# ---- sr_switch_conditioner ----
sr_switch_conditioner, met1 routing:
(6 px per um) Supply wires on this layer in grey.
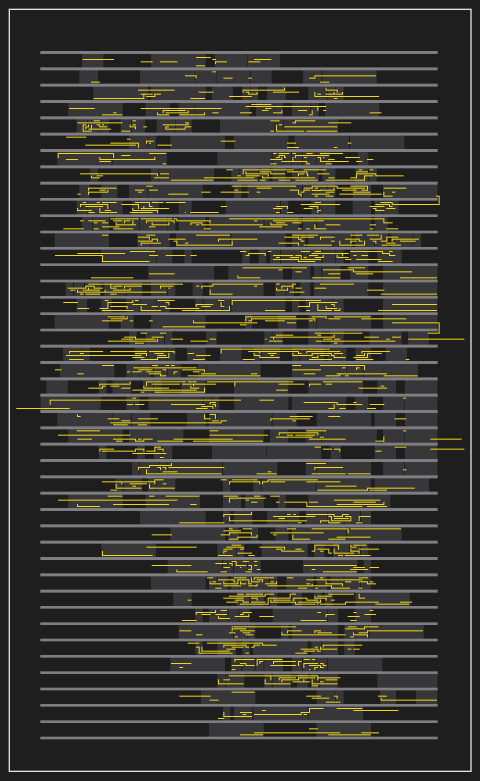

<file path="config.mk">
export PLATFORM = sky130hd
export DESIGN_NAME = sr_switch_conditioner
export DESIGN_NICKNAME = d
export VERILOG_FILES = /design/src/rtl/sr_switch_conditioner.sv
export SDC_FILE = /design/constraint.sdc
export NUM_CORES = 1
export LEC_CHECK = 0
export CAP_MARGIN = 40
export CORE_ASPECT_RATIO = 1.75
export CORE_MARGIN = 5
export CORE_UTILIZATION = 45
export DETAILED_ROUTE_END_ITERATION = 12
export HOLD_SLACK_MARGIN = 0.15
export PLACE_DENSITY = 0.71
export REMOVE_ABC_BUFFERS = 1
export SLEW_MARGIN = 20
export SYNTH_ARGS = -nofsm -noshare
export SYNTH_HDL_FRONTEND = slang
export SYNTH_SLANG_ARGS = --single-unit
</file>
<file path="constraint.sdc">
create_clock -name clk -period 3.45 [get_ports clk]
set_clock_uncertainty 0.05 [all_clocks]
set_input_delay 0.345 -clock clk [delete_from_list [all_inputs] [get_ports clk]]
set_output_delay 0.345 -clock clk [all_outputs]
set_load 0.1 [all_outputs]
</file>
<file path="src/rtl/sr_switch_conditioner.sv">
// Switch conditioner: 2-flop synchronizer and counter debounce per channel, plus edge pulses and S/R conflict flag.
// Latency DEBOUNCE_CYCLES+2 edges from a raw change to the clean output; no backpressure, every input is always accepted.
module sr_switch_conditioner #(
  parameter int DEBOUNCE_CYCLES = 1_000_000,
  parameter int CNT_W           = 20
) (
  input  logic       clk,
  input  logic       rst_n,
  input  logic [2:0] sw_raw,
  output logic       s_clean,
  output logic       r_clean,
  output logic       e_clean,
  output logic [2:0] rise,
  output logic [2:0] fall,
  output logic       sr_conflict
);

  localparam logic [CNT_W-1:0] CNT_MAX = CNT_W'(DEBOUNCE_CYCLES - 1);

  logic [2:0]       sync1_q, sync2_q;
  logic [2:0]       clean_q, clean_d;
  logic [2:0]       rise_q, rise_d;
  logic [2:0]       fall_q, fall_d;
  logic [CNT_W-1:0] cnt_q [3];
  logic [CNT_W-1:0] cnt_d [3];

  // Counter only runs while the synchronized level disagrees with clean.
  always_comb begin
    clean_d = clean_q;
    rise_d  = '0;
    fall_d  = '0;
    for (int i = 0; i < 3; i++) begin
      cnt_d[i] = '0;
      if (sync2_q[i] != clean_q[i]) begin
        if (cnt_q[i] == CNT_MAX) begin
          clean_d[i] = sync2_q[i];
          rise_d[i]  = sync2_q[i];
          fall_d[i]  = ~sync2_q[i];
        end else begin
          cnt_d[i] = cnt_q[i] + 1'b1;
        end
      end
    end
  end

  always_ff @(posedge clk or negedge rst_n) begin
    if (!rst_n) begin
      sync1_q <= '0;
      sync2_q <= '0;
      clean_q <= '0;
      rise_q  <= '0;
      fall_q  <= '0;
      for (int i = 0; i < 3; i++) cnt_q[i] <= '0;
    end else begin
      sync1_q <= sw_raw;
      sync2_q <= sync1_q;
      clean_q <= clean_d;
      rise_q  <= rise_d;
      fall_q  <= fall_d;
      for (int i = 0; i < 3; i++) cnt_q[i] <= cnt_d[i];
    end
  end

  assign s_clean     = clean_q[0];
  assign r_clean     = clean_q[1];
  assign e_clean     = clean_q[2];
  assign rise        = rise_q;
  assign fall        = fall_q;
  assign sr_conflict = clean_q[0] & clean_q[1];

endmodule

</file>
# ---- instr_dispatch ----
File: src/rtl/esm_pkg.sv
// Shared definitions for the ESM instruction dispatcher: FSM state encoding
// and default parameter values.
package esm_pkg;

    localparam int DEF_INSTR_W = 32;
    localparam int DEF_BS      = 16;
    localparam int DEF_AW      = 8;

    typedef enum logic [2:0] {
        ST_IDLE   = 3'd0,
        ST_PRIME  = 3'd1,
        ST_FILL   = 3'd2,
        ST_DRAIN  = 3'd3,
        ST_FINISH = 3'd4
    } disp_state_e;

endpackage

File: src/rtl/dispatch_drain_timer.sv
// Down-counter that times the idle gap after each dispatched batch.
// load arms it for CYCLES enabled cycles; expired flags the last enabled one.
module dispatch_drain_timer #(
    parameter int CYCLES = 16
) (
    input  logic clk,
    input  logic rst_n,
    input  logic load,
    input  logic enable,
    output logic expired
);

    // A zero-length gap still costs one cycle, so the counter never has zero width.
    localparam int TW = (CYCLES < 1) ? 1 : $clog2(CYCLES + 1);

    logic [TW-1:0] count_q, count_d;

    // Next count: reload on entry to the gap, otherwise count down while enabled.
    always_comb begin
        count_d = count_q;
        if (load) begin
            count_d = TW'(CYCLES);
        end else if (enable && (count_q != '0)) begin
            count_d = count_q - TW'(1);
        end
    end

    // Counter register with synchronous active-low reset.
    always_ff @(posedge clk) begin
        if (!rst_n) begin
            count_q <= '0;
        end else begin
            count_q <= count_d;
        end
    end

    assign expired = enable && (count_q <= TW'(1));

endmodule

File: src/rtl/instr_dispatch.sv
// Fetches a program from instruction memory and streams it to the ESM in
// batches of up to bs instructions, each followed by an idle drain gap.
// One fetch is kept in flight; a one-entry skid register catches the word
// that lands while hold is asserted.
module instr_dispatch
    import esm_pkg::*;
#(
    parameter int Instruction_word_size = DEF_INSTR_W,
    parameter int bs                    = DEF_BS,
    parameter int AW                    = DEF_AW,
    parameter int DRAIN_CYCLES          = bs
) (
    input  logic                             clk,
    input  logic                             rst_n,
    input  logic                             start,
    input  logic [AW:0]                      prog_len,
    input  logic                             hold,
    output logic                             mem_en,
    output logic [AW-1:0]                    mem_addr,
    input  logic [Instruction_word_size-1:0] mem_rdata,
    output logic [Instruction_word_size-1:0] Instr_in,
    output logic                             valid_flag,
    output logic                             busy,
    output logic                             done
);

    localparam int             BW   = $clog2(bs + 1);
    localparam logic [BW:0]    BS_V = (BW + 1)'(bs);

    disp_state_e                      state_q, state_d;
    logic [AW:0]                      len_q, len_d;
    logic [AW:0]                      pc_q, pc_d;
    logic [AW:0]                      total_q, total_d;
    logic [BW-1:0]                    batch_q, batch_d;
    logic                             rvld_q, rvld_d;
    logic                             skid_vld_q, skid_vld_d;
    logic [Instruction_word_size-1:0] skid_q, skid_d;
    logic [Instruction_word_size-1:0] instr_in_q, instr_in_d;
    logic                             valid_flag_q, valid_flag_d;
    logic                             busy_q, busy_d;
    logic                             done_q, done_d;

    logic        fetch;
    logic        timer_load, timer_en, timer_exp;
    logic [AW+1:0] total_nxt;
    logic [BW:0]   batch_nxt;
    logic        more_total, more_batch;

    // Counts after the instruction issued this cycle; extra top bit keeps
    // prog_len = 2^AW comparisons exact.
    assign total_nxt  = {1'b0, total_q} + (AW + 2)'(1);
    assign batch_nxt  = {1'b0, batch_q} + (BW + 1)'(1);
    assign more_total = total_nxt < {1'b0, len_q};
    assign more_batch = batch_nxt < BS_V;

    dispatch_drain_timer #(
        .CYCLES(DRAIN_CYCLES)
    ) u_drain_timer (
        .clk    (clk),
        .rst_n  (rst_n),
        .load   (timer_load),
        .enable (timer_en),
        .expired(timer_exp)
    );

    // Next-state and datapath decisions; the fetch for instruction i+1 is
    // issued in the same cycle instruction i is handed to the ESM.
    always_comb begin
        state_d      = state_q;
        len_d        = len_q;
        pc_d         = pc_q;
        total_d      = total_q;
        batch_d      = batch_q;
        skid_vld_d   = skid_vld_q;
        skid_d       = skid_q;
        instr_in_d   = instr_in_q;
        valid_flag_d = 1'b0;
        busy_d       = busy_q;
        done_d       = 1'b0;
        fetch        = 1'b0;
        timer_load   = 1'b0;
        timer_en     = 1'b0;

        case (state_q)
            ST_IDLE: begin
                if (start) begin
                    len_d      = prog_len;
                    pc_d       = '0;
                    total_d    = '0;
                    batch_d    = '0;
                    skid_vld_d = 1'b0;
                    busy_d     = 1'b1;
                    state_d    = (prog_len == '0) ? ST_FINISH : ST_PRIME;
                end
            end
            ST_PRIME: begin
                if (!hold) begin
                    fetch   = 1'b1;
                    state_d = ST_FILL;
                end
            end
            ST_FILL: begin
                if (hold) begin
                    // Word from last cycle's fetch must not be dropped.
                    if (rvld_q) begin
                        skid_d     = mem_rdata;
                        skid_vld_d = 1'b1;
                    end
                end else if (skid_vld_q || rvld_q) begin
                    instr_in_d   = skid_vld_q ? skid_q : mem_rdata;
                    valid_flag_d = 1'b1;
                    skid_vld_d   = 1'b0;
                    total_d      = total_nxt[AW:0];
                    batch_d      = batch_nxt[BW-1:0];
                    if (more_total && more_batch) begin
                        fetch = 1'b1;
                    end else begin
                        timer_load = 1'b1;
                        state_d    = ST_DRAIN;
                    end
                end
            end
            ST_DRAIN: begin
                if (!hold) begin
                    timer_en = 1'b1;
                    if (timer_exp) begin
                        if (total_q < len_q) begin
                            batch_d = '0;
                            state_d = ST_PRIME;
                        end else begin
                            state_d = ST_FINISH;
                        end
                    end
                end
            end
            ST_FINISH: begin
                busy_d  = 1'b0;
                done_d  = 1'b1;
                state_d = ST_IDLE;
            end
            default: begin
                state_d = ST_IDLE;
            end
        endcase

        if (fetch) begin
            pc_d = pc_q + (AW + 1)'(1);
        end
        rvld_d = fetch;
    end

    // State, counters, skid and output registers; reset aborts any run.
    always_ff @(posedge clk) begin
        if (!rst_n) begin
            state_q      <= ST_IDLE;
            len_q        <= '0;
            pc_q         <= '0;
            total_q      <= '0;
            batch_q      <= '0;
            rvld_q       <= 1'b0;
            skid_vld_q   <= 1'b0;
            skid_q       <= '0;
            instr_in_q   <= '0;
            valid_flag_q <= 1'b0;
            busy_q       <= 1'b0;
            done_q       <= 1'b0;
        end else begin
            state_q      <= state_d;
            len_q        <= len_d;
            pc_q         <= pc_d;
            total_q      <= total_d;
            batch_q      <= batch_d;
            rvld_q       <= rvld_d;
            skid_vld_q   <= skid_vld_d;
            skid_q       <= skid_d;
            instr_in_q   <= instr_in_d;
            valid_flag_q <= valid_flag_d;
            busy_q       <= busy_d;
            done_q       <= done_d;
        end
    end

    assign mem_en     = fetch;
    assign mem_addr   = pc_q[AW-1:0];
    assign Instr_in   = instr_in_q;
    assign valid_flag = valid_flag_q;
    assign busy       = busy_q;
    assign done       = done_q;

endmodule

File: config.mk
export PLATFORM = sky130hd
export DESIGN_NAME = instr_dispatch
export DESIGN_NICKNAME = d
export VERILOG_FILES = /design/src/rtl/esm_pkg.sv /design/src/rtl/dispatch_drain_timer.sv /design/src/rtl/instr_dispatch.sv
export SDC_FILE = /design/constraint.sdc
export NUM_CORES = 1
export LEC_CHECK = 0
export ABC_AREA = 1
export CORE_UTILIZATION = 57
export CTS_CLUSTER_DIAMETER = 120
export DETAILED_ROUTE_END_ITERATION = 7
export PLACE_DENSITY = 0.85
export SYNTH_ARGS = -nofsm -noshare
export SYNTH_HDL_FRONTEND = slang
export SYNTH_HIERARCHICAL = 1
export SYNTH_SLANG_ARGS = --single-unit
File: constraint.sdc
create_clock -name clk -period 4.4 [get_ports clk]
set_input_delay 0.66 -clock clk [delete_from_list [all_inputs] [get_ports clk]]
set_output_delay 0.66 -clock clk [all_outputs]
set_load 0.05 [all_outputs]
# ---- id_stage_pipe_flat ----
File: src/rtl/id_stage_pipe_if.sv
// Bundles the fs-side, register-file, es-side and ws-side signals of the decode stage.
// The master modport belongs to the surrounding pipeline; the slave modport belongs to the decode stage.
interface id_stage_pipe_if #(
  parameter int DATA_W   = 8,
  parameter int REG_AW   = 2,
  parameter int OPC_W    = 4,
  parameter int NUM_OPS  = 4,
  parameter int IMM_W    = 8,
  parameter int STALL_CW = 16
);
  localparam int INST_W = IMM_W + OPC_W + 2*REG_AW;
  localparam int BUS_W  = NUM_OPS + 2*DATA_W + IMM_W;

  logic                fs_to_ds_valid;
  logic [INST_W-1:0]   fs_to_ds_bus;
  logic                ds_allowin;
  logic                flush;
  logic [REG_AW-1:0]   rx;
  logic [REG_AW-1:0]   ry;
  logic [DATA_W-1:0]   rx_value;
  logic [DATA_W-1:0]   ry_value;
  logic                es_valid;
  logic                es_we;
  logic [REG_AW-1:0]   es_waddr;
  logic                ws_we;
  logic [REG_AW-1:0]   ws_waddr;
  logic [DATA_W-1:0]   ws_wdata;
  logic                es_allowin;
  logic                ds_to_es_valid;
  logic [BUS_W-1:0]    ds_to_es_bus;
  logic                ds_illegal;
  logic [STALL_CW-1:0] stall_cnt;

  modport master (
    output fs_to_ds_valid, fs_to_ds_bus, flush, rx_value, ry_value,
           es_valid, es_we, es_waddr, ws_we, ws_waddr, ws_wdata, es_allowin,
    input  ds_allowin, rx, ry, ds_to_es_valid, ds_to_es_bus, ds_illegal, stall_cnt
  );

  modport slave (
    input  fs_to_ds_valid, fs_to_ds_bus, flush, rx_value, ry_value,
           es_valid, es_we, es_waddr, ws_we, ws_waddr, ws_wdata, es_allowin,
    output ds_allowin, rx, ry, ds_to_es_valid, ds_to_es_bus, ds_illegal, stall_cnt
  );
endinterface

File: src/rtl/id_stage_pipe.sv
// Registered instruction-decode stage: latches one instruction, decodes the opcode one-hot,
// bypasses same-cycle WB writes and stalls on RAW hazards against the instruction in es.
module id_stage_pipe #(
  parameter int DATA_W   = 8,
  parameter int REG_AW   = 2,
  parameter int OPC_W    = 4,
  parameter int NUM_OPS  = 4,
  parameter int IMM_W    = 8,
  parameter int STALL_CW = 16
) (
  input logic            clk,
  input logic            reset,
  id_stage_pipe_if.slave io
);
  localparam int INST_W = IMM_W + OPC_W + 2*REG_AW;

  logic                ds_valid;
  logic [INST_W-1:0]   inst_r;
  logic [STALL_CW-1:0] stall_r;

  logic [REG_AW-1:0]   rx_a;
  logic [REG_AW-1:0]   ry_a;
  logic [OPC_W-1:0]    opcode;
  logic [IMM_W-1:0]    imm;
  logic [NUM_OPS-1:0]  onehot;
  logic [DATA_W-1:0]   rx_val;
  logic [DATA_W-1:0]   ry_val;
  logic                ready_go;
  logic                allowin;

  function automatic logic [STALL_CW-1:0] sat_inc(input logic [STALL_CW-1:0] v);
    return (&v) ? v : v + STALL_CW'(1);
  endfunction

  // Opcode k (1..NUM_OPS) lights bit NUM_OPS-k, so op 1 lands on the MSB.
  function automatic logic [NUM_OPS-1:0] decode(input logic [OPC_W-1:0] op);
    logic [NUM_OPS-1:0] oh;
    oh = '0;
    for (int k = 1; k <= NUM_OPS; k++) begin
      if (op == OPC_W'(k)) oh[NUM_OPS-k] = 1'b1;
    end
    return oh;
  endfunction

  // Decode stage: fields, bypass and hazard, all combinational from inst_r
  assign rx_a   = inst_r[REG_AW-1:0];
  assign ry_a   = inst_r[2*REG_AW-1:REG_AW];
  assign opcode = inst_r[2*REG_AW +: OPC_W];
  assign imm    = inst_r[INST_W-1 -: IMM_W];
  assign onehot = decode(opcode);

  assign rx_val = (io.ws_we && io.ws_waddr == rx_a) ? io.ws_wdata : io.rx_value;
  assign ry_val = (io.ws_we && io.ws_waddr == ry_a) ? io.ws_wdata : io.ry_value;

  assign ready_go = !(io.es_valid && io.es_we && (io.es_waddr == rx_a || io.es_waddr == ry_a));
  assign allowin  = !ds_valid || (ready_go && io.es_allowin);

  assign io.rx             = rx_a;
  assign io.ry             = ry_a;
  assign io.ds_allowin     = allowin;
  assign io.ds_to_es_valid = ds_valid && ready_go;
  assign io.ds_to_es_bus   = ds_valid ? {onehot, ry_val, rx_val, imm} : '0;
  assign io.ds_illegal     = ds_valid && (onehot == '0);
  assign io.stall_cnt      = stall_r;

  // fs -> ds boundary: instruction latch, occupancy and stall counter
  always_ff @(posedge clk) begin
    if (reset) begin
      ds_valid <= 1'b0;
      inst_r   <= '0;
      stall_r  <= '0;
    end else begin
      if (ds_valid && !ready_go && !io.flush) stall_r <= sat_inc(stall_r);
      if (io.flush) begin
        ds_valid <= 1'b0;
      end else if (allowin) begin
        ds_valid <= io.fs_to_ds_valid;
      end
      if (io.fs_to_ds_valid && allowin && !io.flush) inst_r <= io.fs_to_ds_bus;
    end
  end
endmodule
File: src/flat_wrapper.sv
// flat-port wrapper written by rule: the top's interface ports become plain ports
module id_stage_pipe_flat 
#(
  parameter int DATA_W   = 8,
  parameter int REG_AW   = 2,
  parameter int OPC_W    = 4,
  parameter int NUM_OPS  = 4,
  parameter int IMM_W    = 8,
  parameter int STALL_CW = 16
)
  (clk, reset, io_fs_to_ds_valid, io_fs_to_ds_bus, io_flush, io_rx_value, io_ry_value, io_es_valid, io_es_we, io_es_waddr, io_ws_we, io_ws_waddr, io_ws_wdata, io_es_allowin, io_ds_allowin, io_rx, io_ry, io_ds_to_es_valid, io_ds_to_es_bus, io_ds_illegal, io_stall_cnt);
  id_stage_pipe_if #(.DATA_W(DATA_W), .REG_AW(REG_AW), .OPC_W(OPC_W), .NUM_OPS(NUM_OPS), .IMM_W(IMM_W), .STALL_CW(STALL_CW)) io_i ();
  input logic clk;
  input logic reset;
  input wire logic [$bits(io_i.fs_to_ds_valid)-1:0] io_fs_to_ds_valid;
  input wire logic [$bits(io_i.fs_to_ds_bus)-1:0] io_fs_to_ds_bus;
  input wire logic [$bits(io_i.flush)-1:0] io_flush;
  input wire logic [$bits(io_i.rx_value)-1:0] io_rx_value;
  input wire logic [$bits(io_i.ry_value)-1:0] io_ry_value;
  input wire logic [$bits(io_i.es_valid)-1:0] io_es_valid;
  input wire logic [$bits(io_i.es_we)-1:0] io_es_we;
  input wire logic [$bits(io_i.es_waddr)-1:0] io_es_waddr;
  input wire logic [$bits(io_i.ws_we)-1:0] io_ws_we;
  input wire logic [$bits(io_i.ws_waddr)-1:0] io_ws_waddr;
  input wire logic [$bits(io_i.ws_wdata)-1:0] io_ws_wdata;
  input wire logic [$bits(io_i.es_allowin)-1:0] io_es_allowin;
  output wire logic [$bits(io_i.ds_allowin)-1:0] io_ds_allowin;
  output wire logic [$bits(io_i.rx)-1:0] io_rx;
  output wire logic [$bits(io_i.ry)-1:0] io_ry;
  output wire logic [$bits(io_i.ds_to_es_valid)-1:0] io_ds_to_es_valid;
  output wire logic [$bits(io_i.ds_to_es_bus)-1:0] io_ds_to_es_bus;
  output wire logic [$bits(io_i.ds_illegal)-1:0] io_ds_illegal;
  output wire logic [$bits(io_i.stall_cnt)-1:0] io_stall_cnt;
  assign io_i.fs_to_ds_valid = io_fs_to_ds_valid;
  assign io_i.fs_to_ds_bus = io_fs_to_ds_bus;
  assign io_i.flush = io_flush;
  assign io_i.rx_value = io_rx_value;
  assign io_i.ry_value = io_ry_value;
  assign io_i.es_valid = io_es_valid;
  assign io_i.es_we = io_es_we;
  assign io_i.es_waddr = io_es_waddr;
  assign io_i.ws_we = io_ws_we;
  assign io_i.ws_waddr = io_ws_waddr;
  assign io_i.ws_wdata = io_ws_wdata;
  assign io_i.es_allowin = io_es_allowin;
  assign io_ds_allowin = io_i.ds_allowin;
  assign io_rx = io_i.rx;
  assign io_ry = io_i.ry;
  assign io_ds_to_es_valid = io_i.ds_to_es_valid;
  assign io_ds_to_es_bus = io_i.ds_to_es_bus;
  assign io_ds_illegal = io_i.ds_illegal;
  assign io_stall_cnt = io_i.stall_cnt;
  id_stage_pipe #(.DATA_W(DATA_W), .REG_AW(REG_AW), .OPC_W(OPC_W), .NUM_OPS(NUM_OPS), .IMM_W(IMM_W), .STALL_CW(STALL_CW)) u_core (.clk(clk), .reset(reset), .io(io_i));
endmodule
File: config.mk
export PLATFORM = sky130hd
export DESIGN_NAME = id_stage_pipe_flat
export DESIGN_NICKNAME = d
export VERILOG_FILES = /design/src/rtl/id_stage_pipe_if.sv /design/src/rtl/id_stage_pipe.sv /design/src/flat_wrapper.sv
export SDC_FILE = /design/constraint.sdc
export NUM_CORES = 1
export LEC_CHECK = 0
export CAP_MARGIN = 20
export CORE_ASPECT_RATIO = 0.9
export CORE_MARGIN = 3
export CORE_UTILIZATION = 30
export CTS_CLUSTER_DIAMETER = 120
export DETAILED_ROUTE_END_ITERATION = 8
export HOLD_SLACK_MARGIN = 0.06
export PLACE_DENSITY = 0.69
export REMOVE_ABC_BUFFERS = 1
export SLEW_MARGIN = 20
export SYNTH_ARGS = -nofsm -noshare
export SYNTH_HDL_FRONTEND = slang
export SYNTH_SLANG_ARGS = --single-unit
File: constraint.sdc
create_clock -name clk -period 2 [get_ports clk]
set_input_delay 0.4 -clock clk [delete_from_list [all_inputs] [get_ports clk]]
set_output_delay 0.4 -clock clk [all_outputs]
set_load 0.005 [all_outputs]
id_stage_pipe_flat, cell density map:
(4 px per um) 9 x 8 tiles, from dark blue (low) to red (high), 0 to 100% covered.
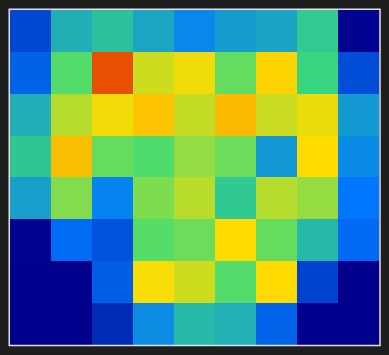
13% of the tiles are nearly empty. 11% of the tiles are over 75% full. The fullest tile reaches 91%.

id_stage_pipe_flat, met1 routing:
(6 px per um) Supply wires on this layer in grey.
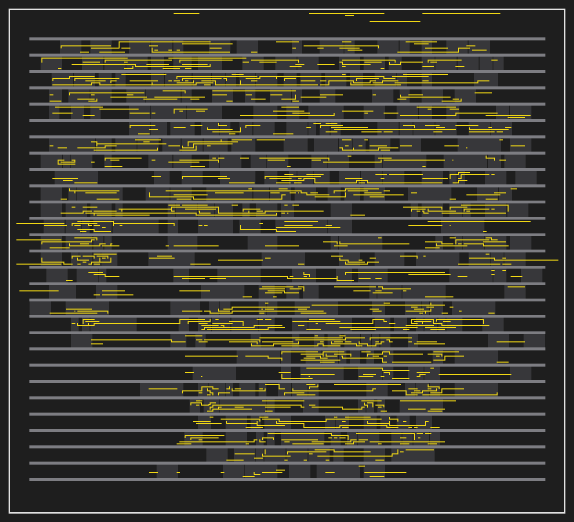
The layer holds 44% of the routed length. The layer carries 2780 um of wire.
WL final: 6.347 mm
GR Util met1: 20.07%
vias: 2117

==> results_slide.txt, id_stage_pipe_flat <==
Flow Results at a Glance

Finish
  – Inverters: 7
  – Finished Core Util: 53.89%
  – Final Cell Area: 3405 sq um
  – Non-filler cells, final: 448
  – Seq area share: 19.74%
  – # diodes: 0
  – Comb area share: 38.44%

Synth
  – Synth cell count leaders: 33 x dfxtp_1, 32 x mux2i_1, 25 x nor2_1
  – Ys Warns: 0
  – Xor/xnor share: 3.918%
  – Adder Share, Synth: 0.6219%
  – Post-synth seq share: 32.84%

Pwr
  – Internal: 1.128 mW
  – Sequential power: 690 uW
  – Switch share: 25.42%

CTS
  – Post-CTS Setup Repair Bufs: 7
  – Post-cts resize count: 73
  – TritonCTS Buffers: 5
  – CTS max path bufs: 2

Run status
  – Status: finished, final reports clean

Routing
  – Pre-antenna DRT Iters: 4

Critical path
  – Setup CP Type: in2out
  – Terminus of the critical flop-to-flop path: u_core.io.stall_cnt[5]
  – CP startpoint kind: input pin

Floorplanning
  – IO Count: 103

Hold path
  – Hold Path Origin: u_core.io.stall_cnt[14]
  – Hold EP: u_core.io.stall_cnt[14]

GRT
  – GR peak layer: met2
  – Grt ovf: 0

STA
  – Final setup margin: 0.02043 ns
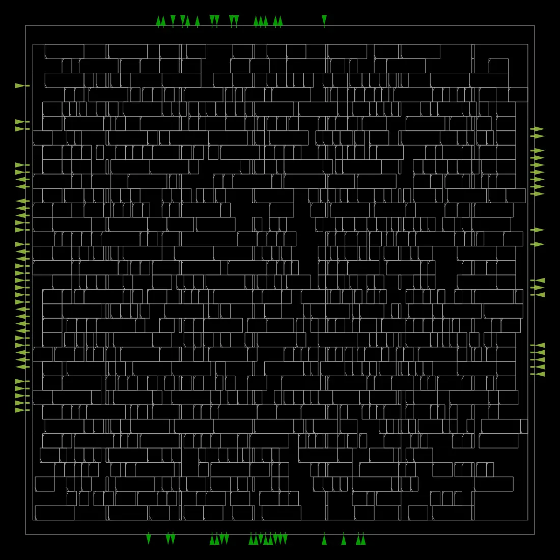
instr_dispatch: placed standard cells
non-filler cells, final: 858
Flop Count: 108
Finished Core Util: 72.77%
core box area: 8382 sq um

instr_dispatch, met1 routing:
(6 px per um) Supply wires on this layer in grey.
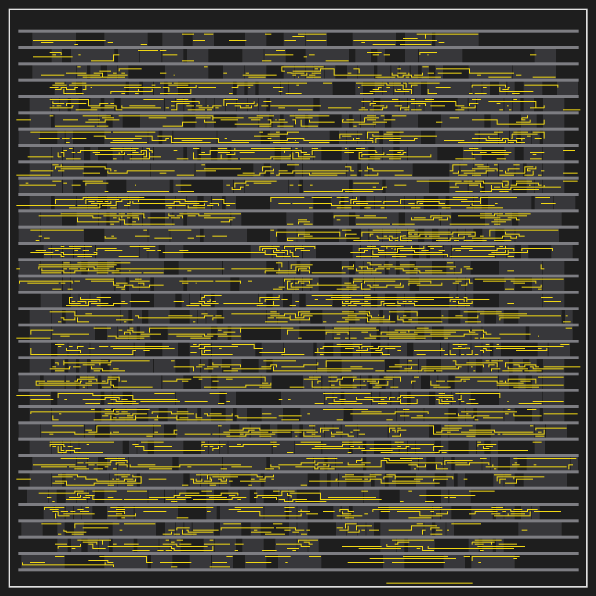
The longest straight run is 23.9 um. The layer carries 5210 um of wire.

==> results_slide.txt, instr_dispatch <==
Flow Results at a Glance

Run status
  – Status: finished, final reports clean

STA
  – Final Max Slew Viols: 0
  – Final Skew: 0.01217 ns
  – Final setup margin: 0.3990 ns
  – Worst-margin pin slew: 0.9695 ns
  – Max-slew headroom: 34.97%
  – Worst hold slack: 0.4831 ns

Critical path
  – CP bufs+invs: 2
  – Setup CP Type: reg2out
  – Most Frequent Cell on Critical Path: nand2_1
  – CP startpoint kind: flip-flop
  – Critical path launch point: total_q[2]
  – Slowest cell on the critical path: clkdlybuf4s50_1
  – Worst-path cell chain: nand3_1 > nor2_1 > xor2_1 > ha_1 > nand2_1 > inv_1 > a21oi_1 > nand2_1 > nand2_1 > nand2_1 > nand2_1 > nand3_4 > nand2_4 > clkdlybuf4s50_1
  – Terminus of the critical flop-to-flop path: u_drain_timer/count_q[0]
  – Crit path to: mem_en

Routing
  – Vias: 4655
  – DR top layer: met4
  – Detailed-route vias per instance: 5.425

Floorplanning
  – Fp util: 60.11%
  – Num tapcells: 105
  – Die Span Y: 96.02 um
  – IO Count: 89
  – Rows: 33

Finish
  – Flop area: 2163 sq um
  – Most numerous logic cell after layout: a21oi_1
  – Largest class: multi-input combinational cells
  – Comb area share: 39.65%
  – Inverters: 82
  – Most frequent cells in the layout: 135 x a21oi_1, 107 x dfxtp_1, 87 x clkdlybuf4s50_1
  – Comb area: 2419 sq um
  – Net count reported at finish: 815
  – Ratio of cells with drive above 1 in the final layout: 4.781%
  – Signal buf overhead: 14.85%

Pwr
  – Psw: 741.3 uW
  – Internal: 1.433 mW
  – Clock network power share: 25.5%
  – Clk. pwr: 556 uW
  – Logic pwr share: 24.8%

Synth
  – Yosys reg bits: 108
  – Dominant flop cell: dfxtp_1
  – Synth async-reset ratio: 0%

CTS
  – Post-CTS Setup Repair Bufs: 0
  – TritonCTS clock tree: yes
  – TritonCTS Buffers: 9
  – Clk root buf: clkbuf_8

Place
  – IO buf count: 88

GRT
  – Grt ovf: 0
  – Met2 Resource Use GR: 44.44%
  – Routing usage on met3: 6.556%
  – GR peak layer: met2

Hold path
  – Hold Path Origin: busy
  – Hold Crit Depth: 2
sr_switch_conditioner, cell density map:
(4 px per um) 8 x 13 tiles, from dark blue (low) to red (high), 0 to 100% covered.
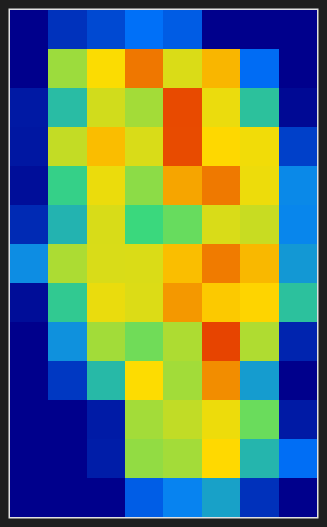
16% of the tiles are over 75% full. The fullest tile reaches 92%. The densest ninth of the die: centre. The emptiest ninth of the die: south-west. The mean over all tiles is 43%.

About 'met1 routing' of sr_switch_conditioner:
The layer carries 2800 um of wire. The wires run mostly horizontal. 353 nets have wire on it.
GR Util met1: 16.37%
vias: 2584
WL final: 6.795 mm

==> results_slide.txt, sr_switch_conditioner <==
Flow Results at a Glance

CTS
  – Post-cts resize count: 0
  – Latency at later pin: 0.34 ns
  – Post-CTS Setup Repair Bufs: 0
  – CTS clk-pin slew, worst paths: 0.06 ns
  – CTS sink cnt: 75
  – Hold_buf cts: 1
  – CTS max path bufs: 2

STA
  – Final period util: 68.13%
  – Top achievable clock speed: 425.4 MHz
  – Final Max Slew Viols: 0

GRT
  – First-pass GRT wire length: 11.79 mm
  – GR peak layer: met2
  – Grt ovf: 0
  – Vias in the first global route: 2622
  – Routing usage on met3: 2.908%

Pwr
  – Switch share: 20.25%
  – P_comb: 54.5 uW
  – P per Cell Area: 473.1 nW/um^2
  – Internal: 1.618 mW
  – Psw: 411.0 uW

Critical path
  – Critical path launch point: cnt_q[40]
  – Slowest cell on the critical path: or4_4
  – CP startpoint kind: flip-flop
  – Worst-path fanout max: 16
  – Worst setup EP type: flip-flop
  – WP data arrival: 2.50 ns
  – Req. time, crit path: 3.60 ns
  – Worst Reg-to-Reg Cells: 5

Finish
  – Signal buf overhead: 8.226%
  – Final Cell Area: 4289 sq um
  – Largest class: flip-flops and latches
  – Seq area share: 43.76%
  – Comb area: 1565 sq um
  – Clock Network Area Fraction: 7.993%
  – Mi-comb count: 247
  – Finished Core Util: 56.68%
  – Synthesis-to-layout area growth: 22.34%
  – Flop area: 1877 sq um

Synth
  – Yosys reg bits: 75
  – Top cells by area: dfrtp_1 54%, xnor2_1 8.2%, nor2_1 5.7%, nand3_1 2.7%, nor4_1 2.5%
  – Synth mux share: 1.356%
  – Adder Share, Synth: 1.071%
  – Yosys cell count: 338
  – Gate Count Post-Synth: 338
  – Most common cell in the netlist: dfrtp_1
  – Post-synth EDFFs: 0
  – Post-synth seq share: 53.53%
  – Synth async-reset ratio: 100.0%
  – Ys Warns: 0

Run status
  – Status: finished, final reports clean

Place
  – DP Cell Count: 448
  – IO buf count: 14

Floorplanning
  – Chip footprint: 9725 sq um
  – Die Span Y: 126.8 um
  – Core box area: 7567 sq um

Routing
  – DR top layer: met4
  – WL/cell: 14.61 um

Flow run
  – Maxcap violations: 0

==> layout pictures side by side <==
Cells by drive strength.
(4 px per um)
panel A
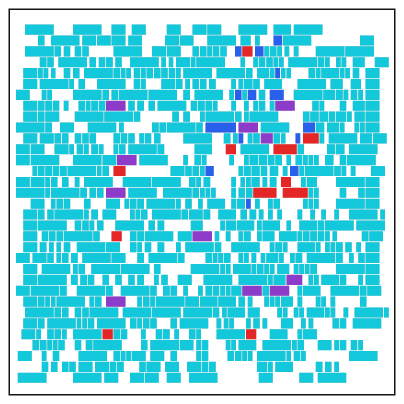
panel B
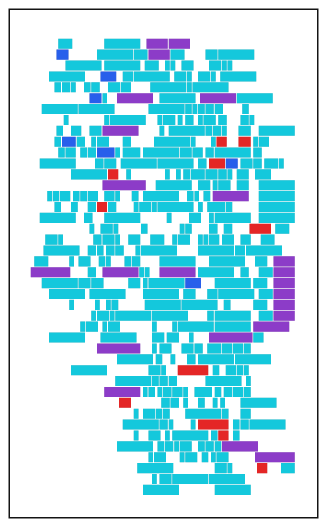
panel C
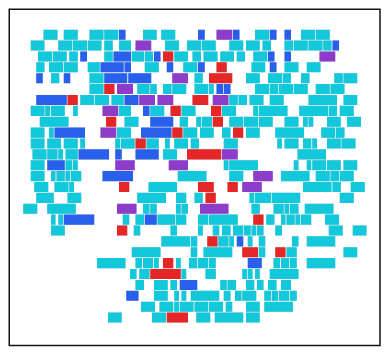
The one with the smallest die is panel C.
The one with the most cells is panel A.
- id_stage_pipe_flat = panel C
- instr_dispatch = panel A
- sr_switch_conditioner = panel B


# ---- video_pal_timing_flat ----
video_pal_timing_flat, met1 routing:
(8 px per um) Supply wires on this layer in grey.
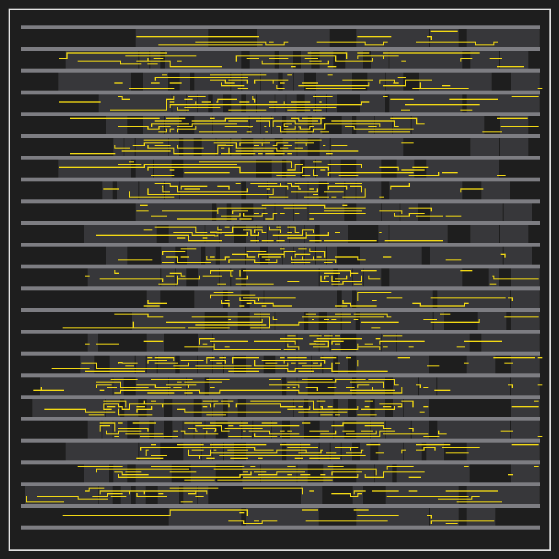

<file path="config.mk">
export PLATFORM = sky130hd
export DESIGN_NAME = video_pal_timing_flat
export DESIGN_NICKNAME = d
export VERILOG_FILES = /design/src/rtl/video_pal_timing_if.sv /design/src/rtl/video_pal_timing.sv /design/src/flat_wrapper.sv
export SDC_FILE = /design/constraint.sdc
export NUM_CORES = 1
export LEC_CHECK = 0
export ABC_AREA = 1
export CAP_MARGIN = 20
export CORE_UTILIZATION = 56
export CTS_BUF_LIST = sky130_fd_sc_hd__clkbuf_16
export DETAILED_ROUTE_END_ITERATION = 16
export PLACE_DENSITY = 0.79
export SLEW_MARGIN = 20
export SYNTH_ARGS = -nofsm -noshare
export SYNTH_HDL_FRONTEND = slang
export SYNTH_SLANG_ARGS = --single-unit
</file>
<file path="constraint.sdc">
create_clock -name clk -period 1.88 [get_ports clk]
set_clock_uncertainty 0.1 [all_clocks]
set_input_delay 0.376 -clock clk [delete_from_list [all_inputs] [get_ports clk]]
set_output_delay 0.376 -clock clk [all_outputs]
set_load 0.01 [all_outputs]
</file>
<file path="src/rtl/video_pal_timing_if.sv">
// Purpose: groups the video timing outputs so that pixel sources can take them as one port.
// Latency: none. This is wiring only.
// Backpressure: none. The producer runs freely and consumers just sample.
// Ports:
//   o_sync, o_active   composite sync (0 = sync level) and active-window flag
//   o_x, o_y           active pixel and line index, 0 outside the window
//   o_line_start       one-clock pulse at h==0
//   o_frame_start      one-clock pulse at h==0, v==0
interface video_pal_timing_if;
  logic       o_sync;
  logic       o_active;
  logic [9:0] o_x;
  logic [8:0] o_y;
  logic       o_line_start;
  logic       o_frame_start;

  modport master (
    output o_sync, o_active, o_x, o_y, o_line_start, o_frame_start
  );

  modport slave (
    input  o_sync, o_active, o_x, o_y, o_line_start, o_frame_start
  );
endinterface

</file>
<file path="src/rtl/video_pal_timing.sv">
// Purpose: PAL-style 312-line progressive timing generator. It produces composite sync, the active window and x/y.
// Latency: 1 clock. Every output is the registered decode of (h,v) from the previous clock.
// Backpressure: none. The counters run freely after reset.
// Ports:
//   clk   system clock (~12 MHz)
//   rst   asynchronous reset, active high. It forces h=v=0, o_sync=1 and all other outputs to 0.
//   vid   master side of video_pal_timing_if (o_sync, o_active, o_x, o_y, o_line_start, o_frame_start)
module video_pal_timing #(
  parameter int H_TOTAL     = 768,
  parameter int H_SYNC      = 56,
  parameter int H_EQ        = 28,
  parameter int H_ACT_START = 126,
  parameter int H_ACTIVE    = 624,
  parameter int V_TOTAL     = 312,
  parameter int V_BROAD     = 3,
  parameter int V_EQ        = 3,
  parameter int V_ACT_START = 23,
  parameter int V_ACTIVE    = 280
) (
  input  logic               clk,
  input  logic               rst,
  video_pal_timing_if.master vid
);

  localparam int HALF = H_TOTAL / 2;

  // The constants are sized to the counter widths so that every compare below has matching operands.
  localparam logic [9:0] HT_LAST   = 10'(H_TOTAL - 1);
  localparam logic [9:0] HALF_W    = 10'(HALF);
  localparam logic [9:0] BROAD_LOW = 10'(HALF - H_SYNC);
  localparam logic [9:0] H_SYNC_W  = 10'(H_SYNC);
  localparam logic [9:0] H_EQ_W    = 10'(H_EQ);
  localparam logic [9:0] H_AS      = 10'(H_ACT_START);
  localparam logic [9:0] H_AE      = 10'(H_ACT_START + H_ACTIVE);
  localparam logic [8:0] VT_LAST   = 9'(V_TOTAL - 1);
  localparam logic [8:0] V_BROAD_W = 9'(V_BROAD);
  localparam logic [8:0] V_EQ_END  = 9'(V_BROAD + V_EQ);
  localparam logic [8:0] V_EQ_TAIL = 9'(V_TOTAL - V_EQ);
  localparam logic [8:0] V_AS      = 9'(V_ACT_START);
  localparam logic [8:0] V_AE      = 9'(V_ACT_START + V_ACTIVE);

  typedef enum logic [1:0] {
    LINE_NORMAL,
    LINE_BROAD,
    LINE_EQ
  } line_type_e;

  logic [9:0] h_q, h_d;
  logic [8:0] v_q, v_d;
  logic       sync_q, sync_d;
  logic       active_q, active_d;
  logic [9:0] x_q, x_d;
  logic [8:0] y_q, y_d;
  logic       line_start_q, line_start_d;
  logic       frame_start_q, frame_start_d;

  logic [9:0] hp;
  line_type_e line_type;
  logic       sync_low;

  always_comb begin
    h_d           = h_q + 10'd1;
    v_d           = v_q;
    hp            = h_q;
    line_type     = LINE_NORMAL;
    sync_low      = 1'b0;
    active_d      = 1'b0;
    x_d           = '0;
    y_d           = '0;

    if (h_q == HT_LAST) begin
      h_d = '0;
      v_d = (v_q == VT_LAST) ? '0 : v_q + 9'd1;
    end

    // Broad and equalising pulses repeat every half line, so they are decoded from the position within the half line.
    if (h_q >= HALF_W) begin
      hp = h_q - HALF_W;
    end

    if (v_q < V_BROAD_W) begin
      line_type = LINE_BROAD;
    end else if (v_q < V_EQ_END || v_q >= V_EQ_TAIL) begin
      line_type = LINE_EQ;
    end

    case (line_type)
      LINE_BROAD: sync_low = (hp < BROAD_LOW);
      LINE_EQ:    sync_low = (hp < H_EQ_W);
      default:    sync_low = (h_q < H_SYNC_W);
    endcase

    if (h_q >= H_AS && h_q < H_AE && v_q >= V_AS && v_q < V_AE) begin
      active_d = 1'b1;
      x_d      = h_q - H_AS;
      y_d      = v_q - V_AS;
    end

    sync_d        = ~sync_low;
    line_start_d  = (h_q == '0);
    frame_start_d = (h_q == '0) && (v_q == '0);
  end

  // Reset takes effect at once and drops any partial line. The restart begins at (0,0).
  always_ff @(posedge clk or posedge rst) begin
    if (rst) begin
      h_q           <= '0;
      v_q           <= '0;
      sync_q        <= 1'b1;
      active_q      <= 1'b0;
      x_q           <= '0;
      y_q           <= '0;
      line_start_q  <= 1'b0;
      frame_start_q <= 1'b0;
    end else begin
      h_q           <= h_d;
      v_q           <= v_d;
      sync_q        <= sync_d;
      active_q      <= active_d;
      x_q           <= x_d;
      y_q           <= y_d;
      line_start_q  <= line_start_d;
      frame_start_q <= frame_start_d;
    end
  end

  assign vid.o_sync        = sync_q;
  assign vid.o_active      = active_q;
  assign vid.o_x           = x_q;
  assign vid.o_y           = y_q;
  assign vid.o_line_start  = line_start_q;
  assign vid.o_frame_start = frame_start_q;

`ifndef SYNTHESIS
  initial begin
    if (H_ACT_START + H_ACTIVE > H_TOTAL)
      $error("video_pal_timing: active window extends past the end of the line");
    if (V_ACT_START + V_ACTIVE > V_TOTAL - V_EQ)
      $error("video_pal_timing: active lines overlap the trailing equalising lines");
    if (V_ACT_START < V_BROAD + V_EQ)
      $error("video_pal_timing: active lines start inside the vertical sync lines");
  end
`endif

endmodule
</file>
<file path="src/flat_wrapper.sv">
// flat-port wrapper written by rule: the top's interface ports become plain ports
module video_pal_timing_flat 
#(
  parameter int H_TOTAL     = 768,
  parameter int H_SYNC      = 56,
  parameter int H_EQ        = 28,
  parameter int H_ACT_START = 126,
  parameter int H_ACTIVE    = 624,
  parameter int V_TOTAL     = 312,
  parameter int V_BROAD     = 3,
  parameter int V_EQ        = 3,
  parameter int V_ACT_START = 23,
  parameter int V_ACTIVE    = 280
)
  (clk, rst, vid_o_sync, vid_o_active, vid_o_x, vid_o_y, vid_o_line_start, vid_o_frame_start);
  video_pal_timing_if vid_i ();
  input  logic clk;
  input  logic rst;
  output wire logic [$bits(vid_i.o_sync)-1:0] vid_o_sync;
  output wire logic [$bits(vid_i.o_active)-1:0] vid_o_active;
  output wire logic [$bits(vid_i.o_x)-1:0] vid_o_x;
  output wire logic [$bits(vid_i.o_y)-1:0] vid_o_y;
  output wire logic [$bits(vid_i.o_line_start)-1:0] vid_o_line_start;
  output wire logic [$bits(vid_i.o_frame_start)-1:0] vid_o_frame_start;
  assign vid_o_sync = vid_i.o_sync;
  assign vid_o_active = vid_i.o_active;
  assign vid_o_x = vid_i.o_x;
  assign vid_o_y = vid_i.o_y;
  assign vid_o_line_start = vid_i.o_line_start;
  assign vid_o_frame_start = vid_i.o_frame_start;
  video_pal_timing #(.H_TOTAL(H_TOTAL), .H_SYNC(H_SYNC), .H_EQ(H_EQ), .H_ACT_START(H_ACT_START), .H_ACTIVE(H_ACTIVE), .V_TOTAL(V_TOTAL), .V_BROAD(V_BROAD), .V_EQ(V_EQ), .V_ACT_START(V_ACT_START), .V_ACTIVE(V_ACTIVE)) u_core (.clk(clk), .rst(rst), .vid(vid_i));
endmodule
</file>
# ---- serial_tx ----
<file path="src/rtl/serial_tx_pkg.sv">
// Shared definitions for the serial transmitter and its matching receiver:
// FSM state encodings, frame-format limits and counter sizing helpers.
package serial_tx_pkg;

    // Frame sequencer states, 2-bit encoding shared with the receiver.
    typedef enum logic [1:0] {
        ST_IDLE  = 2'd0,
        ST_START = 2'd1,
        ST_DATA  = 2'd2,
        ST_STOP  = 2'd3
    } tx_state_t;

    // Frame-format limits. Legal ranges: DATA_BITS 5..8, STOP_BITS 1..2,
    // CLKS_PER_BIT 1..256.
    localparam int DATA_BITS_MAX    = 8;
    localparam int STOP_BITS_MAX    = 2;
    localparam int CLKS_PER_BIT_MAX = 256;

    // Width of a counter that must hold 0..n-1, never narrower than one bit.
    function automatic int cnt_width(input int n);
        return (n > 1) ? $clog2(n) : 1;
    endfunction

    // Data-bit index counter and stop-bit counter widths.
    localparam int BIT_CNT_W  = $clog2(DATA_BITS_MAX);
    localparam int STOP_CNT_W = cnt_width(STOP_BITS_MAX);
    localparam int TICK_CNT_W_MAX = cnt_width(CLKS_PER_BIT_MAX);

endpackage

</file>
<file path="src/rtl/serial_tx_serclk_tick.sv">
// serclk sampler and rising-edge detector. serclk is a divided clock that is
// only ever sampled in the clk domain; each rising edge becomes a one-cycle
// tick. The delayed copy resets high so a serclk that is already high when
// reset is released does not produce a spurious tick.
module serclk_tick (
    input  logic clk,
    input  logic reset_n,
    input  logic serclk,
    output logic tick
);

    logic serclk_q;

    // Keep last cycle's serclk level for edge detection.
    always_ff @(posedge clk or negedge reset_n) begin
        if (!reset_n) begin
            serclk_q <= 1'b1;
        end else begin
            serclk_q <= serclk;
        end
    end

    assign tick = serclk & ~serclk_q;

endmodule

</file>
<file path="src/rtl/serial_tx.sv">
// Byte-wide serial transmitter: start bit, DATA_BITS data bits LSB first,
// STOP_BITS stop bits. Bit timing comes from ticks derived from serclk, each
// bit lasting exactly CLKS_PER_BIT ticks. A one-deep holding register lets the
// CPU queue the next byte while the current one is shifting, which gives
// back-to-back frames with no idle gap.
//
// Handshake: a byte is accepted on a clk edge where tx_valid and tx_ready are
// both high; tx_data is captured into the holding register on that edge.
// tx_ready is registered and is simply "holding register empty", so it drops
// the cycle after an accept and rises the cycle after the byte is moved into
// the shifter. tx_valid may stay high across handshakes; each accept takes
// exactly one byte. tx_valid may not be withdrawn by the DUT's choice: it is
// the producer's to drive, and nothing is accepted while tx_ready is low.
module serial_tx
    import serial_tx_pkg::*;
#(
    parameter int DATA_BITS    = 8,
    parameter int STOP_BITS    = 1,
    parameter int CLKS_PER_BIT = 16
) (
    input  logic                 clk,
    input  logic                 reset_n,
    input  logic                 serclk,
    input  logic [DATA_BITS-1:0] tx_data,
    input  logic                 tx_valid,
    output logic                 tx_ready,
    output logic                 txd,
    output logic                 busy,
    output logic [1:0]           state_dbg
);

    localparam int TW = cnt_width(CLKS_PER_BIT);
    localparam logic [TW-1:0]         TICK_LAST = TW'(CLKS_PER_BIT - 1);
    localparam logic [BIT_CNT_W-1:0]  BIT_LAST  = BIT_CNT_W'(DATA_BITS - 1);
    localparam logic [STOP_CNT_W-1:0] STOP_LAST = STOP_CNT_W'(STOP_BITS - 1);

    logic tick;

    tx_state_t              state_q, state_d;
    logic [DATA_BITS-1:0]   hold_q, hold_d;
    logic                   hold_full_q, hold_full_d;
    logic [DATA_BITS-1:0]   shifter_q, shifter_d;
    logic [TW-1:0]          tick_cnt_q, tick_cnt_d;
    logic [BIT_CNT_W-1:0]   bit_cnt_q, bit_cnt_d;
    logic [STOP_CNT_W-1:0]  stop_cnt_q, stop_cnt_d;
    logic                   txd_q, txd_d;
    logic                   tx_ready_q;
    logic                   busy_q;
    logic                   accept;
    logic                   bit_end;
    logic                   load_frame;

    serclk_tick u_tick (
        .clk     (clk),
        .reset_n (reset_n),
        .serclk  (serclk),
        .tick    (tick)
    );

    assign accept  = tx_valid & tx_ready_q;
    assign bit_end = (tick_cnt_q == TICK_LAST);

    // Next-state logic: handshake capture, frame sequencing on ticks, and the
    // reload of the holding byte into the shifter at a frame boundary.
    always_comb begin
        state_d     = state_q;
        hold_d      = hold_q;
        hold_full_d = hold_full_q;
        shifter_d   = shifter_q;
        tick_cnt_d  = tick_cnt_q;
        bit_cnt_d   = bit_cnt_q;
        stop_cnt_d  = stop_cnt_q;
        txd_d       = txd_q;
        load_frame  = 1'b0;

        if (accept) begin
            hold_d      = tx_data;
            hold_full_d = 1'b1;
        end

        if (tick) begin
            if (state_q == ST_IDLE) begin
                // A tick with nothing queued is simply ignored.
                load_frame = hold_full_q;
            end else if (!bit_end) begin
                tick_cnt_d = tick_cnt_q + 1'b1;
            end else begin
                tick_cnt_d = '0;
                case (state_q)
                    ST_START: begin
                        state_d   = ST_DATA;
                        txd_d     = shifter_q[0];
                        bit_cnt_d = '0;
                    end
                    ST_DATA: begin
                        shifter_d = shifter_q >> 1;
                        if (bit_cnt_q == BIT_LAST) begin
                            state_d    = ST_STOP;
                            txd_d      = 1'b1;
                            stop_cnt_d = '0;
                        end else begin
                            bit_cnt_d = bit_cnt_q + 1'b1;
                            txd_d     = shifter_q[1];
                        end
                    end
                    ST_STOP: begin
                        if (stop_cnt_q == STOP_LAST) begin
                            // Queued byte goes out straight after the last stop bit.
                            load_frame = hold_full_q;
                            if (!hold_full_q) begin
                                state_d = ST_IDLE;
                            end
                        end else begin
                            stop_cnt_d = stop_cnt_q + 1'b1;
                        end
                    end
                    default: ;
                endcase
            end
        end

        // Accept and reload never coincide: accept needs the holder empty,
        // reload needs it full.
        if (load_frame) begin
            shifter_d   = hold_q;
            hold_full_d = 1'b0;
            state_d     = ST_START;
            txd_d       = 1'b0;
            tick_cnt_d  = '0;
        end
    end

    // State and datapath registers; reset forces the line idle immediately.
    always_ff @(posedge clk or negedge reset_n) begin
        if (!reset_n) begin
            state_q     <= ST_IDLE;
            hold_q      <= '0;
            hold_full_q <= 1'b0;
            shifter_q   <= '0;
            tick_cnt_q  <= '0;
            bit_cnt_q   <= '0;
            stop_cnt_q  <= '0;
            txd_q       <= 1'b1;
            tx_ready_q  <= 1'b1;
            busy_q      <= 1'b0;
        end else begin
            state_q     <= state_d;
            hold_q      <= hold_d;
            hold_full_q <= hold_full_d;
            shifter_q   <= shifter_d;
            tick_cnt_q  <= tick_cnt_d;
            bit_cnt_q   <= bit_cnt_d;
            stop_cnt_q  <= stop_cnt_d;
            txd_q       <= txd_d;
            tx_ready_q  <= ~hold_full_d;
            busy_q      <= (state_d != ST_IDLE) | hold_full_d;
        end
    end

    assign txd       = txd_q;
    assign tx_ready  = tx_ready_q;
    assign busy      = busy_q;
    assign state_dbg = state_q;

endmodule
</file>
<file path="config.mk">
export PLATFORM = sky130hd
export DESIGN_NAME = serial_tx
export DESIGN_NICKNAME = d
export VERILOG_FILES = /design/src/rtl/serial_tx_pkg.sv /design/src/rtl/serial_tx_serclk_tick.sv /design/src/rtl/serial_tx.sv
export SDC_FILE = /design/constraint.sdc
export NUM_CORES = 1
export LEC_CHECK = 0
export ABC_CLOCK_PERIOD_IN_PS = 2300
export CAP_MARGIN = 20
export CORE_MARGIN = 4
export CORE_UTILIZATION = 55
export DETAILED_ROUTE_END_ITERATION = 16
export PLACE_DENSITY = 0.76
export SYNTH_ARGS = -nofsm -noshare
export SYNTH_HDL_FRONTEND = slang
export SYNTH_SLANG_ARGS = --single-unit
export TNS_END_PERCENT = 1
</file>
<file path="constraint.sdc">
create_clock -name clk -period 2.3 [get_ports clk]
set_input_delay 0.345 -clock clk [delete_from_list [all_inputs] [get_ports clk]]
set_output_delay 0.345 -clock clk [all_outputs]
set_load 0.05 [all_outputs]
</file>
# ---- sd_spi_master ----
File: src/rtl/sd_spi_master.sv
// sd_spi_master: byte-wide SPI mode-0 master with debounced card detect and abort on card removal
module sd_spi_master #(
  parameter int DEBOUNCE_CYCLES = 65535,
  parameter int CNT_WIDTH = 16
) (
  input  logic       clk_core,
  input  logic       reset,
  input  logic [7:0] div,
  input  logic       cs_req,
  input  logic       cmd_valid,
  input  logic [7:0] cmd_data,
  output logic       cmd_ready,
  output logic       rsp_valid,
  output logic [7:0] rsp_data,
  output logic       rsp_err,
  output logic       busy,
  output logic       card_present,
  output logic       sd_cs_n,
  output logic       sd_sck,
  output logic       sd_mosi,
  input  logic       sd_miso,
  input  logic       sd_cd
);
  typedef enum logic [1:0] {IDLE, LOW, HIGH, DONE} state_t;
  state_t state;
  logic cd_s1, cd_s2;
  logic [CNT_WIDTH-1:0] cnt;
  logic [7:0] hc, dl, tx, rx;
  logic [2:0] bc;
  // sd_cd is active low; count only while the synchronised level disagrees with card_present
  always_ff @(posedge clk_core) begin
    if (reset) begin
      cd_s1 <= 1'b1;
      cd_s2 <= 1'b1;
      cnt <= '0;
      card_present <= 1'b0;
    end else begin
      cd_s1 <= sd_cd;
      cd_s2 <= cd_s1;
      if (~cd_s2 == card_present) cnt <= '0;
      else if (cnt == CNT_WIDTH'(DEBOUNCE_CYCLES - 1)) begin
        cnt <= '0;
        card_present <= ~card_present;
      end else cnt <= cnt + 1'b1;
    end
  end
  always_ff @(posedge clk_core) begin
    if (reset) begin
      state <= IDLE;
      sd_cs_n <= 1'b1;
      sd_sck <= 1'b0;
      sd_mosi <= 1'b1;
      rsp_valid <= 1'b0;
      rsp_err <= 1'b0;
      rsp_data <= 8'hFF;
      busy <= 1'b0;
      cmd_ready <= 1'b0;
      hc <= '0;
      dl <= '0;
      tx <= '0;
      rx <= '0;
      bc <= '0;
    end else begin
      rsp_valid <= 1'b0;
      case (state)
        IDLE: begin
          cmd_ready <= 1'b1;
          sd_cs_n <= ~(cs_req & card_present);
          if (!card_present) sd_mosi <= 1'b1;
          if (cmd_valid && cmd_ready && card_present) begin
            tx <= cmd_data;
            sd_mosi <= cmd_data[7];
            dl <= div;
            hc <= div;
            bc <= '0;
            busy <= 1'b1;
            cmd_ready <= 1'b0;
            state <= LOW;
          end else if (cmd_valid && cmd_ready) begin
            rsp_valid <= 1'b1;
            rsp_err <= 1'b1;
            rsp_data <= 8'hFF;
          end
        end
        LOW, HIGH: begin
          if (!card_present) begin
            sd_sck <= 1'b0;
            sd_cs_n <= 1'b1;
            sd_mosi <= 1'b1;
            rsp_valid <= 1'b1;
            rsp_err <= 1'b1;
            rsp_data <= 8'hFF;
            busy <= 1'b0;
            cmd_ready <= 1'b1;
            state <= IDLE;
          end else if (hc != 8'd0) hc <= hc - 8'd1;
          else if (state == LOW) begin
            sd_sck <= 1'b1;
            rx <= {rx[6:0], sd_miso};
            hc <= dl;
            state <= HIGH;
          end else begin
            sd_sck <= 1'b0;
            hc <= dl;
            if (bc == 3'd7) state <= DONE;
            else begin
              bc <= bc + 3'd1;
              tx <= {tx[6:0], 1'b0};
              sd_mosi <= tx[6];
              state <= LOW;
            end
          end
        end
        DONE: begin
          rsp_valid <= 1'b1;
          rsp_data <= rx;
          rsp_err <= 1'b0;
          busy <= 1'b0;
          sd_mosi <= 1'b1;
          cmd_ready <= 1'b1;
          state <= IDLE;
        end
        default: state <= IDLE;
      endcase
    end
  end
endmodule

File: config.mk
export PLATFORM = sky130hd
export DESIGN_NAME = sd_spi_master
export DESIGN_NICKNAME = d
export VERILOG_FILES = /design/src/rtl/sd_spi_master.sv
export SDC_FILE = /design/constraint.sdc
export NUM_CORES = 1
export LEC_CHECK = 0
export CAP_MARGIN = 25
export CORE_MARGIN = 10
export CORE_UTILIZATION = 58
export CTS_BUF_LIST = sky130_fd_sc_hd__clkbuf_4 sky130_fd_sc_hd__clkbuf_8
export CTS_CLUSTER_DIAMETER = 40
export DETAILED_ROUTE_END_ITERATION = 7
export PLACE_DENSITY = 0.82
export SLEW_MARGIN = 20
export SYNTH_ARGS = -nofsm -noshare
export SYNTH_HDL_FRONTEND = slang
export SYNTH_SLANG_ARGS = --single-unit
File: constraint.sdc
create_clock -name clk_core -period 2.9 [get_ports clk_core]
set_input_delay 0.435 -clock clk_core [delete_from_list [all_inputs] [get_ports clk_core]]
set_output_delay 0.435 -clock clk_core [all_outputs]
set_load 0.02 [all_outputs]

==> screenshots <==
Cells by drive strength.
picture 1
(6 px per um)
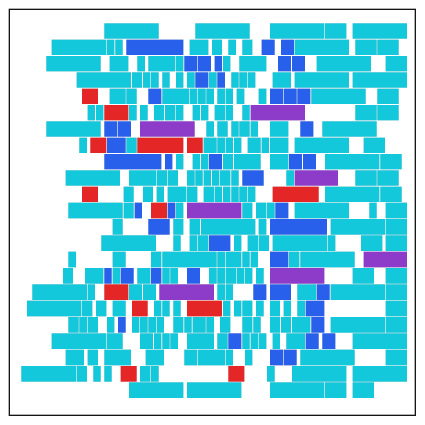
picture 2
(4 px per um)
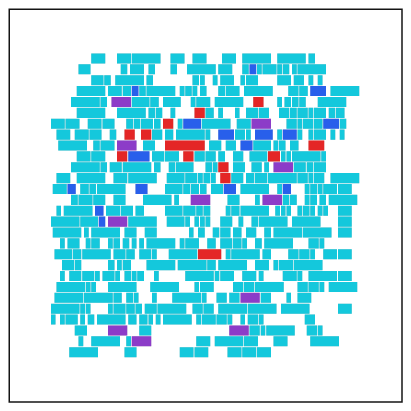
picture 3
(6 px per um)
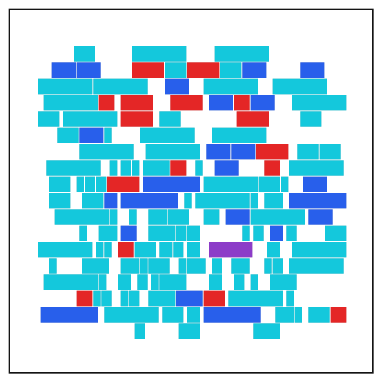
- most cells: picture 2
- video_pal_timing_flat = picture 1
- sd_spi_master = picture 2
- serial_tx = picture 3

Key to picture 1:
x3 and x4: marked red, cells 13, share 4.1%. x2: marked blue, cells 46, share 15%. x1 and smaller: marked cyan, cells 250, share 79%. x6 and larger: marked purple, cells 7, share 2.2%.

serial_tx, nets reached from selected ports:
(6 px per um)
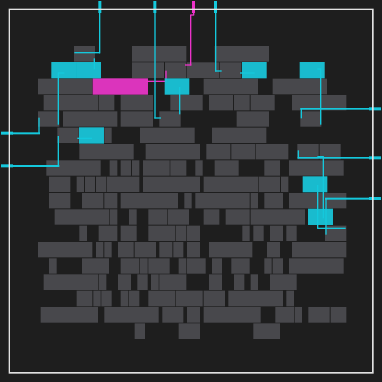
`busy`: marked magenta, bits 1, direction output, end cells 1, wire 15.3 um. `tx_data`: marked cyan, bits 8, direction input, end cells 8, wire 152 um.
IO buf count: 16
IO Count: 17

==> results_slide.txt, serial_tx <==
Flow Results at a Glance

Run status
  – Status: finished, final reports clean

Finish
  – Finished Core Util: 68.83%
  – Final Cell Area: 1752 sq um
  – Synthesis-to-layout area growth: 16.28%

Flow run
  – Maxcap violations: 0

STA
  – Worst hold slack: 0.3919 ns
  – Final hold vios: 0

Synth
  – Yosys cell count: 124
  – Gate Count Post-Synth: 124
  – Most common cell in the netlist: dfrtp_1
  – Synth mux share: 19.77%

Pwr
  – Psw: 356.6 uW

Critical path
  – CP top delay family: buffers and inverters
  – CP startpoint kind: flip-flop
  – R2R Setup Slk: 0.29 ns

Place
  – RePlAce Congestion: 0.7889
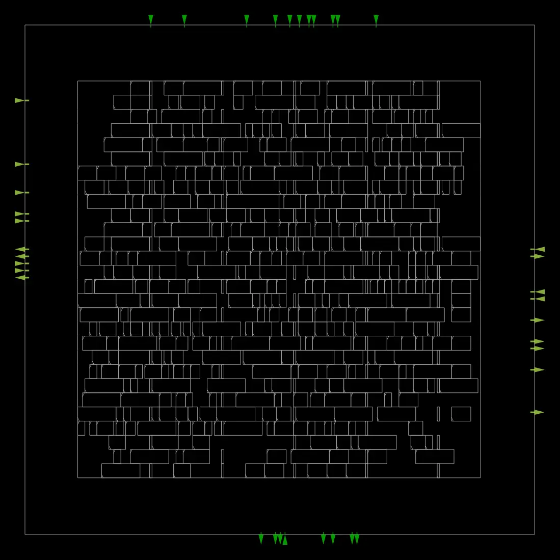
sd_spi_master: placed standard cells
num tapcells: 75
Finished Core Util: 69.28%

sd_spi_master, cell density map:
(4 px per um) 10 x 10 tiles, from dark blue (low) to red (high), 0 to 100% covered.
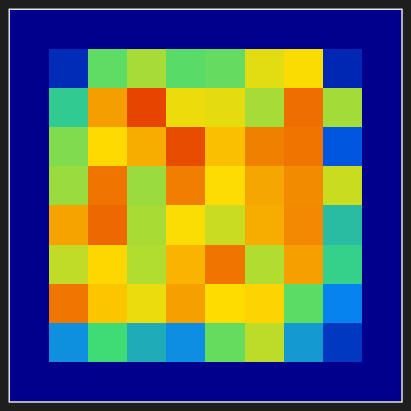
The densest ninth of the die: centre. 36% of the tiles are nearly empty. The mean over all tiles is 42%. The emptiest ninth of the die: south-east. The fullest tile reaches 92%.

==> results_slide.txt, sd_spi_master <==
Flow Results at a Glance

Run status
  – Status: finished, final reports clean

Finish
  – Final Cell Area: 4078 sq um
  – Comb area share: 47.25%
  – Most numerous logic cell after layout: dfxtp_1
  – Largest class: multi-input combinational cells
  – Clock Network Area Fraction: 4.541%
  – Flop area: 1401 sq um
  – Mi-comb count: 296

Synth
  – Synth cell count leaders: 70 x dfxtp_1, 61 x nor2_1, 27 x a21oi_1
  – Post-synth seq share: 39.93%
  – Synthesized Nets: 438
  – Distinct cells, synth: 60
  – Ys Warns: 0
  – YS chip area: 3510 sq um

GRT
  – GR Util met1: 19.67%
  – GRT Total Usage: 16.05%
  – Initial antenna violation count: 0
  – Largest net degree at the start of global routing: 36

Floorplanning
  – Core box area: 5886 sq um
  – Rows: 28

STA
  – Setup TNS: 0 ns

Pwr
  – Total Power: 1.894 mW
  – Psw: 483.1 uW

Critical path
  – Worst R2R Start: state[0]
  – Worst-path fanout max: 12

Routing
  – Antenna Violating Nets Remaining: 0
  – Pre-antenna DRT Iters: 4

CTS
  – TritonCTS clock tree: yes
  – Hold_buf cts: 0

Place
  – Area post-placement: 3892 sq um
video_pal_timing_flat, nets reached from selected ports:
(6 px per um)
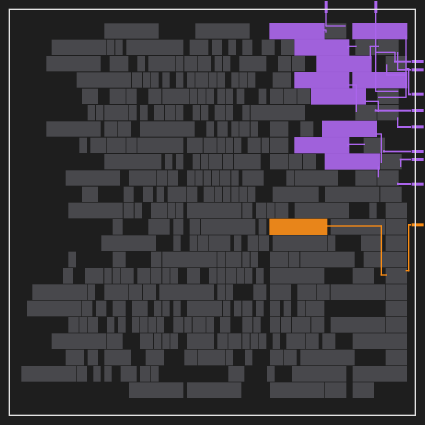
`vid_o_sync`: marked orange, bits 1, direction output, end cells 1, wire 26.6 um. `vid_o_x`: marked purple, bits 10, direction output, end cells 10, wire 104 um.

About 'met1 routing' of video_pal_timing_flat:
The layer holds 47% of the routed length. The longest straight run is 23.9 um.
GR Util met1: 35.01%
vias: 1998
WL final: 4.918 mm

==> results_slide.txt, video_pal_timing_flat <==
Flow Results at a Glance

Run status
  – Status: finished, final reports clean

Floorplanning
  – Chip footprint: 4547 sq um
  – DIE WIDTH: 67.43 um

Critical path
  – CP top delay family: buffers and inverters
  – Slowest cell on the critical path: clkdlybuf4s50_1
  – CP startpoint kind: flip-flop
  – Critical path launch point: u_core.vid.o_sync
  – Setup CP Type: reg2out

GRT
  – First-pass GRT wire length: 8.266 mm
  – Met2 Resource Use GR: 36.50%
  – Routing usage on met3: 4.730%
  – GR peak layer: met2

Pwr
  – Clock network power share: 46.2%
  – Maximum VDD drop: 0.0003475 V
  – P_comb: 23.6 uW
  – Logic pwr share: 1.4%

Synth
  – Post-synth top area cell: dfrtp_1
  – Mapped cell area: 2397 sq um
  – Share of the synthesized area in the top cell type: 42.80%
  – Yosys reg bits: 42
  – Synth async-reset ratio: 100.0%
  – YS chip area: 2397 sq um
  – Mapped Avg Cell Area: 8.501 sq um
  – Ao+oa area frac: 9.290%
  – Comb area leader: simple AND/OR/NAND/NOR gates
  – Xor/xnor share: 4.749%
  – Synth cell count leaders: 50 x nand2_1, 41 x dfrtp_1, 28 x inv_1

Finish
  – Mi-comb count: 196
  – Inverters: 36
  – Flop area: 1055 sq um
  – Signal buf overhead: 11.87%
  – Largest class: multi-input combinational cells
  – Finished Core Util: 70.68%
  – Number of clock buffers in the layout: 5

CTS
  – CTS max path bufs: 2
  – Post-cts resize count: 0
  – Clk root buf: clkbuf_16
  – Hold_buf cts: 0

Place
  – Place WS: 0.1465 ns
  – Area post-placement: 2728 sq um
  – DP HPWL: 3.629 mm
  – DP Cell Count: 358
  – IO buf count: 24

Routing
  – WL met2: 2.160 mm
  – Met1 wire length: 2.297 mm

STA
  – Worst hold slack: 0.3606 ns
  – Finish-stage setup viols: 0

# ---- perf_event_monitor ----
perf_event_monitor, nets reached from selected ports:
(3 px per um)
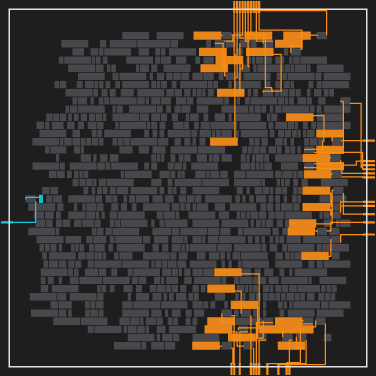

--- src/rtl/perf_pkg.sv ---
`default_nettype none
// ============================================================================
//  Module      : perf_pkg
//  Description : Shared FSM state encoding and read-select codes for the
//                performance event monitor.
//  Revision    : 1.0 - initial release
// ============================================================================
package perf_pkg;

    // Monitor run-control states
    typedef enum logic [1:0] {
        ST_IDLE = 2'd0,
        ST_RUN  = 2'd1,
        ST_DONE = 2'd2
    } state_t;

    // Read-select code that returns the cycle counter; event channel k is k+1
    localparam int unsigned c_SEL_CYCLE = 0;

endpackage
`default_nettype wire

--- src/rtl/sat_counter.sv ---
`default_nettype none
// ============================================================================
//  Module      : sat_counter
//  Description : Saturating up-counter with synchronous clear, optional
//                "discard first event" skip flag and sticky saturation flag.
//  Revision    : 1.0 - initial release
// ============================================================================
module sat_counter
    import perf_pkg::*;
#(
    parameter int WIDTH     = 32,
    parameter bit SKIP_INIT = 1'b0
) (
    input  logic             clk_i,
    input  logic             rst_n_i,
    input  logic             clr_i,
    input  logic             inc_i,
    output logic [WIDTH-1:0] cnt_o,
    output logic             sat_o
);

    localparam logic [WIDTH-1:0] c_MAX = '1;

    logic [WIDTH-1:0] r_cnt;
    logic             r_sat;
    logic             r_skip;

    // Count qualified increments; a pending skip swallows the first one,
    // and the sticky flag is raised on the increment that reaches the ceiling
    always_ff @(posedge clk_i or negedge rst_n_i) begin
        if (!rst_n_i) begin
            r_cnt  <= '0;
            r_sat  <= 1'b0;
            r_skip <= SKIP_INIT;
        end else if (clr_i) begin
            r_cnt  <= '0;
            r_sat  <= 1'b0;
            r_skip <= SKIP_INIT;
        end else if (inc_i) begin
            if (r_skip) begin
                r_skip <= 1'b0;
            end else if (r_cnt != c_MAX) begin
                r_cnt <= r_cnt + 1'b1;
                if (r_cnt == c_MAX - 1'b1) begin
                    r_sat <= 1'b1;
                end
            end
        end
    end

    assign cnt_o = r_cnt;
    assign sat_o = r_sat;

endmodule
`default_nettype wire

--- src/rtl/perf_event_monitor.sv ---
`default_nettype none
// ============================================================================
//  Module      : perf_event_monitor
//  Description : Counts per-channel event strobes and elapsed cycles over a
//                start-gated run window, with freeze, clear, saturation and a
//                registered read port.
//  Revision    : 1.0 - initial release
// ============================================================================
module perf_event_monitor
    import perf_pkg::*;
#(
    parameter int                 NUM_EVT     = 2,
    parameter int                 CNT_W       = 32,
    parameter int                 CYCLE_LIMIT = 100,
    parameter logic [NUM_EVT-1:0] SKIP_MASK   = NUM_EVT'(1)
) (
    input  logic                               clk_i,
    input  logic                               rst_n_i,
    input  logic                               start_i,
    input  logic [NUM_EVT-1:0]                 evt_i,
    input  logic                               clear_i,
    input  logic                               freeze_i,
    input  logic [$clog2(NUM_EVT+1)-1:0]       rd_sel_i,
    output logic [CNT_W-1:0]                   rd_data_o,
    output logic [NUM_EVT-1:0]                 sat_o,
    output logic                               done_o
);

    localparam int               c_SEL_W     = $clog2(NUM_EVT + 1);
    localparam bit               c_HAS_LIMIT = (CYCLE_LIMIT != 0);
    // Cycle count seen on the edge that completes the run
    localparam logic [CNT_W-1:0] c_LAST      = CNT_W'(CYCLE_LIMIT - 1);

    state_t             r_state;
    state_t             w_state_nxt;
    logic               w_cnt_en;
    logic [CNT_W-1:0]   w_cyc_cnt;
    logic               w_unused_cyc_sat;
    logic [CNT_W-1:0]   w_evt_cnt [NUM_EVT];
    logic [NUM_EVT-1:0] w_evt_sat;
    logic [CNT_W-1:0]   w_rd_mux;
    logic [CNT_W-1:0]   r_rd_data;

    // Run-control state register
    always_ff @(posedge clk_i or negedge rst_n_i) begin
        if (!rst_n_i) begin
            r_state <= ST_IDLE;
        end else begin
            r_state <= w_state_nxt;
        end
    end

    // Next state and count enable; counting only happens on a RUN edge that
    // keeps start high and is not frozen, so dropping start holds the counts
    always_comb begin
        w_state_nxt = r_state;
        w_cnt_en    = 1'b0;
        if (clear_i) begin
            w_state_nxt = ST_IDLE;
        end else begin
            case (r_state)
                ST_IDLE: begin
                    if (start_i) begin
                        w_state_nxt = ST_RUN;
                    end
                end
                ST_RUN: begin
                    if (!start_i) begin
                        w_state_nxt = ST_IDLE;
                    end else if (!freeze_i) begin
                        w_cnt_en = 1'b1;
                        if (c_HAS_LIMIT && (w_cyc_cnt == c_LAST)) begin
                            w_state_nxt = ST_DONE;
                        end
                    end
                end
                ST_DONE: begin
                    w_state_nxt = ST_DONE;
                end
                default: begin
                    w_state_nxt = ST_IDLE;
                end
            endcase
        end
    end

    sat_counter #(
        .WIDTH     (CNT_W),
        .SKIP_INIT (1'b0)
    ) u_cyc_cnt (
        .clk_i   (clk_i),
        .rst_n_i (rst_n_i),
        .clr_i   (clear_i),
        .inc_i   (w_cnt_en),
        .cnt_o   (w_cyc_cnt),
        .sat_o   (w_unused_cyc_sat)
    );

    generate
        for (genvar k = 0; k < NUM_EVT; k++) begin : g_evt
            sat_counter #(
                .WIDTH     (CNT_W),
                .SKIP_INIT (SKIP_MASK[k])
            ) u_evt_cnt (
                .clk_i   (clk_i),
                .rst_n_i (rst_n_i),
                .clr_i   (clear_i),
                .inc_i   (w_cnt_en & evt_i[k]),
                .cnt_o   (w_evt_cnt[k]),
                .sat_o   (w_evt_sat[k])
            );
        end
    endgenerate

    // Read-select mux over pre-update counter values; unknown codes read 0
    always_comb begin
        w_rd_mux = '0;
        if (rd_sel_i == c_SEL_W'(c_SEL_CYCLE)) begin
            w_rd_mux = w_cyc_cnt;
        end
        for (int k = 0; k < NUM_EVT; k++) begin
            if (rd_sel_i == c_SEL_W'(k + 1)) begin
                w_rd_mux = w_evt_cnt[k];
            end
        end
    end

    // Registered read data
    always_ff @(posedge clk_i or negedge rst_n_i) begin
        if (!rst_n_i) begin
            r_rd_data <= '0;
        end else begin
            r_rd_data <= w_rd_mux;
        end
    end

    assign rd_data_o = r_rd_data;
    assign sat_o     = w_evt_sat;
    assign done_o    = (r_state == ST_DONE);

endmodule
`default_nettype wire

--- config.mk ---
export PLATFORM = sky130hd
export DESIGN_NAME = perf_event_monitor
export DESIGN_NICKNAME = d
export VERILOG_FILES = /design/src/rtl/perf_pkg.sv /design/src/rtl/sat_counter.sv /design/src/rtl/perf_event_monitor.sv
export SDC_FILE = /design/constraint.sdc
export NUM_CORES = 1
export LEC_CHECK = 0
export CAP_MARGIN = 25
export CORE_MARGIN = 5
export CORE_UTILIZATION = 62
export CTS_CLUSTER_DIAMETER = 120
export DETAILED_ROUTE_END_ITERATION = 10
export PLACE_DENSITY = 0.84
export SLEW_MARGIN = 20
export SYNTH_ARGS = -nofsm -noshare
export SYNTH_HDL_FRONTEND = slang
export SYNTH_HIERARCHICAL = 1
export SYNTH_SLANG_ARGS = --single-unit
--- constraint.sdc ---
create_clock -name clk_i -period 4.5 [get_ports clk_i]
set_input_delay 0.9 -clock clk_i [delete_from_list [all_inputs] [get_ports clk_i]]
set_output_delay 0.9 -clock clk_i [all_outputs]
set_load 0.03 [all_outputs]
# ---- beta_writeback ----
[config.mk]
export PLATFORM = sky130hd
export DESIGN_NAME = beta_writeback
export DESIGN_NICKNAME = d
export VERILOG_FILES = /design/src/rtl/beta_pkg.sv /design/src/rtl/beta_wb_fwd.sv /design/src/rtl/beta_writeback.sv
export SDC_FILE = /design/constraint.sdc
export NUM_CORES = 1
export LEC_CHECK = 0
export ABC_AREA = 1
export CAP_MARGIN = 20
export CORE_UTILIZATION = 34
export CTS_CLUSTER_SIZE = 24
export DETAILED_ROUTE_END_ITERATION = 16
export PLACE_DENSITY = 0.82
export SYNTH_ARGS = -nofsm -noshare
export SYNTH_HDL_FRONTEND = slang
export SYNTH_SLANG_ARGS = --single-unit
[constraint.sdc]
create_clock -name clk -period 1.67 [get_ports clk]
set_clock_uncertainty 0.15 [all_clocks]
set_input_delay 0.2505 -clock clk [delete_from_list [all_inputs] [get_ports clk]]
set_output_delay 0.2505 -clock clk [all_outputs]
set_load 0.05 [all_outputs]
[src/rtl/beta_pkg.sv]
// Shared types and register constants for the Beta writeback slice.
package beta_pkg;

  typedef enum logic [1:0] {RD_RC, RD_RB, RD_R31, RD_XP} regdst_e;
  typedef enum logic [1:0] {WD_ALU, WD_LOAD, WD_PC4} wdsel_e;
  typedef enum logic [1:0] {EMPTY, HOLD, WAIT_LD} wb_state_e;

  localparam logic [4:0] REG_LP   = 5'd31;
  localparam logic [4:0] REG_XP   = 5'd1;
  localparam logic [4:0] REG_ZERO = 5'd0;

endpackage

[src/rtl/beta_wb_fwd.sv]
// Destination resolution, operand forwarding and load-use hazard detect.
// Purely combinational so it can be reused for EX-stage bypass.
module beta_wb_fwd
  import beta_pkg::*;
#(
  parameter int DW = 32,
  parameter int AW = 5
) (
  input  logic          hold,
  input  logic          wait_ld,
  input  logic          regwrite,
  input  logic [1:0]    regdst,
  input  logic [AW-1:0] rb,
  input  logic [AW-1:0] rc,
  input  logic [DW-1:0] wdata,
  input  logic [AW-1:0] dec_ra,
  input  logic [AW-1:0] dec_rb,
  input  logic [DW-1:0] rf_radata,
  input  logic [DW-1:0] rf_rbdata,
  output logic          wr_en,
  output logic [DW-1:0] fwd_radata,
  output logic [DW-1:0] fwd_rbdata,
  output logic          ld_hazard
);

  logic [AW-1:0] dest;
  logic          dest_live;

  always_comb begin
    dest = rc;
    case (regdst)
      RD_RC:   dest = rc;
      RD_RB:   dest = rb;
      RD_R31:  dest = AW'(REG_LP);
      RD_XP:   dest = AW'(REG_XP);
      default: dest = rc;
    endcase
  end

  // R0 is hardwired zero: a write to it neither lands nor forwards.
  assign dest_live = regwrite && (dest != AW'(REG_ZERO));
  assign wr_en     = hold && dest_live;

  assign fwd_radata = (wr_en && (dest == dec_ra) && (dec_ra != AW'(REG_ZERO))) ? wdata : rf_radata;
  assign fwd_rbdata = (wr_en && (dest == dec_rb) && (dec_rb != AW'(REG_ZERO))) ? wdata : rf_rbdata;

  assign ld_hazard = wait_ld && dest_live && ((dest == dec_ra) || (dest == dec_rb));

endmodule

[src/rtl/beta_writeback.sv]
// Beta writeback stage: holds one retiring instruction, waits on load data,
// drives the register file write port and forwards the in-flight result.
module beta_writeback
  import beta_pkg::*;
#(
  parameter int DW = 32,
  parameter int AW = 5
) (
  input  logic          clk,
  input  logic          reset,
  input  logic          mem_valid,
  output logic          mem_ready,
  input  logic          mem_regwrite,
  input  logic [1:0]    mem_regdst,
  input  logic [AW-1:0] mem_rb,
  input  logic [AW-1:0] mem_rc,
  input  logic [1:0]    mem_wdsel,
  input  logic [DW-1:0] mem_alu,
  input  logic [DW-1:0] mem_pc4,
  input  logic          dmem_rvalid,
  input  logic [DW-1:0] dmem_rdata,
  output logic          RegWrite,
  output logic [1:0]    RegDst,
  output logic [AW-1:0] wb_rb,
  output logic [AW-1:0] wb_rc,
  output logic [DW-1:0] wdata,
  input  logic [AW-1:0] dec_ra,
  input  logic [AW-1:0] dec_rb,
  input  logic [DW-1:0] rf_radata,
  input  logic [DW-1:0] rf_rbdata,
  output logic [DW-1:0] fwd_radata,
  output logic [DW-1:0] fwd_rbdata,
  output logic          ld_hazard,
  output logic [31:0]   wb_retired
);

  wb_state_e     state;
  logic          h_regwrite;
  logic [1:0]    h_regdst;
  logic [AW-1:0] h_rb;
  logic [AW-1:0] h_rc;
  logic [DW-1:0] h_wdata;
  logic          accept;

  assign mem_ready = (state != WAIT_LD);
  assign accept    = mem_valid && mem_ready;

  always_ff @(posedge clk) begin
    if (reset) begin
      state      <= EMPTY;
      h_regwrite <= 1'b0;
      h_regdst   <= '0;
      h_rb       <= '0;
      h_rc       <= '0;
      h_wdata    <= '0;
      wb_retired <= '0;
    end else begin
      // Whatever sat in HOLD this cycle has written and now retires.
      if (state == HOLD)
        wb_retired <= wb_retired + 32'd1;

      case (state)
        WAIT_LD: begin
          if (dmem_rvalid) begin
            h_wdata <= dmem_rdata;
            state   <= HOLD;
          end
        end
        default: begin
          if (accept) begin
            h_regwrite <= mem_regwrite;
            h_regdst   <= mem_regdst;
            h_rb       <= mem_rb;
            h_rc       <= mem_rc;
            if (mem_wdsel == WD_LOAD) begin
              state <= WAIT_LD;
            end else begin
              h_wdata <= (mem_wdsel == WD_PC4) ? mem_pc4 : mem_alu;
              state   <= HOLD;
            end
          end else begin
            state <= EMPTY;
          end
        end
      endcase
    end
  end

  assign RegDst = h_regdst;
  assign wb_rb  = h_rb;
  assign wb_rc  = h_rc;
  assign wdata  = h_wdata;

  beta_wb_fwd #(.DW(DW), .AW(AW)) u_fwd (
    .hold       (state == HOLD),
    .wait_ld    (state == WAIT_LD),
    .regwrite   (h_regwrite),
    .regdst     (h_regdst),
    .rb         (h_rb),
    .rc         (h_rc),
    .wdata      (h_wdata),
    .dec_ra     (dec_ra),
    .dec_rb     (dec_rb),
    .rf_radata  (rf_radata),
    .rf_rbdata  (rf_rbdata),
    .wr_en      (RegWrite),
    .fwd_radata (fwd_radata),
    .fwd_rbdata (fwd_rbdata),
    .ld_hazard  (ld_hazard)
  );

endmodule
# ---- da_lut_mac ----
**config.mk**
```make
export PLATFORM = sky130hd
export DESIGN_NAME = da_lut_mac
export DESIGN_NICKNAME = d
export VERILOG_FILES = /design/src/rtl/da_lut_mac.sv
export SDC_FILE = /design/constraint.sdc
export NUM_CORES = 1
export LEC_CHECK = 0
export ABC_AREA = 1
export CORE_AREA = 4 4 267 138
export CTS_CLUSTER_DIAMETER = 80
export DETAILED_ROUTE_END_ITERATION = 8
export DIE_AREA = 0 0 271 142
export GPL_ROUTABILITY_DRIVEN = 0
export PLACE_DENSITY = 0.69
export SYNTH_ARGS = -nofsm -noshare
export SYNTH_HDL_FRONTEND = slang
export SYNTH_SLANG_ARGS = --single-unit
```
**constraint.sdc**
```tcl
create_clock -name clk -period 10.9 [get_ports clk]
set_clock_uncertainty 0.15 [all_clocks]
set_input_delay 1.635 -clock clk [delete_from_list [all_inputs] [get_ports clk]]
set_output_delay 1.635 -clock clk [all_outputs]
set_load 0.1 [all_outputs]
```
**src/rtl/da_lut_mac.sv**
```systemverilog
// da_lut_mac -- distributed-arithmetic multiply-accumulate.
//
// Computes out = sum_i( x_i * c_i ) bit-serially. Each x_i is a DATA_W-bit
// two's-complement sample. The coefficient combinations live in a
// 2^N_IN-entry LUT that the host programs through cfg_*. One result takes
// DATA_W RUN cycles. The most significant sample bit carries negative
// weight, so its partial product is subtracted.
//
// Build option: define DA_LUT_MAC_SAT_EN to saturate the output to the
// OUT_W range. When it is undefined, the output wraps (the high bits are
// truncated).
//
// Ports:
//   clk        rising-edge clock
//   rst_n      asynchronous active-low reset; its release is synchronised
//   cs         chip select; gates sample acceptance and LUT writes
//   cfg_we     LUT write strobe, honoured only in IDLE
//   cfg_addr   LUT write address
//   cfg_data   LUT write data (two's complement)
//   in_valid   sample vector valid
//   in_ready   sample vector accepted this cycle (combinational)
//   in_data    packed samples; x_i is at [i*DATA_W +: DATA_W]
//   out_valid  result valid, held until out_ready
//   out_ready  downstream accepts the result
//   out_data   result (two's complement)
module da_lut_mac #(
    parameter int N_IN   = 4,
    parameter int DATA_W = 8,
    parameter int COEF_W = 17,
    parameter int OUT_W  = 24,
    parameter int FRAC   = 0
) (
    input  logic                     clk,
    input  logic                     rst_n,
    input  logic                     cs,
    input  logic                     cfg_we,
    input  logic [N_IN-1:0]          cfg_addr,
    input  logic [COEF_W-1:0]        cfg_data,
    input  logic                     in_valid,
    output logic                     in_ready,
    input  logic [N_IN*DATA_W-1:0]   in_data,
    output logic                     out_valid,
    input  logic                     out_ready,
    output logic [OUT_W-1:0]         out_data
);

    localparam int          ACC_W = COEF_W + DATA_W + 1;
    localparam int unsigned DEPTH = 1 << N_IN;
    localparam int          CNT_W = (DATA_W > 1) ? $clog2(DATA_W) : 1;

    typedef enum logic [1:0] {
        IDLE = 2'd0,
        RUN  = 2'd1,
        DONE = 2'd2
    } state_t;

    state_t                    state, state_nxt;
    logic [1:0]                rst_pipe;
    logic                      rst_sync_n;
    logic [COEF_W-1:0]         lut [DEPTH];
    logic [N_IN*DATA_W-1:0]    x_reg;
    logic [CNT_W-1:0]          bit_cnt;
    logic signed [ACC_W-1:0]   acc;
    logic signed [ACC_W-1:0]   acc_nxt;
    logic signed [ACC_W-1:0]   term;
    logic signed [ACC_W-1:0]   term_sh;
    logic signed [ACC_W-1:0]   acc_shr;
    logic [N_IN-1:0]           lut_addr;
    logic [COEF_W-1:0]         lut_word;
    logic [OUT_W-1:0]          out_res;
    logic                      accept;
    logic                      last_bit;
    logic                      lut_we;

    // Reset asserts asynchronously and releases after two clock edges.
    // The core flops still reset directly from rst_n. Acceptance is held
    // off until the synchronised release.
    always_ff @(posedge clk or negedge rst_n) begin
        if (!rst_n) begin
            rst_pipe <= '0;
        end else begin
            rst_pipe <= {rst_pipe[0], 1'b1};
        end
    end
    assign rst_sync_n = rst_pipe[1];

    assign in_ready  = (state == IDLE) && cs && rst_sync_n;
    assign accept    = in_valid && in_ready;
    assign last_bit  = (bit_cnt == CNT_W'(DATA_W - 1));
    assign out_valid = (state == DONE);
    assign lut_we    = cfg_we && cs && (state == IDLE);

    // FSM state register
    always_ff @(posedge clk or negedge rst_n) begin
        if (!rst_n) begin
            state <= IDLE;
        end else begin
            state <= state_nxt;
        end
    end

    always_comb begin
        state_nxt = state;
        case (state)
            IDLE:    if (accept)    state_nxt = RUN;
            RUN:     if (last_bit)  state_nxt = DONE;
            DONE:    if (out_ready) state_nxt = IDLE;
            default:                state_nxt = IDLE;
        endcase
    end

    // Coefficient LUT
    always_ff @(posedge clk or negedge rst_n) begin
        if (!rst_n) begin
            for (int unsigned k = 0; k < DEPTH; k++) begin
                lut[k] <= '0;
            end
        end else if (lut_we) begin
            lut[cfg_addr] <= cfg_data;
        end
    end

    // The LUT address is formed from bit b of every lane, with lane i
    // supplying address bit i.
    always_comb begin
        lut_addr = '0;
        for (int unsigned i = 0; i < N_IN; i++) begin
            lut_addr[i] = x_reg[i*DATA_W + 32'(bit_cnt)];
        end
    end

    assign lut_word = lut[lut_addr];
    assign term     = ACC_W'($signed(lut_word));
    assign term_sh  = term <<< bit_cnt;
    assign acc_nxt  = last_bit ? (acc - term_sh) : (acc + term_sh);
    assign acc_shr  = acc_nxt >>> FRAC;

    // Datapath registers
    always_ff @(posedge clk or negedge rst_n) begin
        if (!rst_n) begin
            x_reg    <= '0;
            acc      <= '0;
            bit_cnt  <= '0;
            out_data <= '0;
        end else begin
            if (accept) begin
                x_reg   <= in_data;
                acc     <= '0;
                bit_cnt <= '0;
            end else if (state == RUN) begin
                acc     <= acc_nxt;
                bit_cnt <= last_bit ? '0 : bit_cnt + 1'b1;
                // Capture from acc_nxt so the result is ready on the same
                // edge that enters DONE.
                if (last_bit) begin
                    out_data <= out_res;
                end
            end
        end
    end

    // Reduce the shifted accumulator to OUT_W bits.
    generate
        if (OUT_W >= ACC_W) begin : g_wide
            assign out_res = OUT_W'(acc_shr);
        end else begin : g_narrow
`ifdef DA_LUT_MAC_SAT_EN
            // The value fits only if every bit from OUT_W-1 upward equals
            // the sign bit.
            logic [ACC_W-OUT_W:0] hi;
            assign hi = acc_shr[ACC_W-1:OUT_W-1];
            always_comb begin
                out_res = acc_shr[OUT_W-1:0];
                if (!((&hi) || !(|hi))) begin
                    out_res = acc_shr[ACC_W-1] ? {1'b1, {(OUT_W-1){1'b0}}}
                                               : {1'b0, {(OUT_W-1){1'b1}}};
                end
            end
`else
            logic unused_hi;
            assign unused_hi = ^acc_shr[ACC_W-1:OUT_W];
            assign out_res   = acc_shr[OUT_W-1:0];
`endif
        end
    endgenerate

endmodule

```
# ---- asw_scan_seq ----
[config.mk]
export PLATFORM = sky130hd
export DESIGN_NAME = asw_scan_seq
export DESIGN_NICKNAME = d
export VERILOG_FILES = /design/src/rtl/asw_scan_pkg.sv /design/src/rtl/asw_cycle_timer.sv /design/src/rtl/asw_scan_seq.sv
export SDC_FILE = /design/constraint.sdc
export NUM_CORES = 1
export LEC_CHECK = 0
export CORE_MARGIN = 1
export CORE_UTILIZATION = 45
export CTS_CLUSTER_SIZE = 30
export DETAILED_ROUTE_END_ITERATION = 16
export PLACE_DENSITY = 0.66
export SYNTH_ARGS = -nofsm -noshare
export SYNTH_HDL_FRONTEND = slang
export SYNTH_SLANG_ARGS = --single-unit
[constraint.sdc]
create_clock -name clk -period 2.3 [get_ports clk]
set_clock_uncertainty 0.05 [all_clocks]
set_input_delay 0.345 -clock clk [delete_from_list [all_inputs] [get_ports clk]]
set_output_delay 0.345 -clock clk [all_outputs]
set_load 0.01 [all_outputs]
[src/rtl/asw_scan_pkg.sv]
// asw_scan_pkg: shared states, channel count and width helper for the ADG715 channel-scan sequencer
package asw_scan_pkg;
    typedef enum logic [2:0] {IDLE, SETUP, START, WAIT_STOP, SETTLE, PRESENT, NEXT} state_t;
    localparam int CH_PER_DEV = 8;
    function automatic int clog2(input int v);
        int r = 0;
        while ((1 << r) < v) r++;
        return r;
    endfunction
endpackage

[src/rtl/asw_cycle_timer.sv]
// asw_cycle_timer: loadable down-counter shared by the setup, timeout and settle phases
module asw_cycle_timer #(
    parameter int W = 8
) (
    input  logic         clk,
    input  logic         reset_n,
    input  logic         load,
    input  logic         en,
    input  logic [W-1:0] value,
    output logic         expired
);
    logic [W-1:0] cnt;
    always_ff @(posedge clk or negedge reset_n)
        if (!reset_n) cnt <= '0;
        else if (load) cnt <= value;
        else if (en && cnt != '0) cnt <= cnt - 1'b1;
    assign expired = cnt == '0;
endmodule

[src/rtl/asw_scan_seq.sv]
// asw_scan_seq: steps every ADG715 channel through the switch writer, settles, then hands it to acquisition.
// Define ASW_SKIP_MASK_EN to add ch_mask and skip masked channels.
module asw_scan_seq
    import asw_scan_pkg::*;
#(
    parameter int NUM_DEV        = 4,
    parameter int SETUP_CYCLES   = 2,
    parameter int SETTLE_CYCLES  = 1000,
    parameter int TIMEOUT_CYCLES = 200000
) (
    input  logic       clk,
    input  logic       reset_n,
    input  logic       scan_start,
    input  logic       scan_abort,
    input  logic       continuous,
`ifdef ASW_SKIP_MASK_EN
    input  logic [NUM_DEV*CH_PER_DEV-1:0] ch_mask,
`endif
    output logic       start_flag,
    output logic [1:0] asw_addr,
    output logic [2:0] asw_channel,
    input  logic       stop_flag,
    output logic       ch_valid,
    input  logic       ch_ack,
    output logic       busy,
    output logic       scan_done,
    output logic       timeout_err
);
    localparam int MAXC = TIMEOUT_CYCLES > SETTLE_CYCLES ?
        (TIMEOUT_CYCLES > SETUP_CYCLES ? TIMEOUT_CYCLES : SETUP_CYCLES) :
        (SETTLE_CYCLES > SETUP_CYCLES ? SETTLE_CYCLES : SETUP_CYCLES);
    localparam int TW = clog2(MAXC + 1);
    localparam logic [4:0] LAST = 5'(NUM_DEV * CH_PER_DEV - 1);
    state_t        state;
    logic          stop_d, stop_edge, cont_q, load, en, expired;
    logic [TW-1:0] load_val;
    logic [4:0]    pos;
`ifdef ASW_SKIP_MASK_EN
    localparam logic [5:0] TOTAL = 6'(NUM_DEV * CH_PER_DEV);
    logic [5:0]  cand;
    logic [31:0] mask_w;
    assign mask_w = 32'(ch_mask);
`endif
    assign stop_edge = stop_flag && !stop_d;
    assign pos = {asw_addr, asw_channel};
    // Each load primes the phase being entered, so the count runs while that phase is active.
    always_comb begin
        load = state == IDLE || state == NEXT || (state == SETUP && expired) || (state == WAIT_STOP && stop_edge);
        en = state inside {SETUP, START, WAIT_STOP, SETTLE};
        load_val = state == SETUP ? TW'(TIMEOUT_CYCLES - 1) :
                   state == WAIT_STOP ? TW'(SETTLE_CYCLES - 1) : TW'(SETUP_CYCLES - 1);
    end
    asw_cycle_timer #(.W(TW)) u_timer (
        .clk(clk), .reset_n(reset_n), .load(load), .en(en), .value(load_val), .expired(expired)
    );
    always_ff @(posedge clk or negedge reset_n) begin
        if (!reset_n) begin
            state <= IDLE;
            stop_d <= 1'b0;
            cont_q <= 1'b0;
            start_flag <= 1'b0;
            asw_addr <= '0;
            asw_channel <= '0;
            ch_valid <= 1'b0;
            busy <= 1'b0;
            scan_done <= 1'b0;
            timeout_err <= 1'b0;
`ifdef ASW_SKIP_MASK_EN
            cand <= '0;
`endif
        end else begin
            stop_d <= stop_flag;
            start_flag <= 1'b0;
            scan_done <= 1'b0;
            case (state)
                IDLE: if (scan_start) begin
                    cont_q <= continuous;
                    timeout_err <= 1'b0;
                    {asw_addr, asw_channel} <= '0;
                    busy <= 1'b1;
`ifdef ASW_SKIP_MASK_EN
                    cand <= '0;
                    state <= NEXT;
`else
                    state <= SETUP;
`endif
                end
                SETUP: if (scan_abort) begin
                    state <= IDLE; busy <= 1'b0; scan_done <= 1'b1;
                end else if (expired) begin
                    start_flag <= 1'b1; state <= START;
                end
                START: state <= WAIT_STOP;
                // An abort waits here for the frame to close so the I2C transfer is never cut short.
                WAIT_STOP: if (stop_edge) begin
                    if (scan_abort) begin
                        state <= IDLE; busy <= 1'b0; scan_done <= 1'b1;
                    end else state <= SETTLE;
                end else if (expired) begin
                    timeout_err <= 1'b1; state <= IDLE; busy <= 1'b0; scan_done <= 1'b1;
                end
                SETTLE: if (scan_abort) begin
                    state <= IDLE; busy <= 1'b0; scan_done <= 1'b1;
                end else if (expired) begin
                    ch_valid <= 1'b1; state <= PRESENT;
                end
                PRESENT: if (scan_abort) begin
                    ch_valid <= 1'b0; state <= IDLE; busy <= 1'b0; scan_done <= 1'b1;
                end else if (ch_ack) begin
                    ch_valid <= 1'b0; state <= NEXT;
                end
`ifdef ASW_SKIP_MASK_EN
                NEXT: if (scan_abort) begin
                    state <= IDLE; busy <= 1'b0; scan_done <= 1'b1;
                end else if (cand == TOTAL) begin
                    if (cont_q) cand <= '0;
                    else begin state <= IDLE; busy <= 1'b0; scan_done <= 1'b1; end
                end else if (mask_w[cand[4:0]]) cand <= cand + 1'b1;
                else begin
                    {asw_addr, asw_channel} <= cand[4:0];
                    cand <= cand + 1'b1;
                    state <= SETUP;
                end
`else
                NEXT: if (scan_abort || (pos == LAST && !cont_q)) begin
                    state <= IDLE; busy <= 1'b0; scan_done <= 1'b1;
                end else begin
                    {asw_addr, asw_channel} <= pos == LAST ? 5'd0 : pos + 5'd1;
                    state <= SETUP;
                end
`endif
                default: state <= IDLE;
            endcase
        end
    end
endmodule


## Gallery

Cells by drive strength.
shot_01.png
(3 px per um)
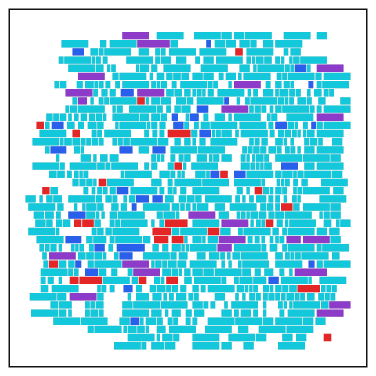
shot_02.png
(2 px per um)
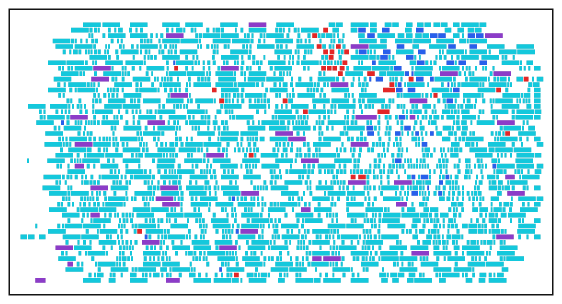
shot_03.png
(3 px per um)
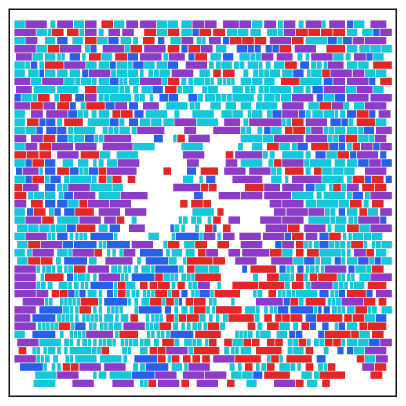
shot_04.png
(6 px per um)
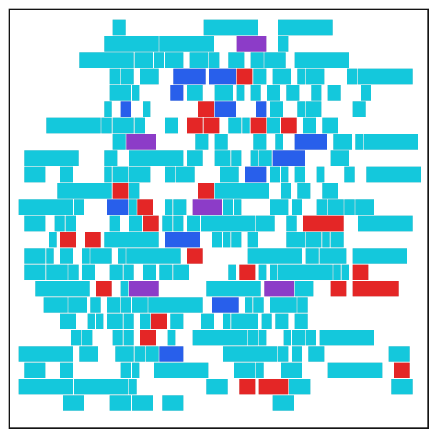
shot_01.png: perf_event_monitor
shot_02.png: da_lut_mac
shot_03.png: beta_writeback
shot_04.png: asw_scan_seq

beta_writeback, placed standard cells:
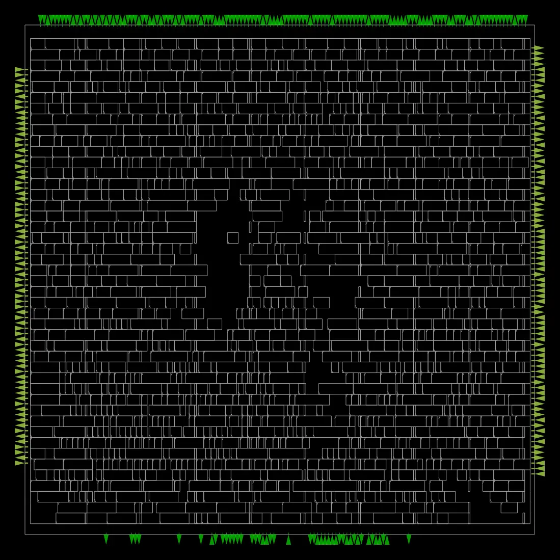
Fill cells: 859
Finished Core Util: 82.92%
Flop Count: 79
Rows: 45
non-filler cells, final: 1519

==> results_slide.txt, beta_writeback <==
Flow Results at a Glance

Run status
  – Status: finished, violations left
  – Failing checks: setup timing

Routing
  – Vias: 8673
  – Met1 wire length: 11.69 mm
  – DRT iter0 DRCs: 804
  – Antenna Violating Nets Remaining: 0

Hold path
  – Hold EP: RegDst[0]

Critical path
  – Crit path largest cell delay: 0.38 ns
  – R2R Setup Slk: -0.20 ns
  – Most Frequent Cell on Critical Path: nand2_2
  – CP top delay family: simple AND/OR/NAND/NOR gates

Finish
  – Ratio of cells with drive above 1 in the final layout: 45.72%
  – Most frequent cells in the layout: 188 x clkdlybuf4s50_1, 141 x nand2_1, 97 x nand3_1
  – Comb area share: 37.90%
  – Largest class: non-clock buffers
  – Signal buf overhead: 43.06%

STA
  – Finish-stage setup viols: 115
  – Final setup margin: -1.183 ns

Flow run
  – Maxcap violations: 0

Place
  – Place WS: -0.7383 ns

Synth
  – Ys Warns: 0
  – Yosys reg bits: 79
  – Post-synth top area cell: dfxtp_1
  – Synth mux share: 0%
  – Share of the synthesized area in the top cell type: 29.06%

Floorplanning
  – IO Count: 332

GRT
  – GR peak layer: met2
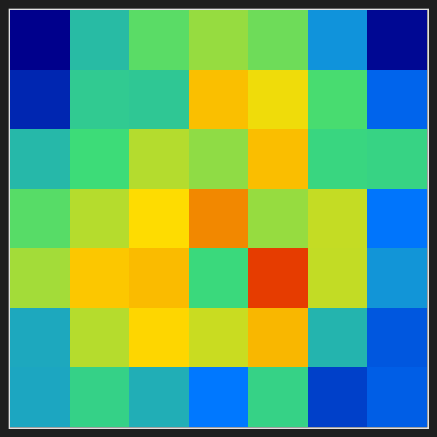
asw_scan_seq: cell density map
(6 px per um) 7 x 7 tiles, from dark blue (low) to red (high), 0 to 100% covered.
The densest ninth of the die: centre. The mean over all tiles is 50%. 4.1% of the tiles are nearly empty.
fp util: 46.86%
Finished Core Util: 57.02%
core box area: 4384 sq um

==> results_slide.txt, asw_scan_seq <==
Flow Results at a Glance

Floorplanning
  – Die Span Y: 69.57 um
  – Chip footprint: 4840 sq um

Critical path
  – Worst-path cell chain: ha_1 > and3_1 > ha_1 > nor2b_1 > o32ai_2 > nand2b_1 > nand2b_4 > o31ai_1
  – Critical path launch point: asw_channel[0]
  – CP startpoint kind: flip-flop
  – WP data arrival: 2.39 ns
  – Crit path to: asw_addr[0]

Finish
  – Most frequent cells in the layout: 33 x dfrtp_1, 21 x buf_4, 17 x o21ai_0
  – Nonclk buf count: 37
  – Ratio of cells with drive above 1 in the final layout: 16.03%
  – Final Cell Area: 2500 sq um
  – Inverters: 8

Synth
  – Synth cell count leaders: 33 x dfrtp_1, 17 x o21ai_0, 16 x a21oi_1, 16 x nand2_1, 13 x nor2_1
  – Simple-Gate Area Share: 25.33%
  – Comb area leader: simple AND/OR/NAND/NOR gates
  – Ao+oa area frac: 21.92%
  – Post-synth seq share: 40.19%
  – Mapped cell area: 2054 sq um
  – Synth async-reset ratio: 100.0%

Routing
  – Met1 wire length: 2.448 mm
  – Detailed-route vias per instance: 5.981
  – WL met2: 2.194 mm
  – Vias: 1878
  – DRC: 0

Flow run
  – Maxcap violations: 0

STA
  – Final Max Slew Viols: 0
  – Max-slew headroom: 60.63%
  – Finish-stage setup viols: 0

Hold path
  – Hold Path Class: in2async

GRT
  – GRT Total Usage: 21.75%

Place
  – DP Cell Count: 304

CTS
  – CTS clk-pin slew, worst paths: 0.07 ns
  – CTS max path bufs: 2
  – CTS sink cnt: 33

Run status
  – Status: finished, final reports clean
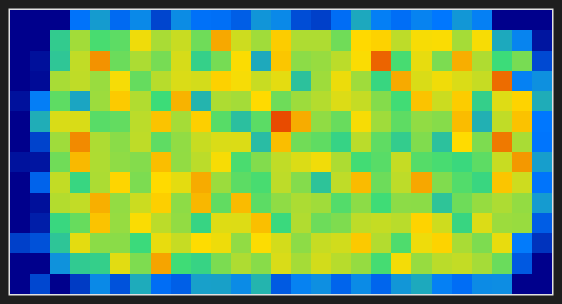
da_lut_mac: cell density map
(2 px per um) 27 x 14 tiles, from dark blue (low) to red (high), 0 to 100% covered.
The densest ninth of the die: centre. 5.8% of the tiles are nearly empty. The fullest tile reaches 92%. The mean over all tiles is 52%.

==> results_slide.txt, da_lut_mac <==
Flow Results at a Glance

Synth
  – Simple-Gate Area Share: 30.03%
  – Ys Warns: 0
  – Most common cell in the netlist: nand2_1
  – Synth async-reset ratio: 100.0%
  – Adder Share, Synth: 1.905%
  – Comb area leader: simple AND/OR/NAND/NOR gates
  – YS chip area: 18790 sq um
  – Dominant flop cell: dfrtp_1
  – Synthesized Nets: 2506
  – Gate Count Post-Synth: 2419

Critical path
  – Slowest cell on the critical path: dfrtp_1
  – Worst setup EP type: flip-flop
  – Terminus of the critical flop-to-flop path: acc[22]
  – WP data arrival: 8.39 ns
  – Worst-path fanout max: 59
  – Crit path largest cell delay: 0.98 ns
  – Worst Reg-to-Reg Cells: 34
  – Worst R2R Start: bit_cnt[1]

GRT
  – First-pass GRT wire length: 85.30 mm
  – Initial antenna violation count: 0
  – Vias in the first global route: 15560
  – GR peak layer: met2
  – GR Util met1: 41.36%

Finish
  – Mi-comb count: 1796
  – Signal buf overhead: 5.119%
  – Number of flip-flops in the largest register: 272
  – Fill cells: 3171
  – Flop area: 8984 sq um
  – Largest class: flip-flops and latches
  – Most frequent cells in the layout: 838 x nand2_1, 377 x nand3_1, 359 x dfrtp_1

STA
  – Setup TNS: 0 ns
  – Finish-stage setup viols: 0
  – Final setup margin: 2.792 ns
  – Top achievable clock speed: 123.3 MHz
  – Final worst path period need: 8.108 ns
  – Worst-margin pin slew: 1.118 ns

Floorplanning
  – Num tapcells: 475
  – IO Count: 85
  – DIE WIDTH: 271 um
  – Core box area: 34290 sq um

Place
  – Area post-placement: 19640 sq um
  – Place WS: 2.998 ns
  – DP HPWL: 31.04 mm

Hold path
  – Hold EP: rst_pipe[1]
  – Hold Crit Depth: 0

CTS
  – CTS max path bufs: 3
  – TritonCTS clock tree: yes
  – Hold_buf cts: 0
  – CTS sink cnt: 359

Flow run
  – Maxcap violations: 0

Run status
  – Status: finished, final reports clean
perf_event_monitor, cell density map:
(3 px per um) 12 x 12 tiles, from dark blue (low) to red (high), 0 to 100% covered.
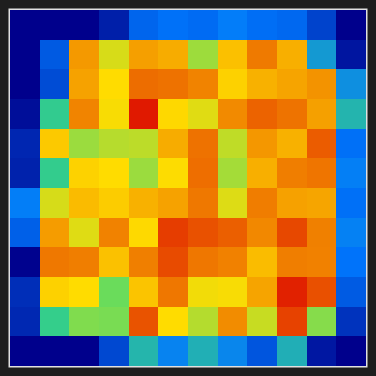
The emptiest ninth of the die: north-west. The mean over all tiles is 58%. The densest ninth of the die: centre.
fp util: 63.61%
core box area: 11520 sq um
Finished Core Util: 72.66%

About 'nets reached from selected ports' of perf_event_monitor:
`rd_data_o`: marked orange, bits 32, direction output, end cells 32, wire 820 um. `done_o`: marked cyan, bits 1, direction output, end cells 1, wire 21.0 um.
IO buf count: 43
IO Count: 44

==> results_slide.txt, perf_event_monitor <==
Flow Results at a Glance

Finish
  – Fill cells: 843
  – Signal buf overhead: 5.981%
  – Ratio of cells with drive above 1 in the final layout: 10.32%
  – Net count reported at finish: 816
  – Largest class: multi-input combinational cells
  – Mi-comb count: 581
  – Synthesis-to-layout area growth: 14.23%
  – Number of clock buffers in the layout: 20
  – Flop Count: 133
  – Non-filler cells, final: 957
  – Most frequent cells in the layout: 132 x dfrtp_1, 75 x nand2_1, 65 x a21oi_1

Routing
  – Met1 wire length: 7.708 mm
  – Vias: 6397
  – Pre-antenna DRT Iters: 5
  – WL/cell: 19.04 um
  – WL met2: 9.018 mm
  – Detailed-route vias per instance: 6.684
  – DRT iter0 DRCs: 838

CTS
  – TritonCTS clock tree: yes
  – CTS clk-pin slew, worst paths: 0.05 ns
  – CTS max path bufs: 2
  – CTS sink cnt: 133
  – Post-cts resize count: 0
  – H-tree level count: 4
  – Latency at later pin: 0.42 ns
  – Hold_buf cts: 0

Synth
  – Gate Count Post-Synth: 770
  – Ys Warns: 6

Place
  – DP Cell Count: 925
  – Place WS: 0.6460 ns
  – RePlAce Congestion: 0.9403

GRT
  – Largest net degree at the start of global routing: 71
  – Met2 Resource Use GR: 43.13%
  – Initial antenna violation count: 0
  – GRT Total Usage: 27.01%

Floorplanning
  – DIE WIDTH: 118.7 um
  – Chip footprint: 14090 sq um
  – Die Span Y: 118.7 um
  – Num tapcells: 143
  – Rows: 39

STA
  – Final period util: 78.24%
  – Worst hold slack: 0.5351 ns
  – Final Max Slew Viols: 0
  – Final hold vios: 0
  – Max-slew headroom: 34.42%
  – Worst-margin pin slew: 0.9837 ns
  – RSZ-0062 raised after global routing: no

Critical path
  – Worst-path cell chain: clkdlybuf4s50_1 > nor3b_1 > and2b_1 > and2_1 > and4b_4 > nand3_4 > a211o_1 > or4_1 > a21oi_1
  – Crit path largest cell delay: 0.54 ns
  – Crit path to: g_evt[0].u_evt_cnt/cnt_o[25]
  – Req. time, crit path: 4.83 ns
  – Worst setup EP type: flip-flop
  – Setup CP Type: in2reg

Flow run
  – Maxcap violations: 0

Run status
  – Status: finished, final reports clean

Hold path
  – Hold Path Origin: g_evt[1].u_evt_cnt/sat_o
  – Hold Crit Depth: 2


==> notes/layouts.md <==
Pictures saved along the way, in no particular order.

Met1 routing.
(a)
(6 px per um) Supply wires on this layer in grey.
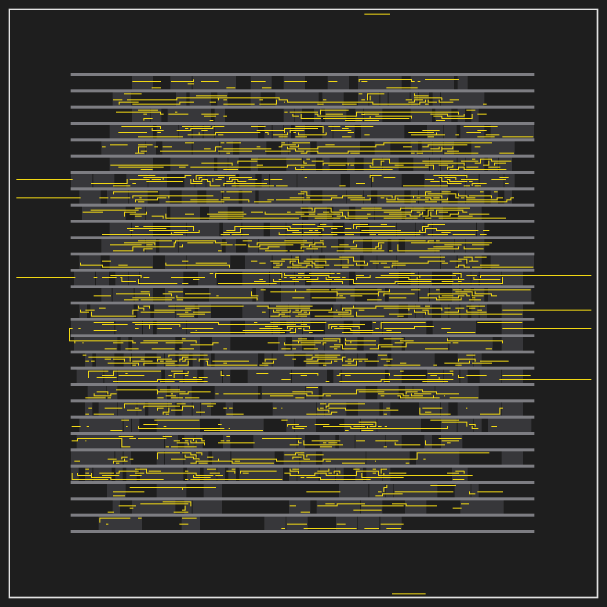
(b)
(3 px per um) Supply wires on this layer in grey.
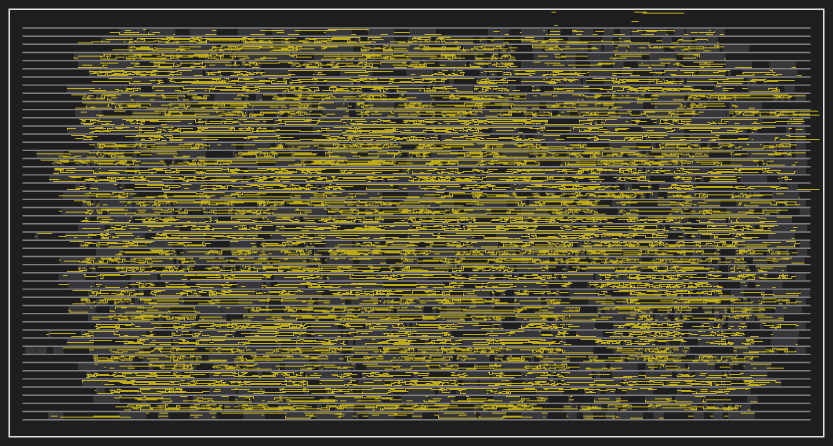
(c)
(10 px per um) Supply wires on this layer in grey.
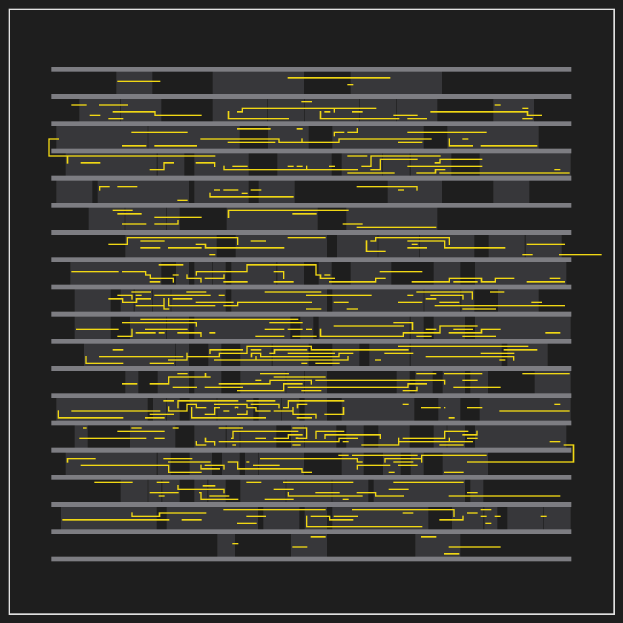
(d)
(4 px per um) Supply wires on this layer in grey.
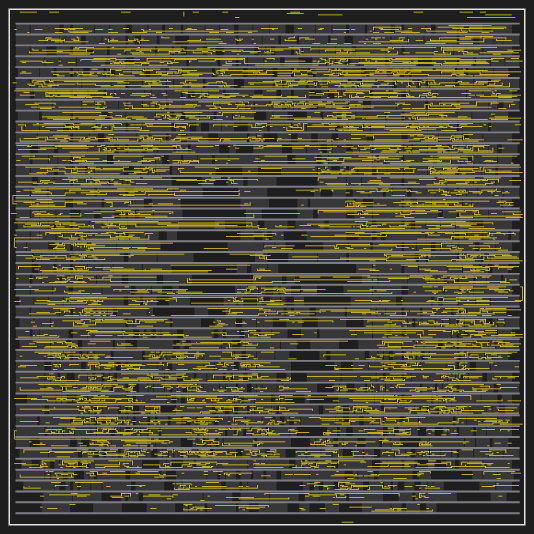
(e)
(8 px per um) Supply wires on this layer in grey.
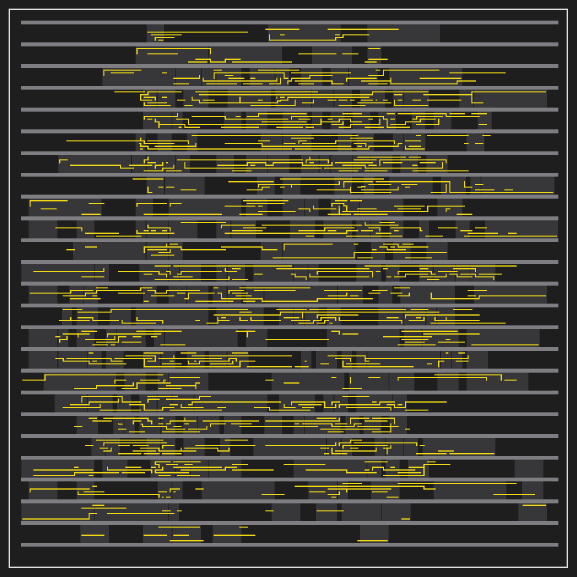
(f)
(4 px per um) Supply wires on this layer in grey.
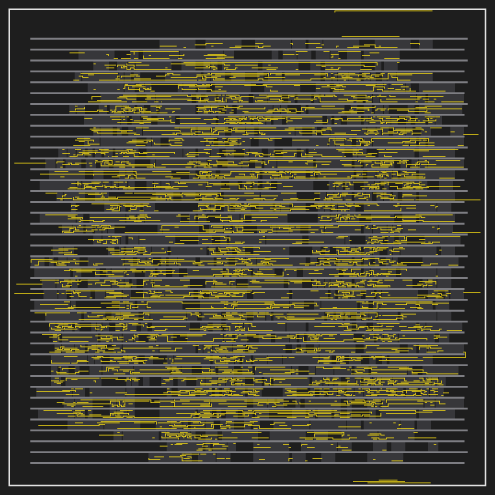
(f) -> perf_event_monitor
(c) -> serial_tx
(b) -> da_lut_mac
(d) -> beta_writeback
(e) -> asw_scan_seq
(a) -> sd_spi_master
- smallest die: (c)
- largest die: (b)


==> screenshots <==
Nets reached from selected ports.
Plate I
(4 px per um)
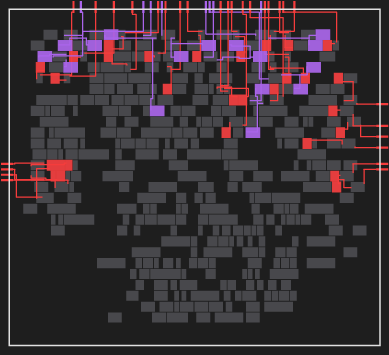
Plate II
(4 px per um)
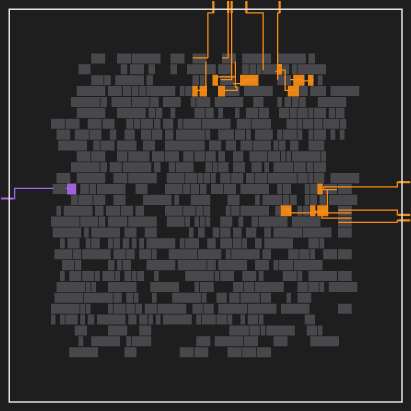
Plate III
(3 px per um)
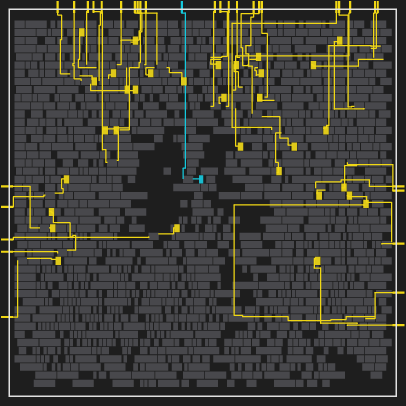
Plate IV
(4 px per um)
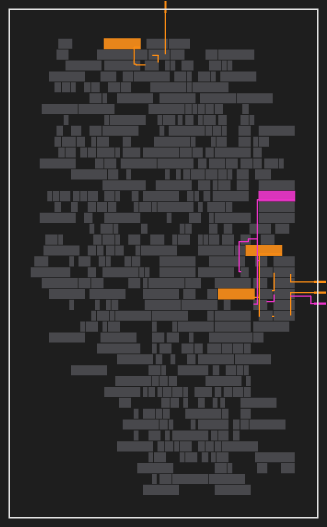
Plate V
(2 px per um)
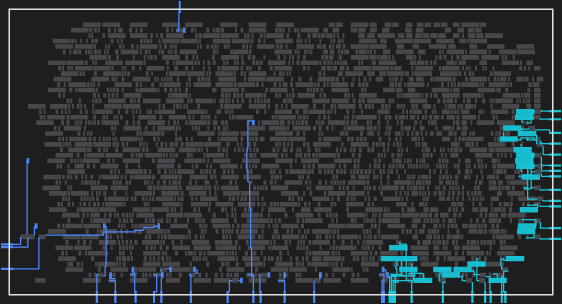
Plate VI
(6 px per um)
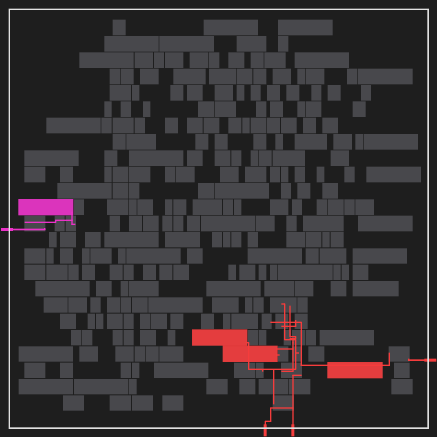
- largest die: Plate V
- most cells: Plate V
| from | picture |
|---|---|
| asw_scan_seq | Plate VI |
| beta_writeback | Plate III |
| sr_switch_conditioner | Plate IV |
| id_stage_pipe_flat | Plate I |
| sd_spi_master | Plate II |
| da_lut_mac | Plate V |

Power and IR drop assume default switching activity.
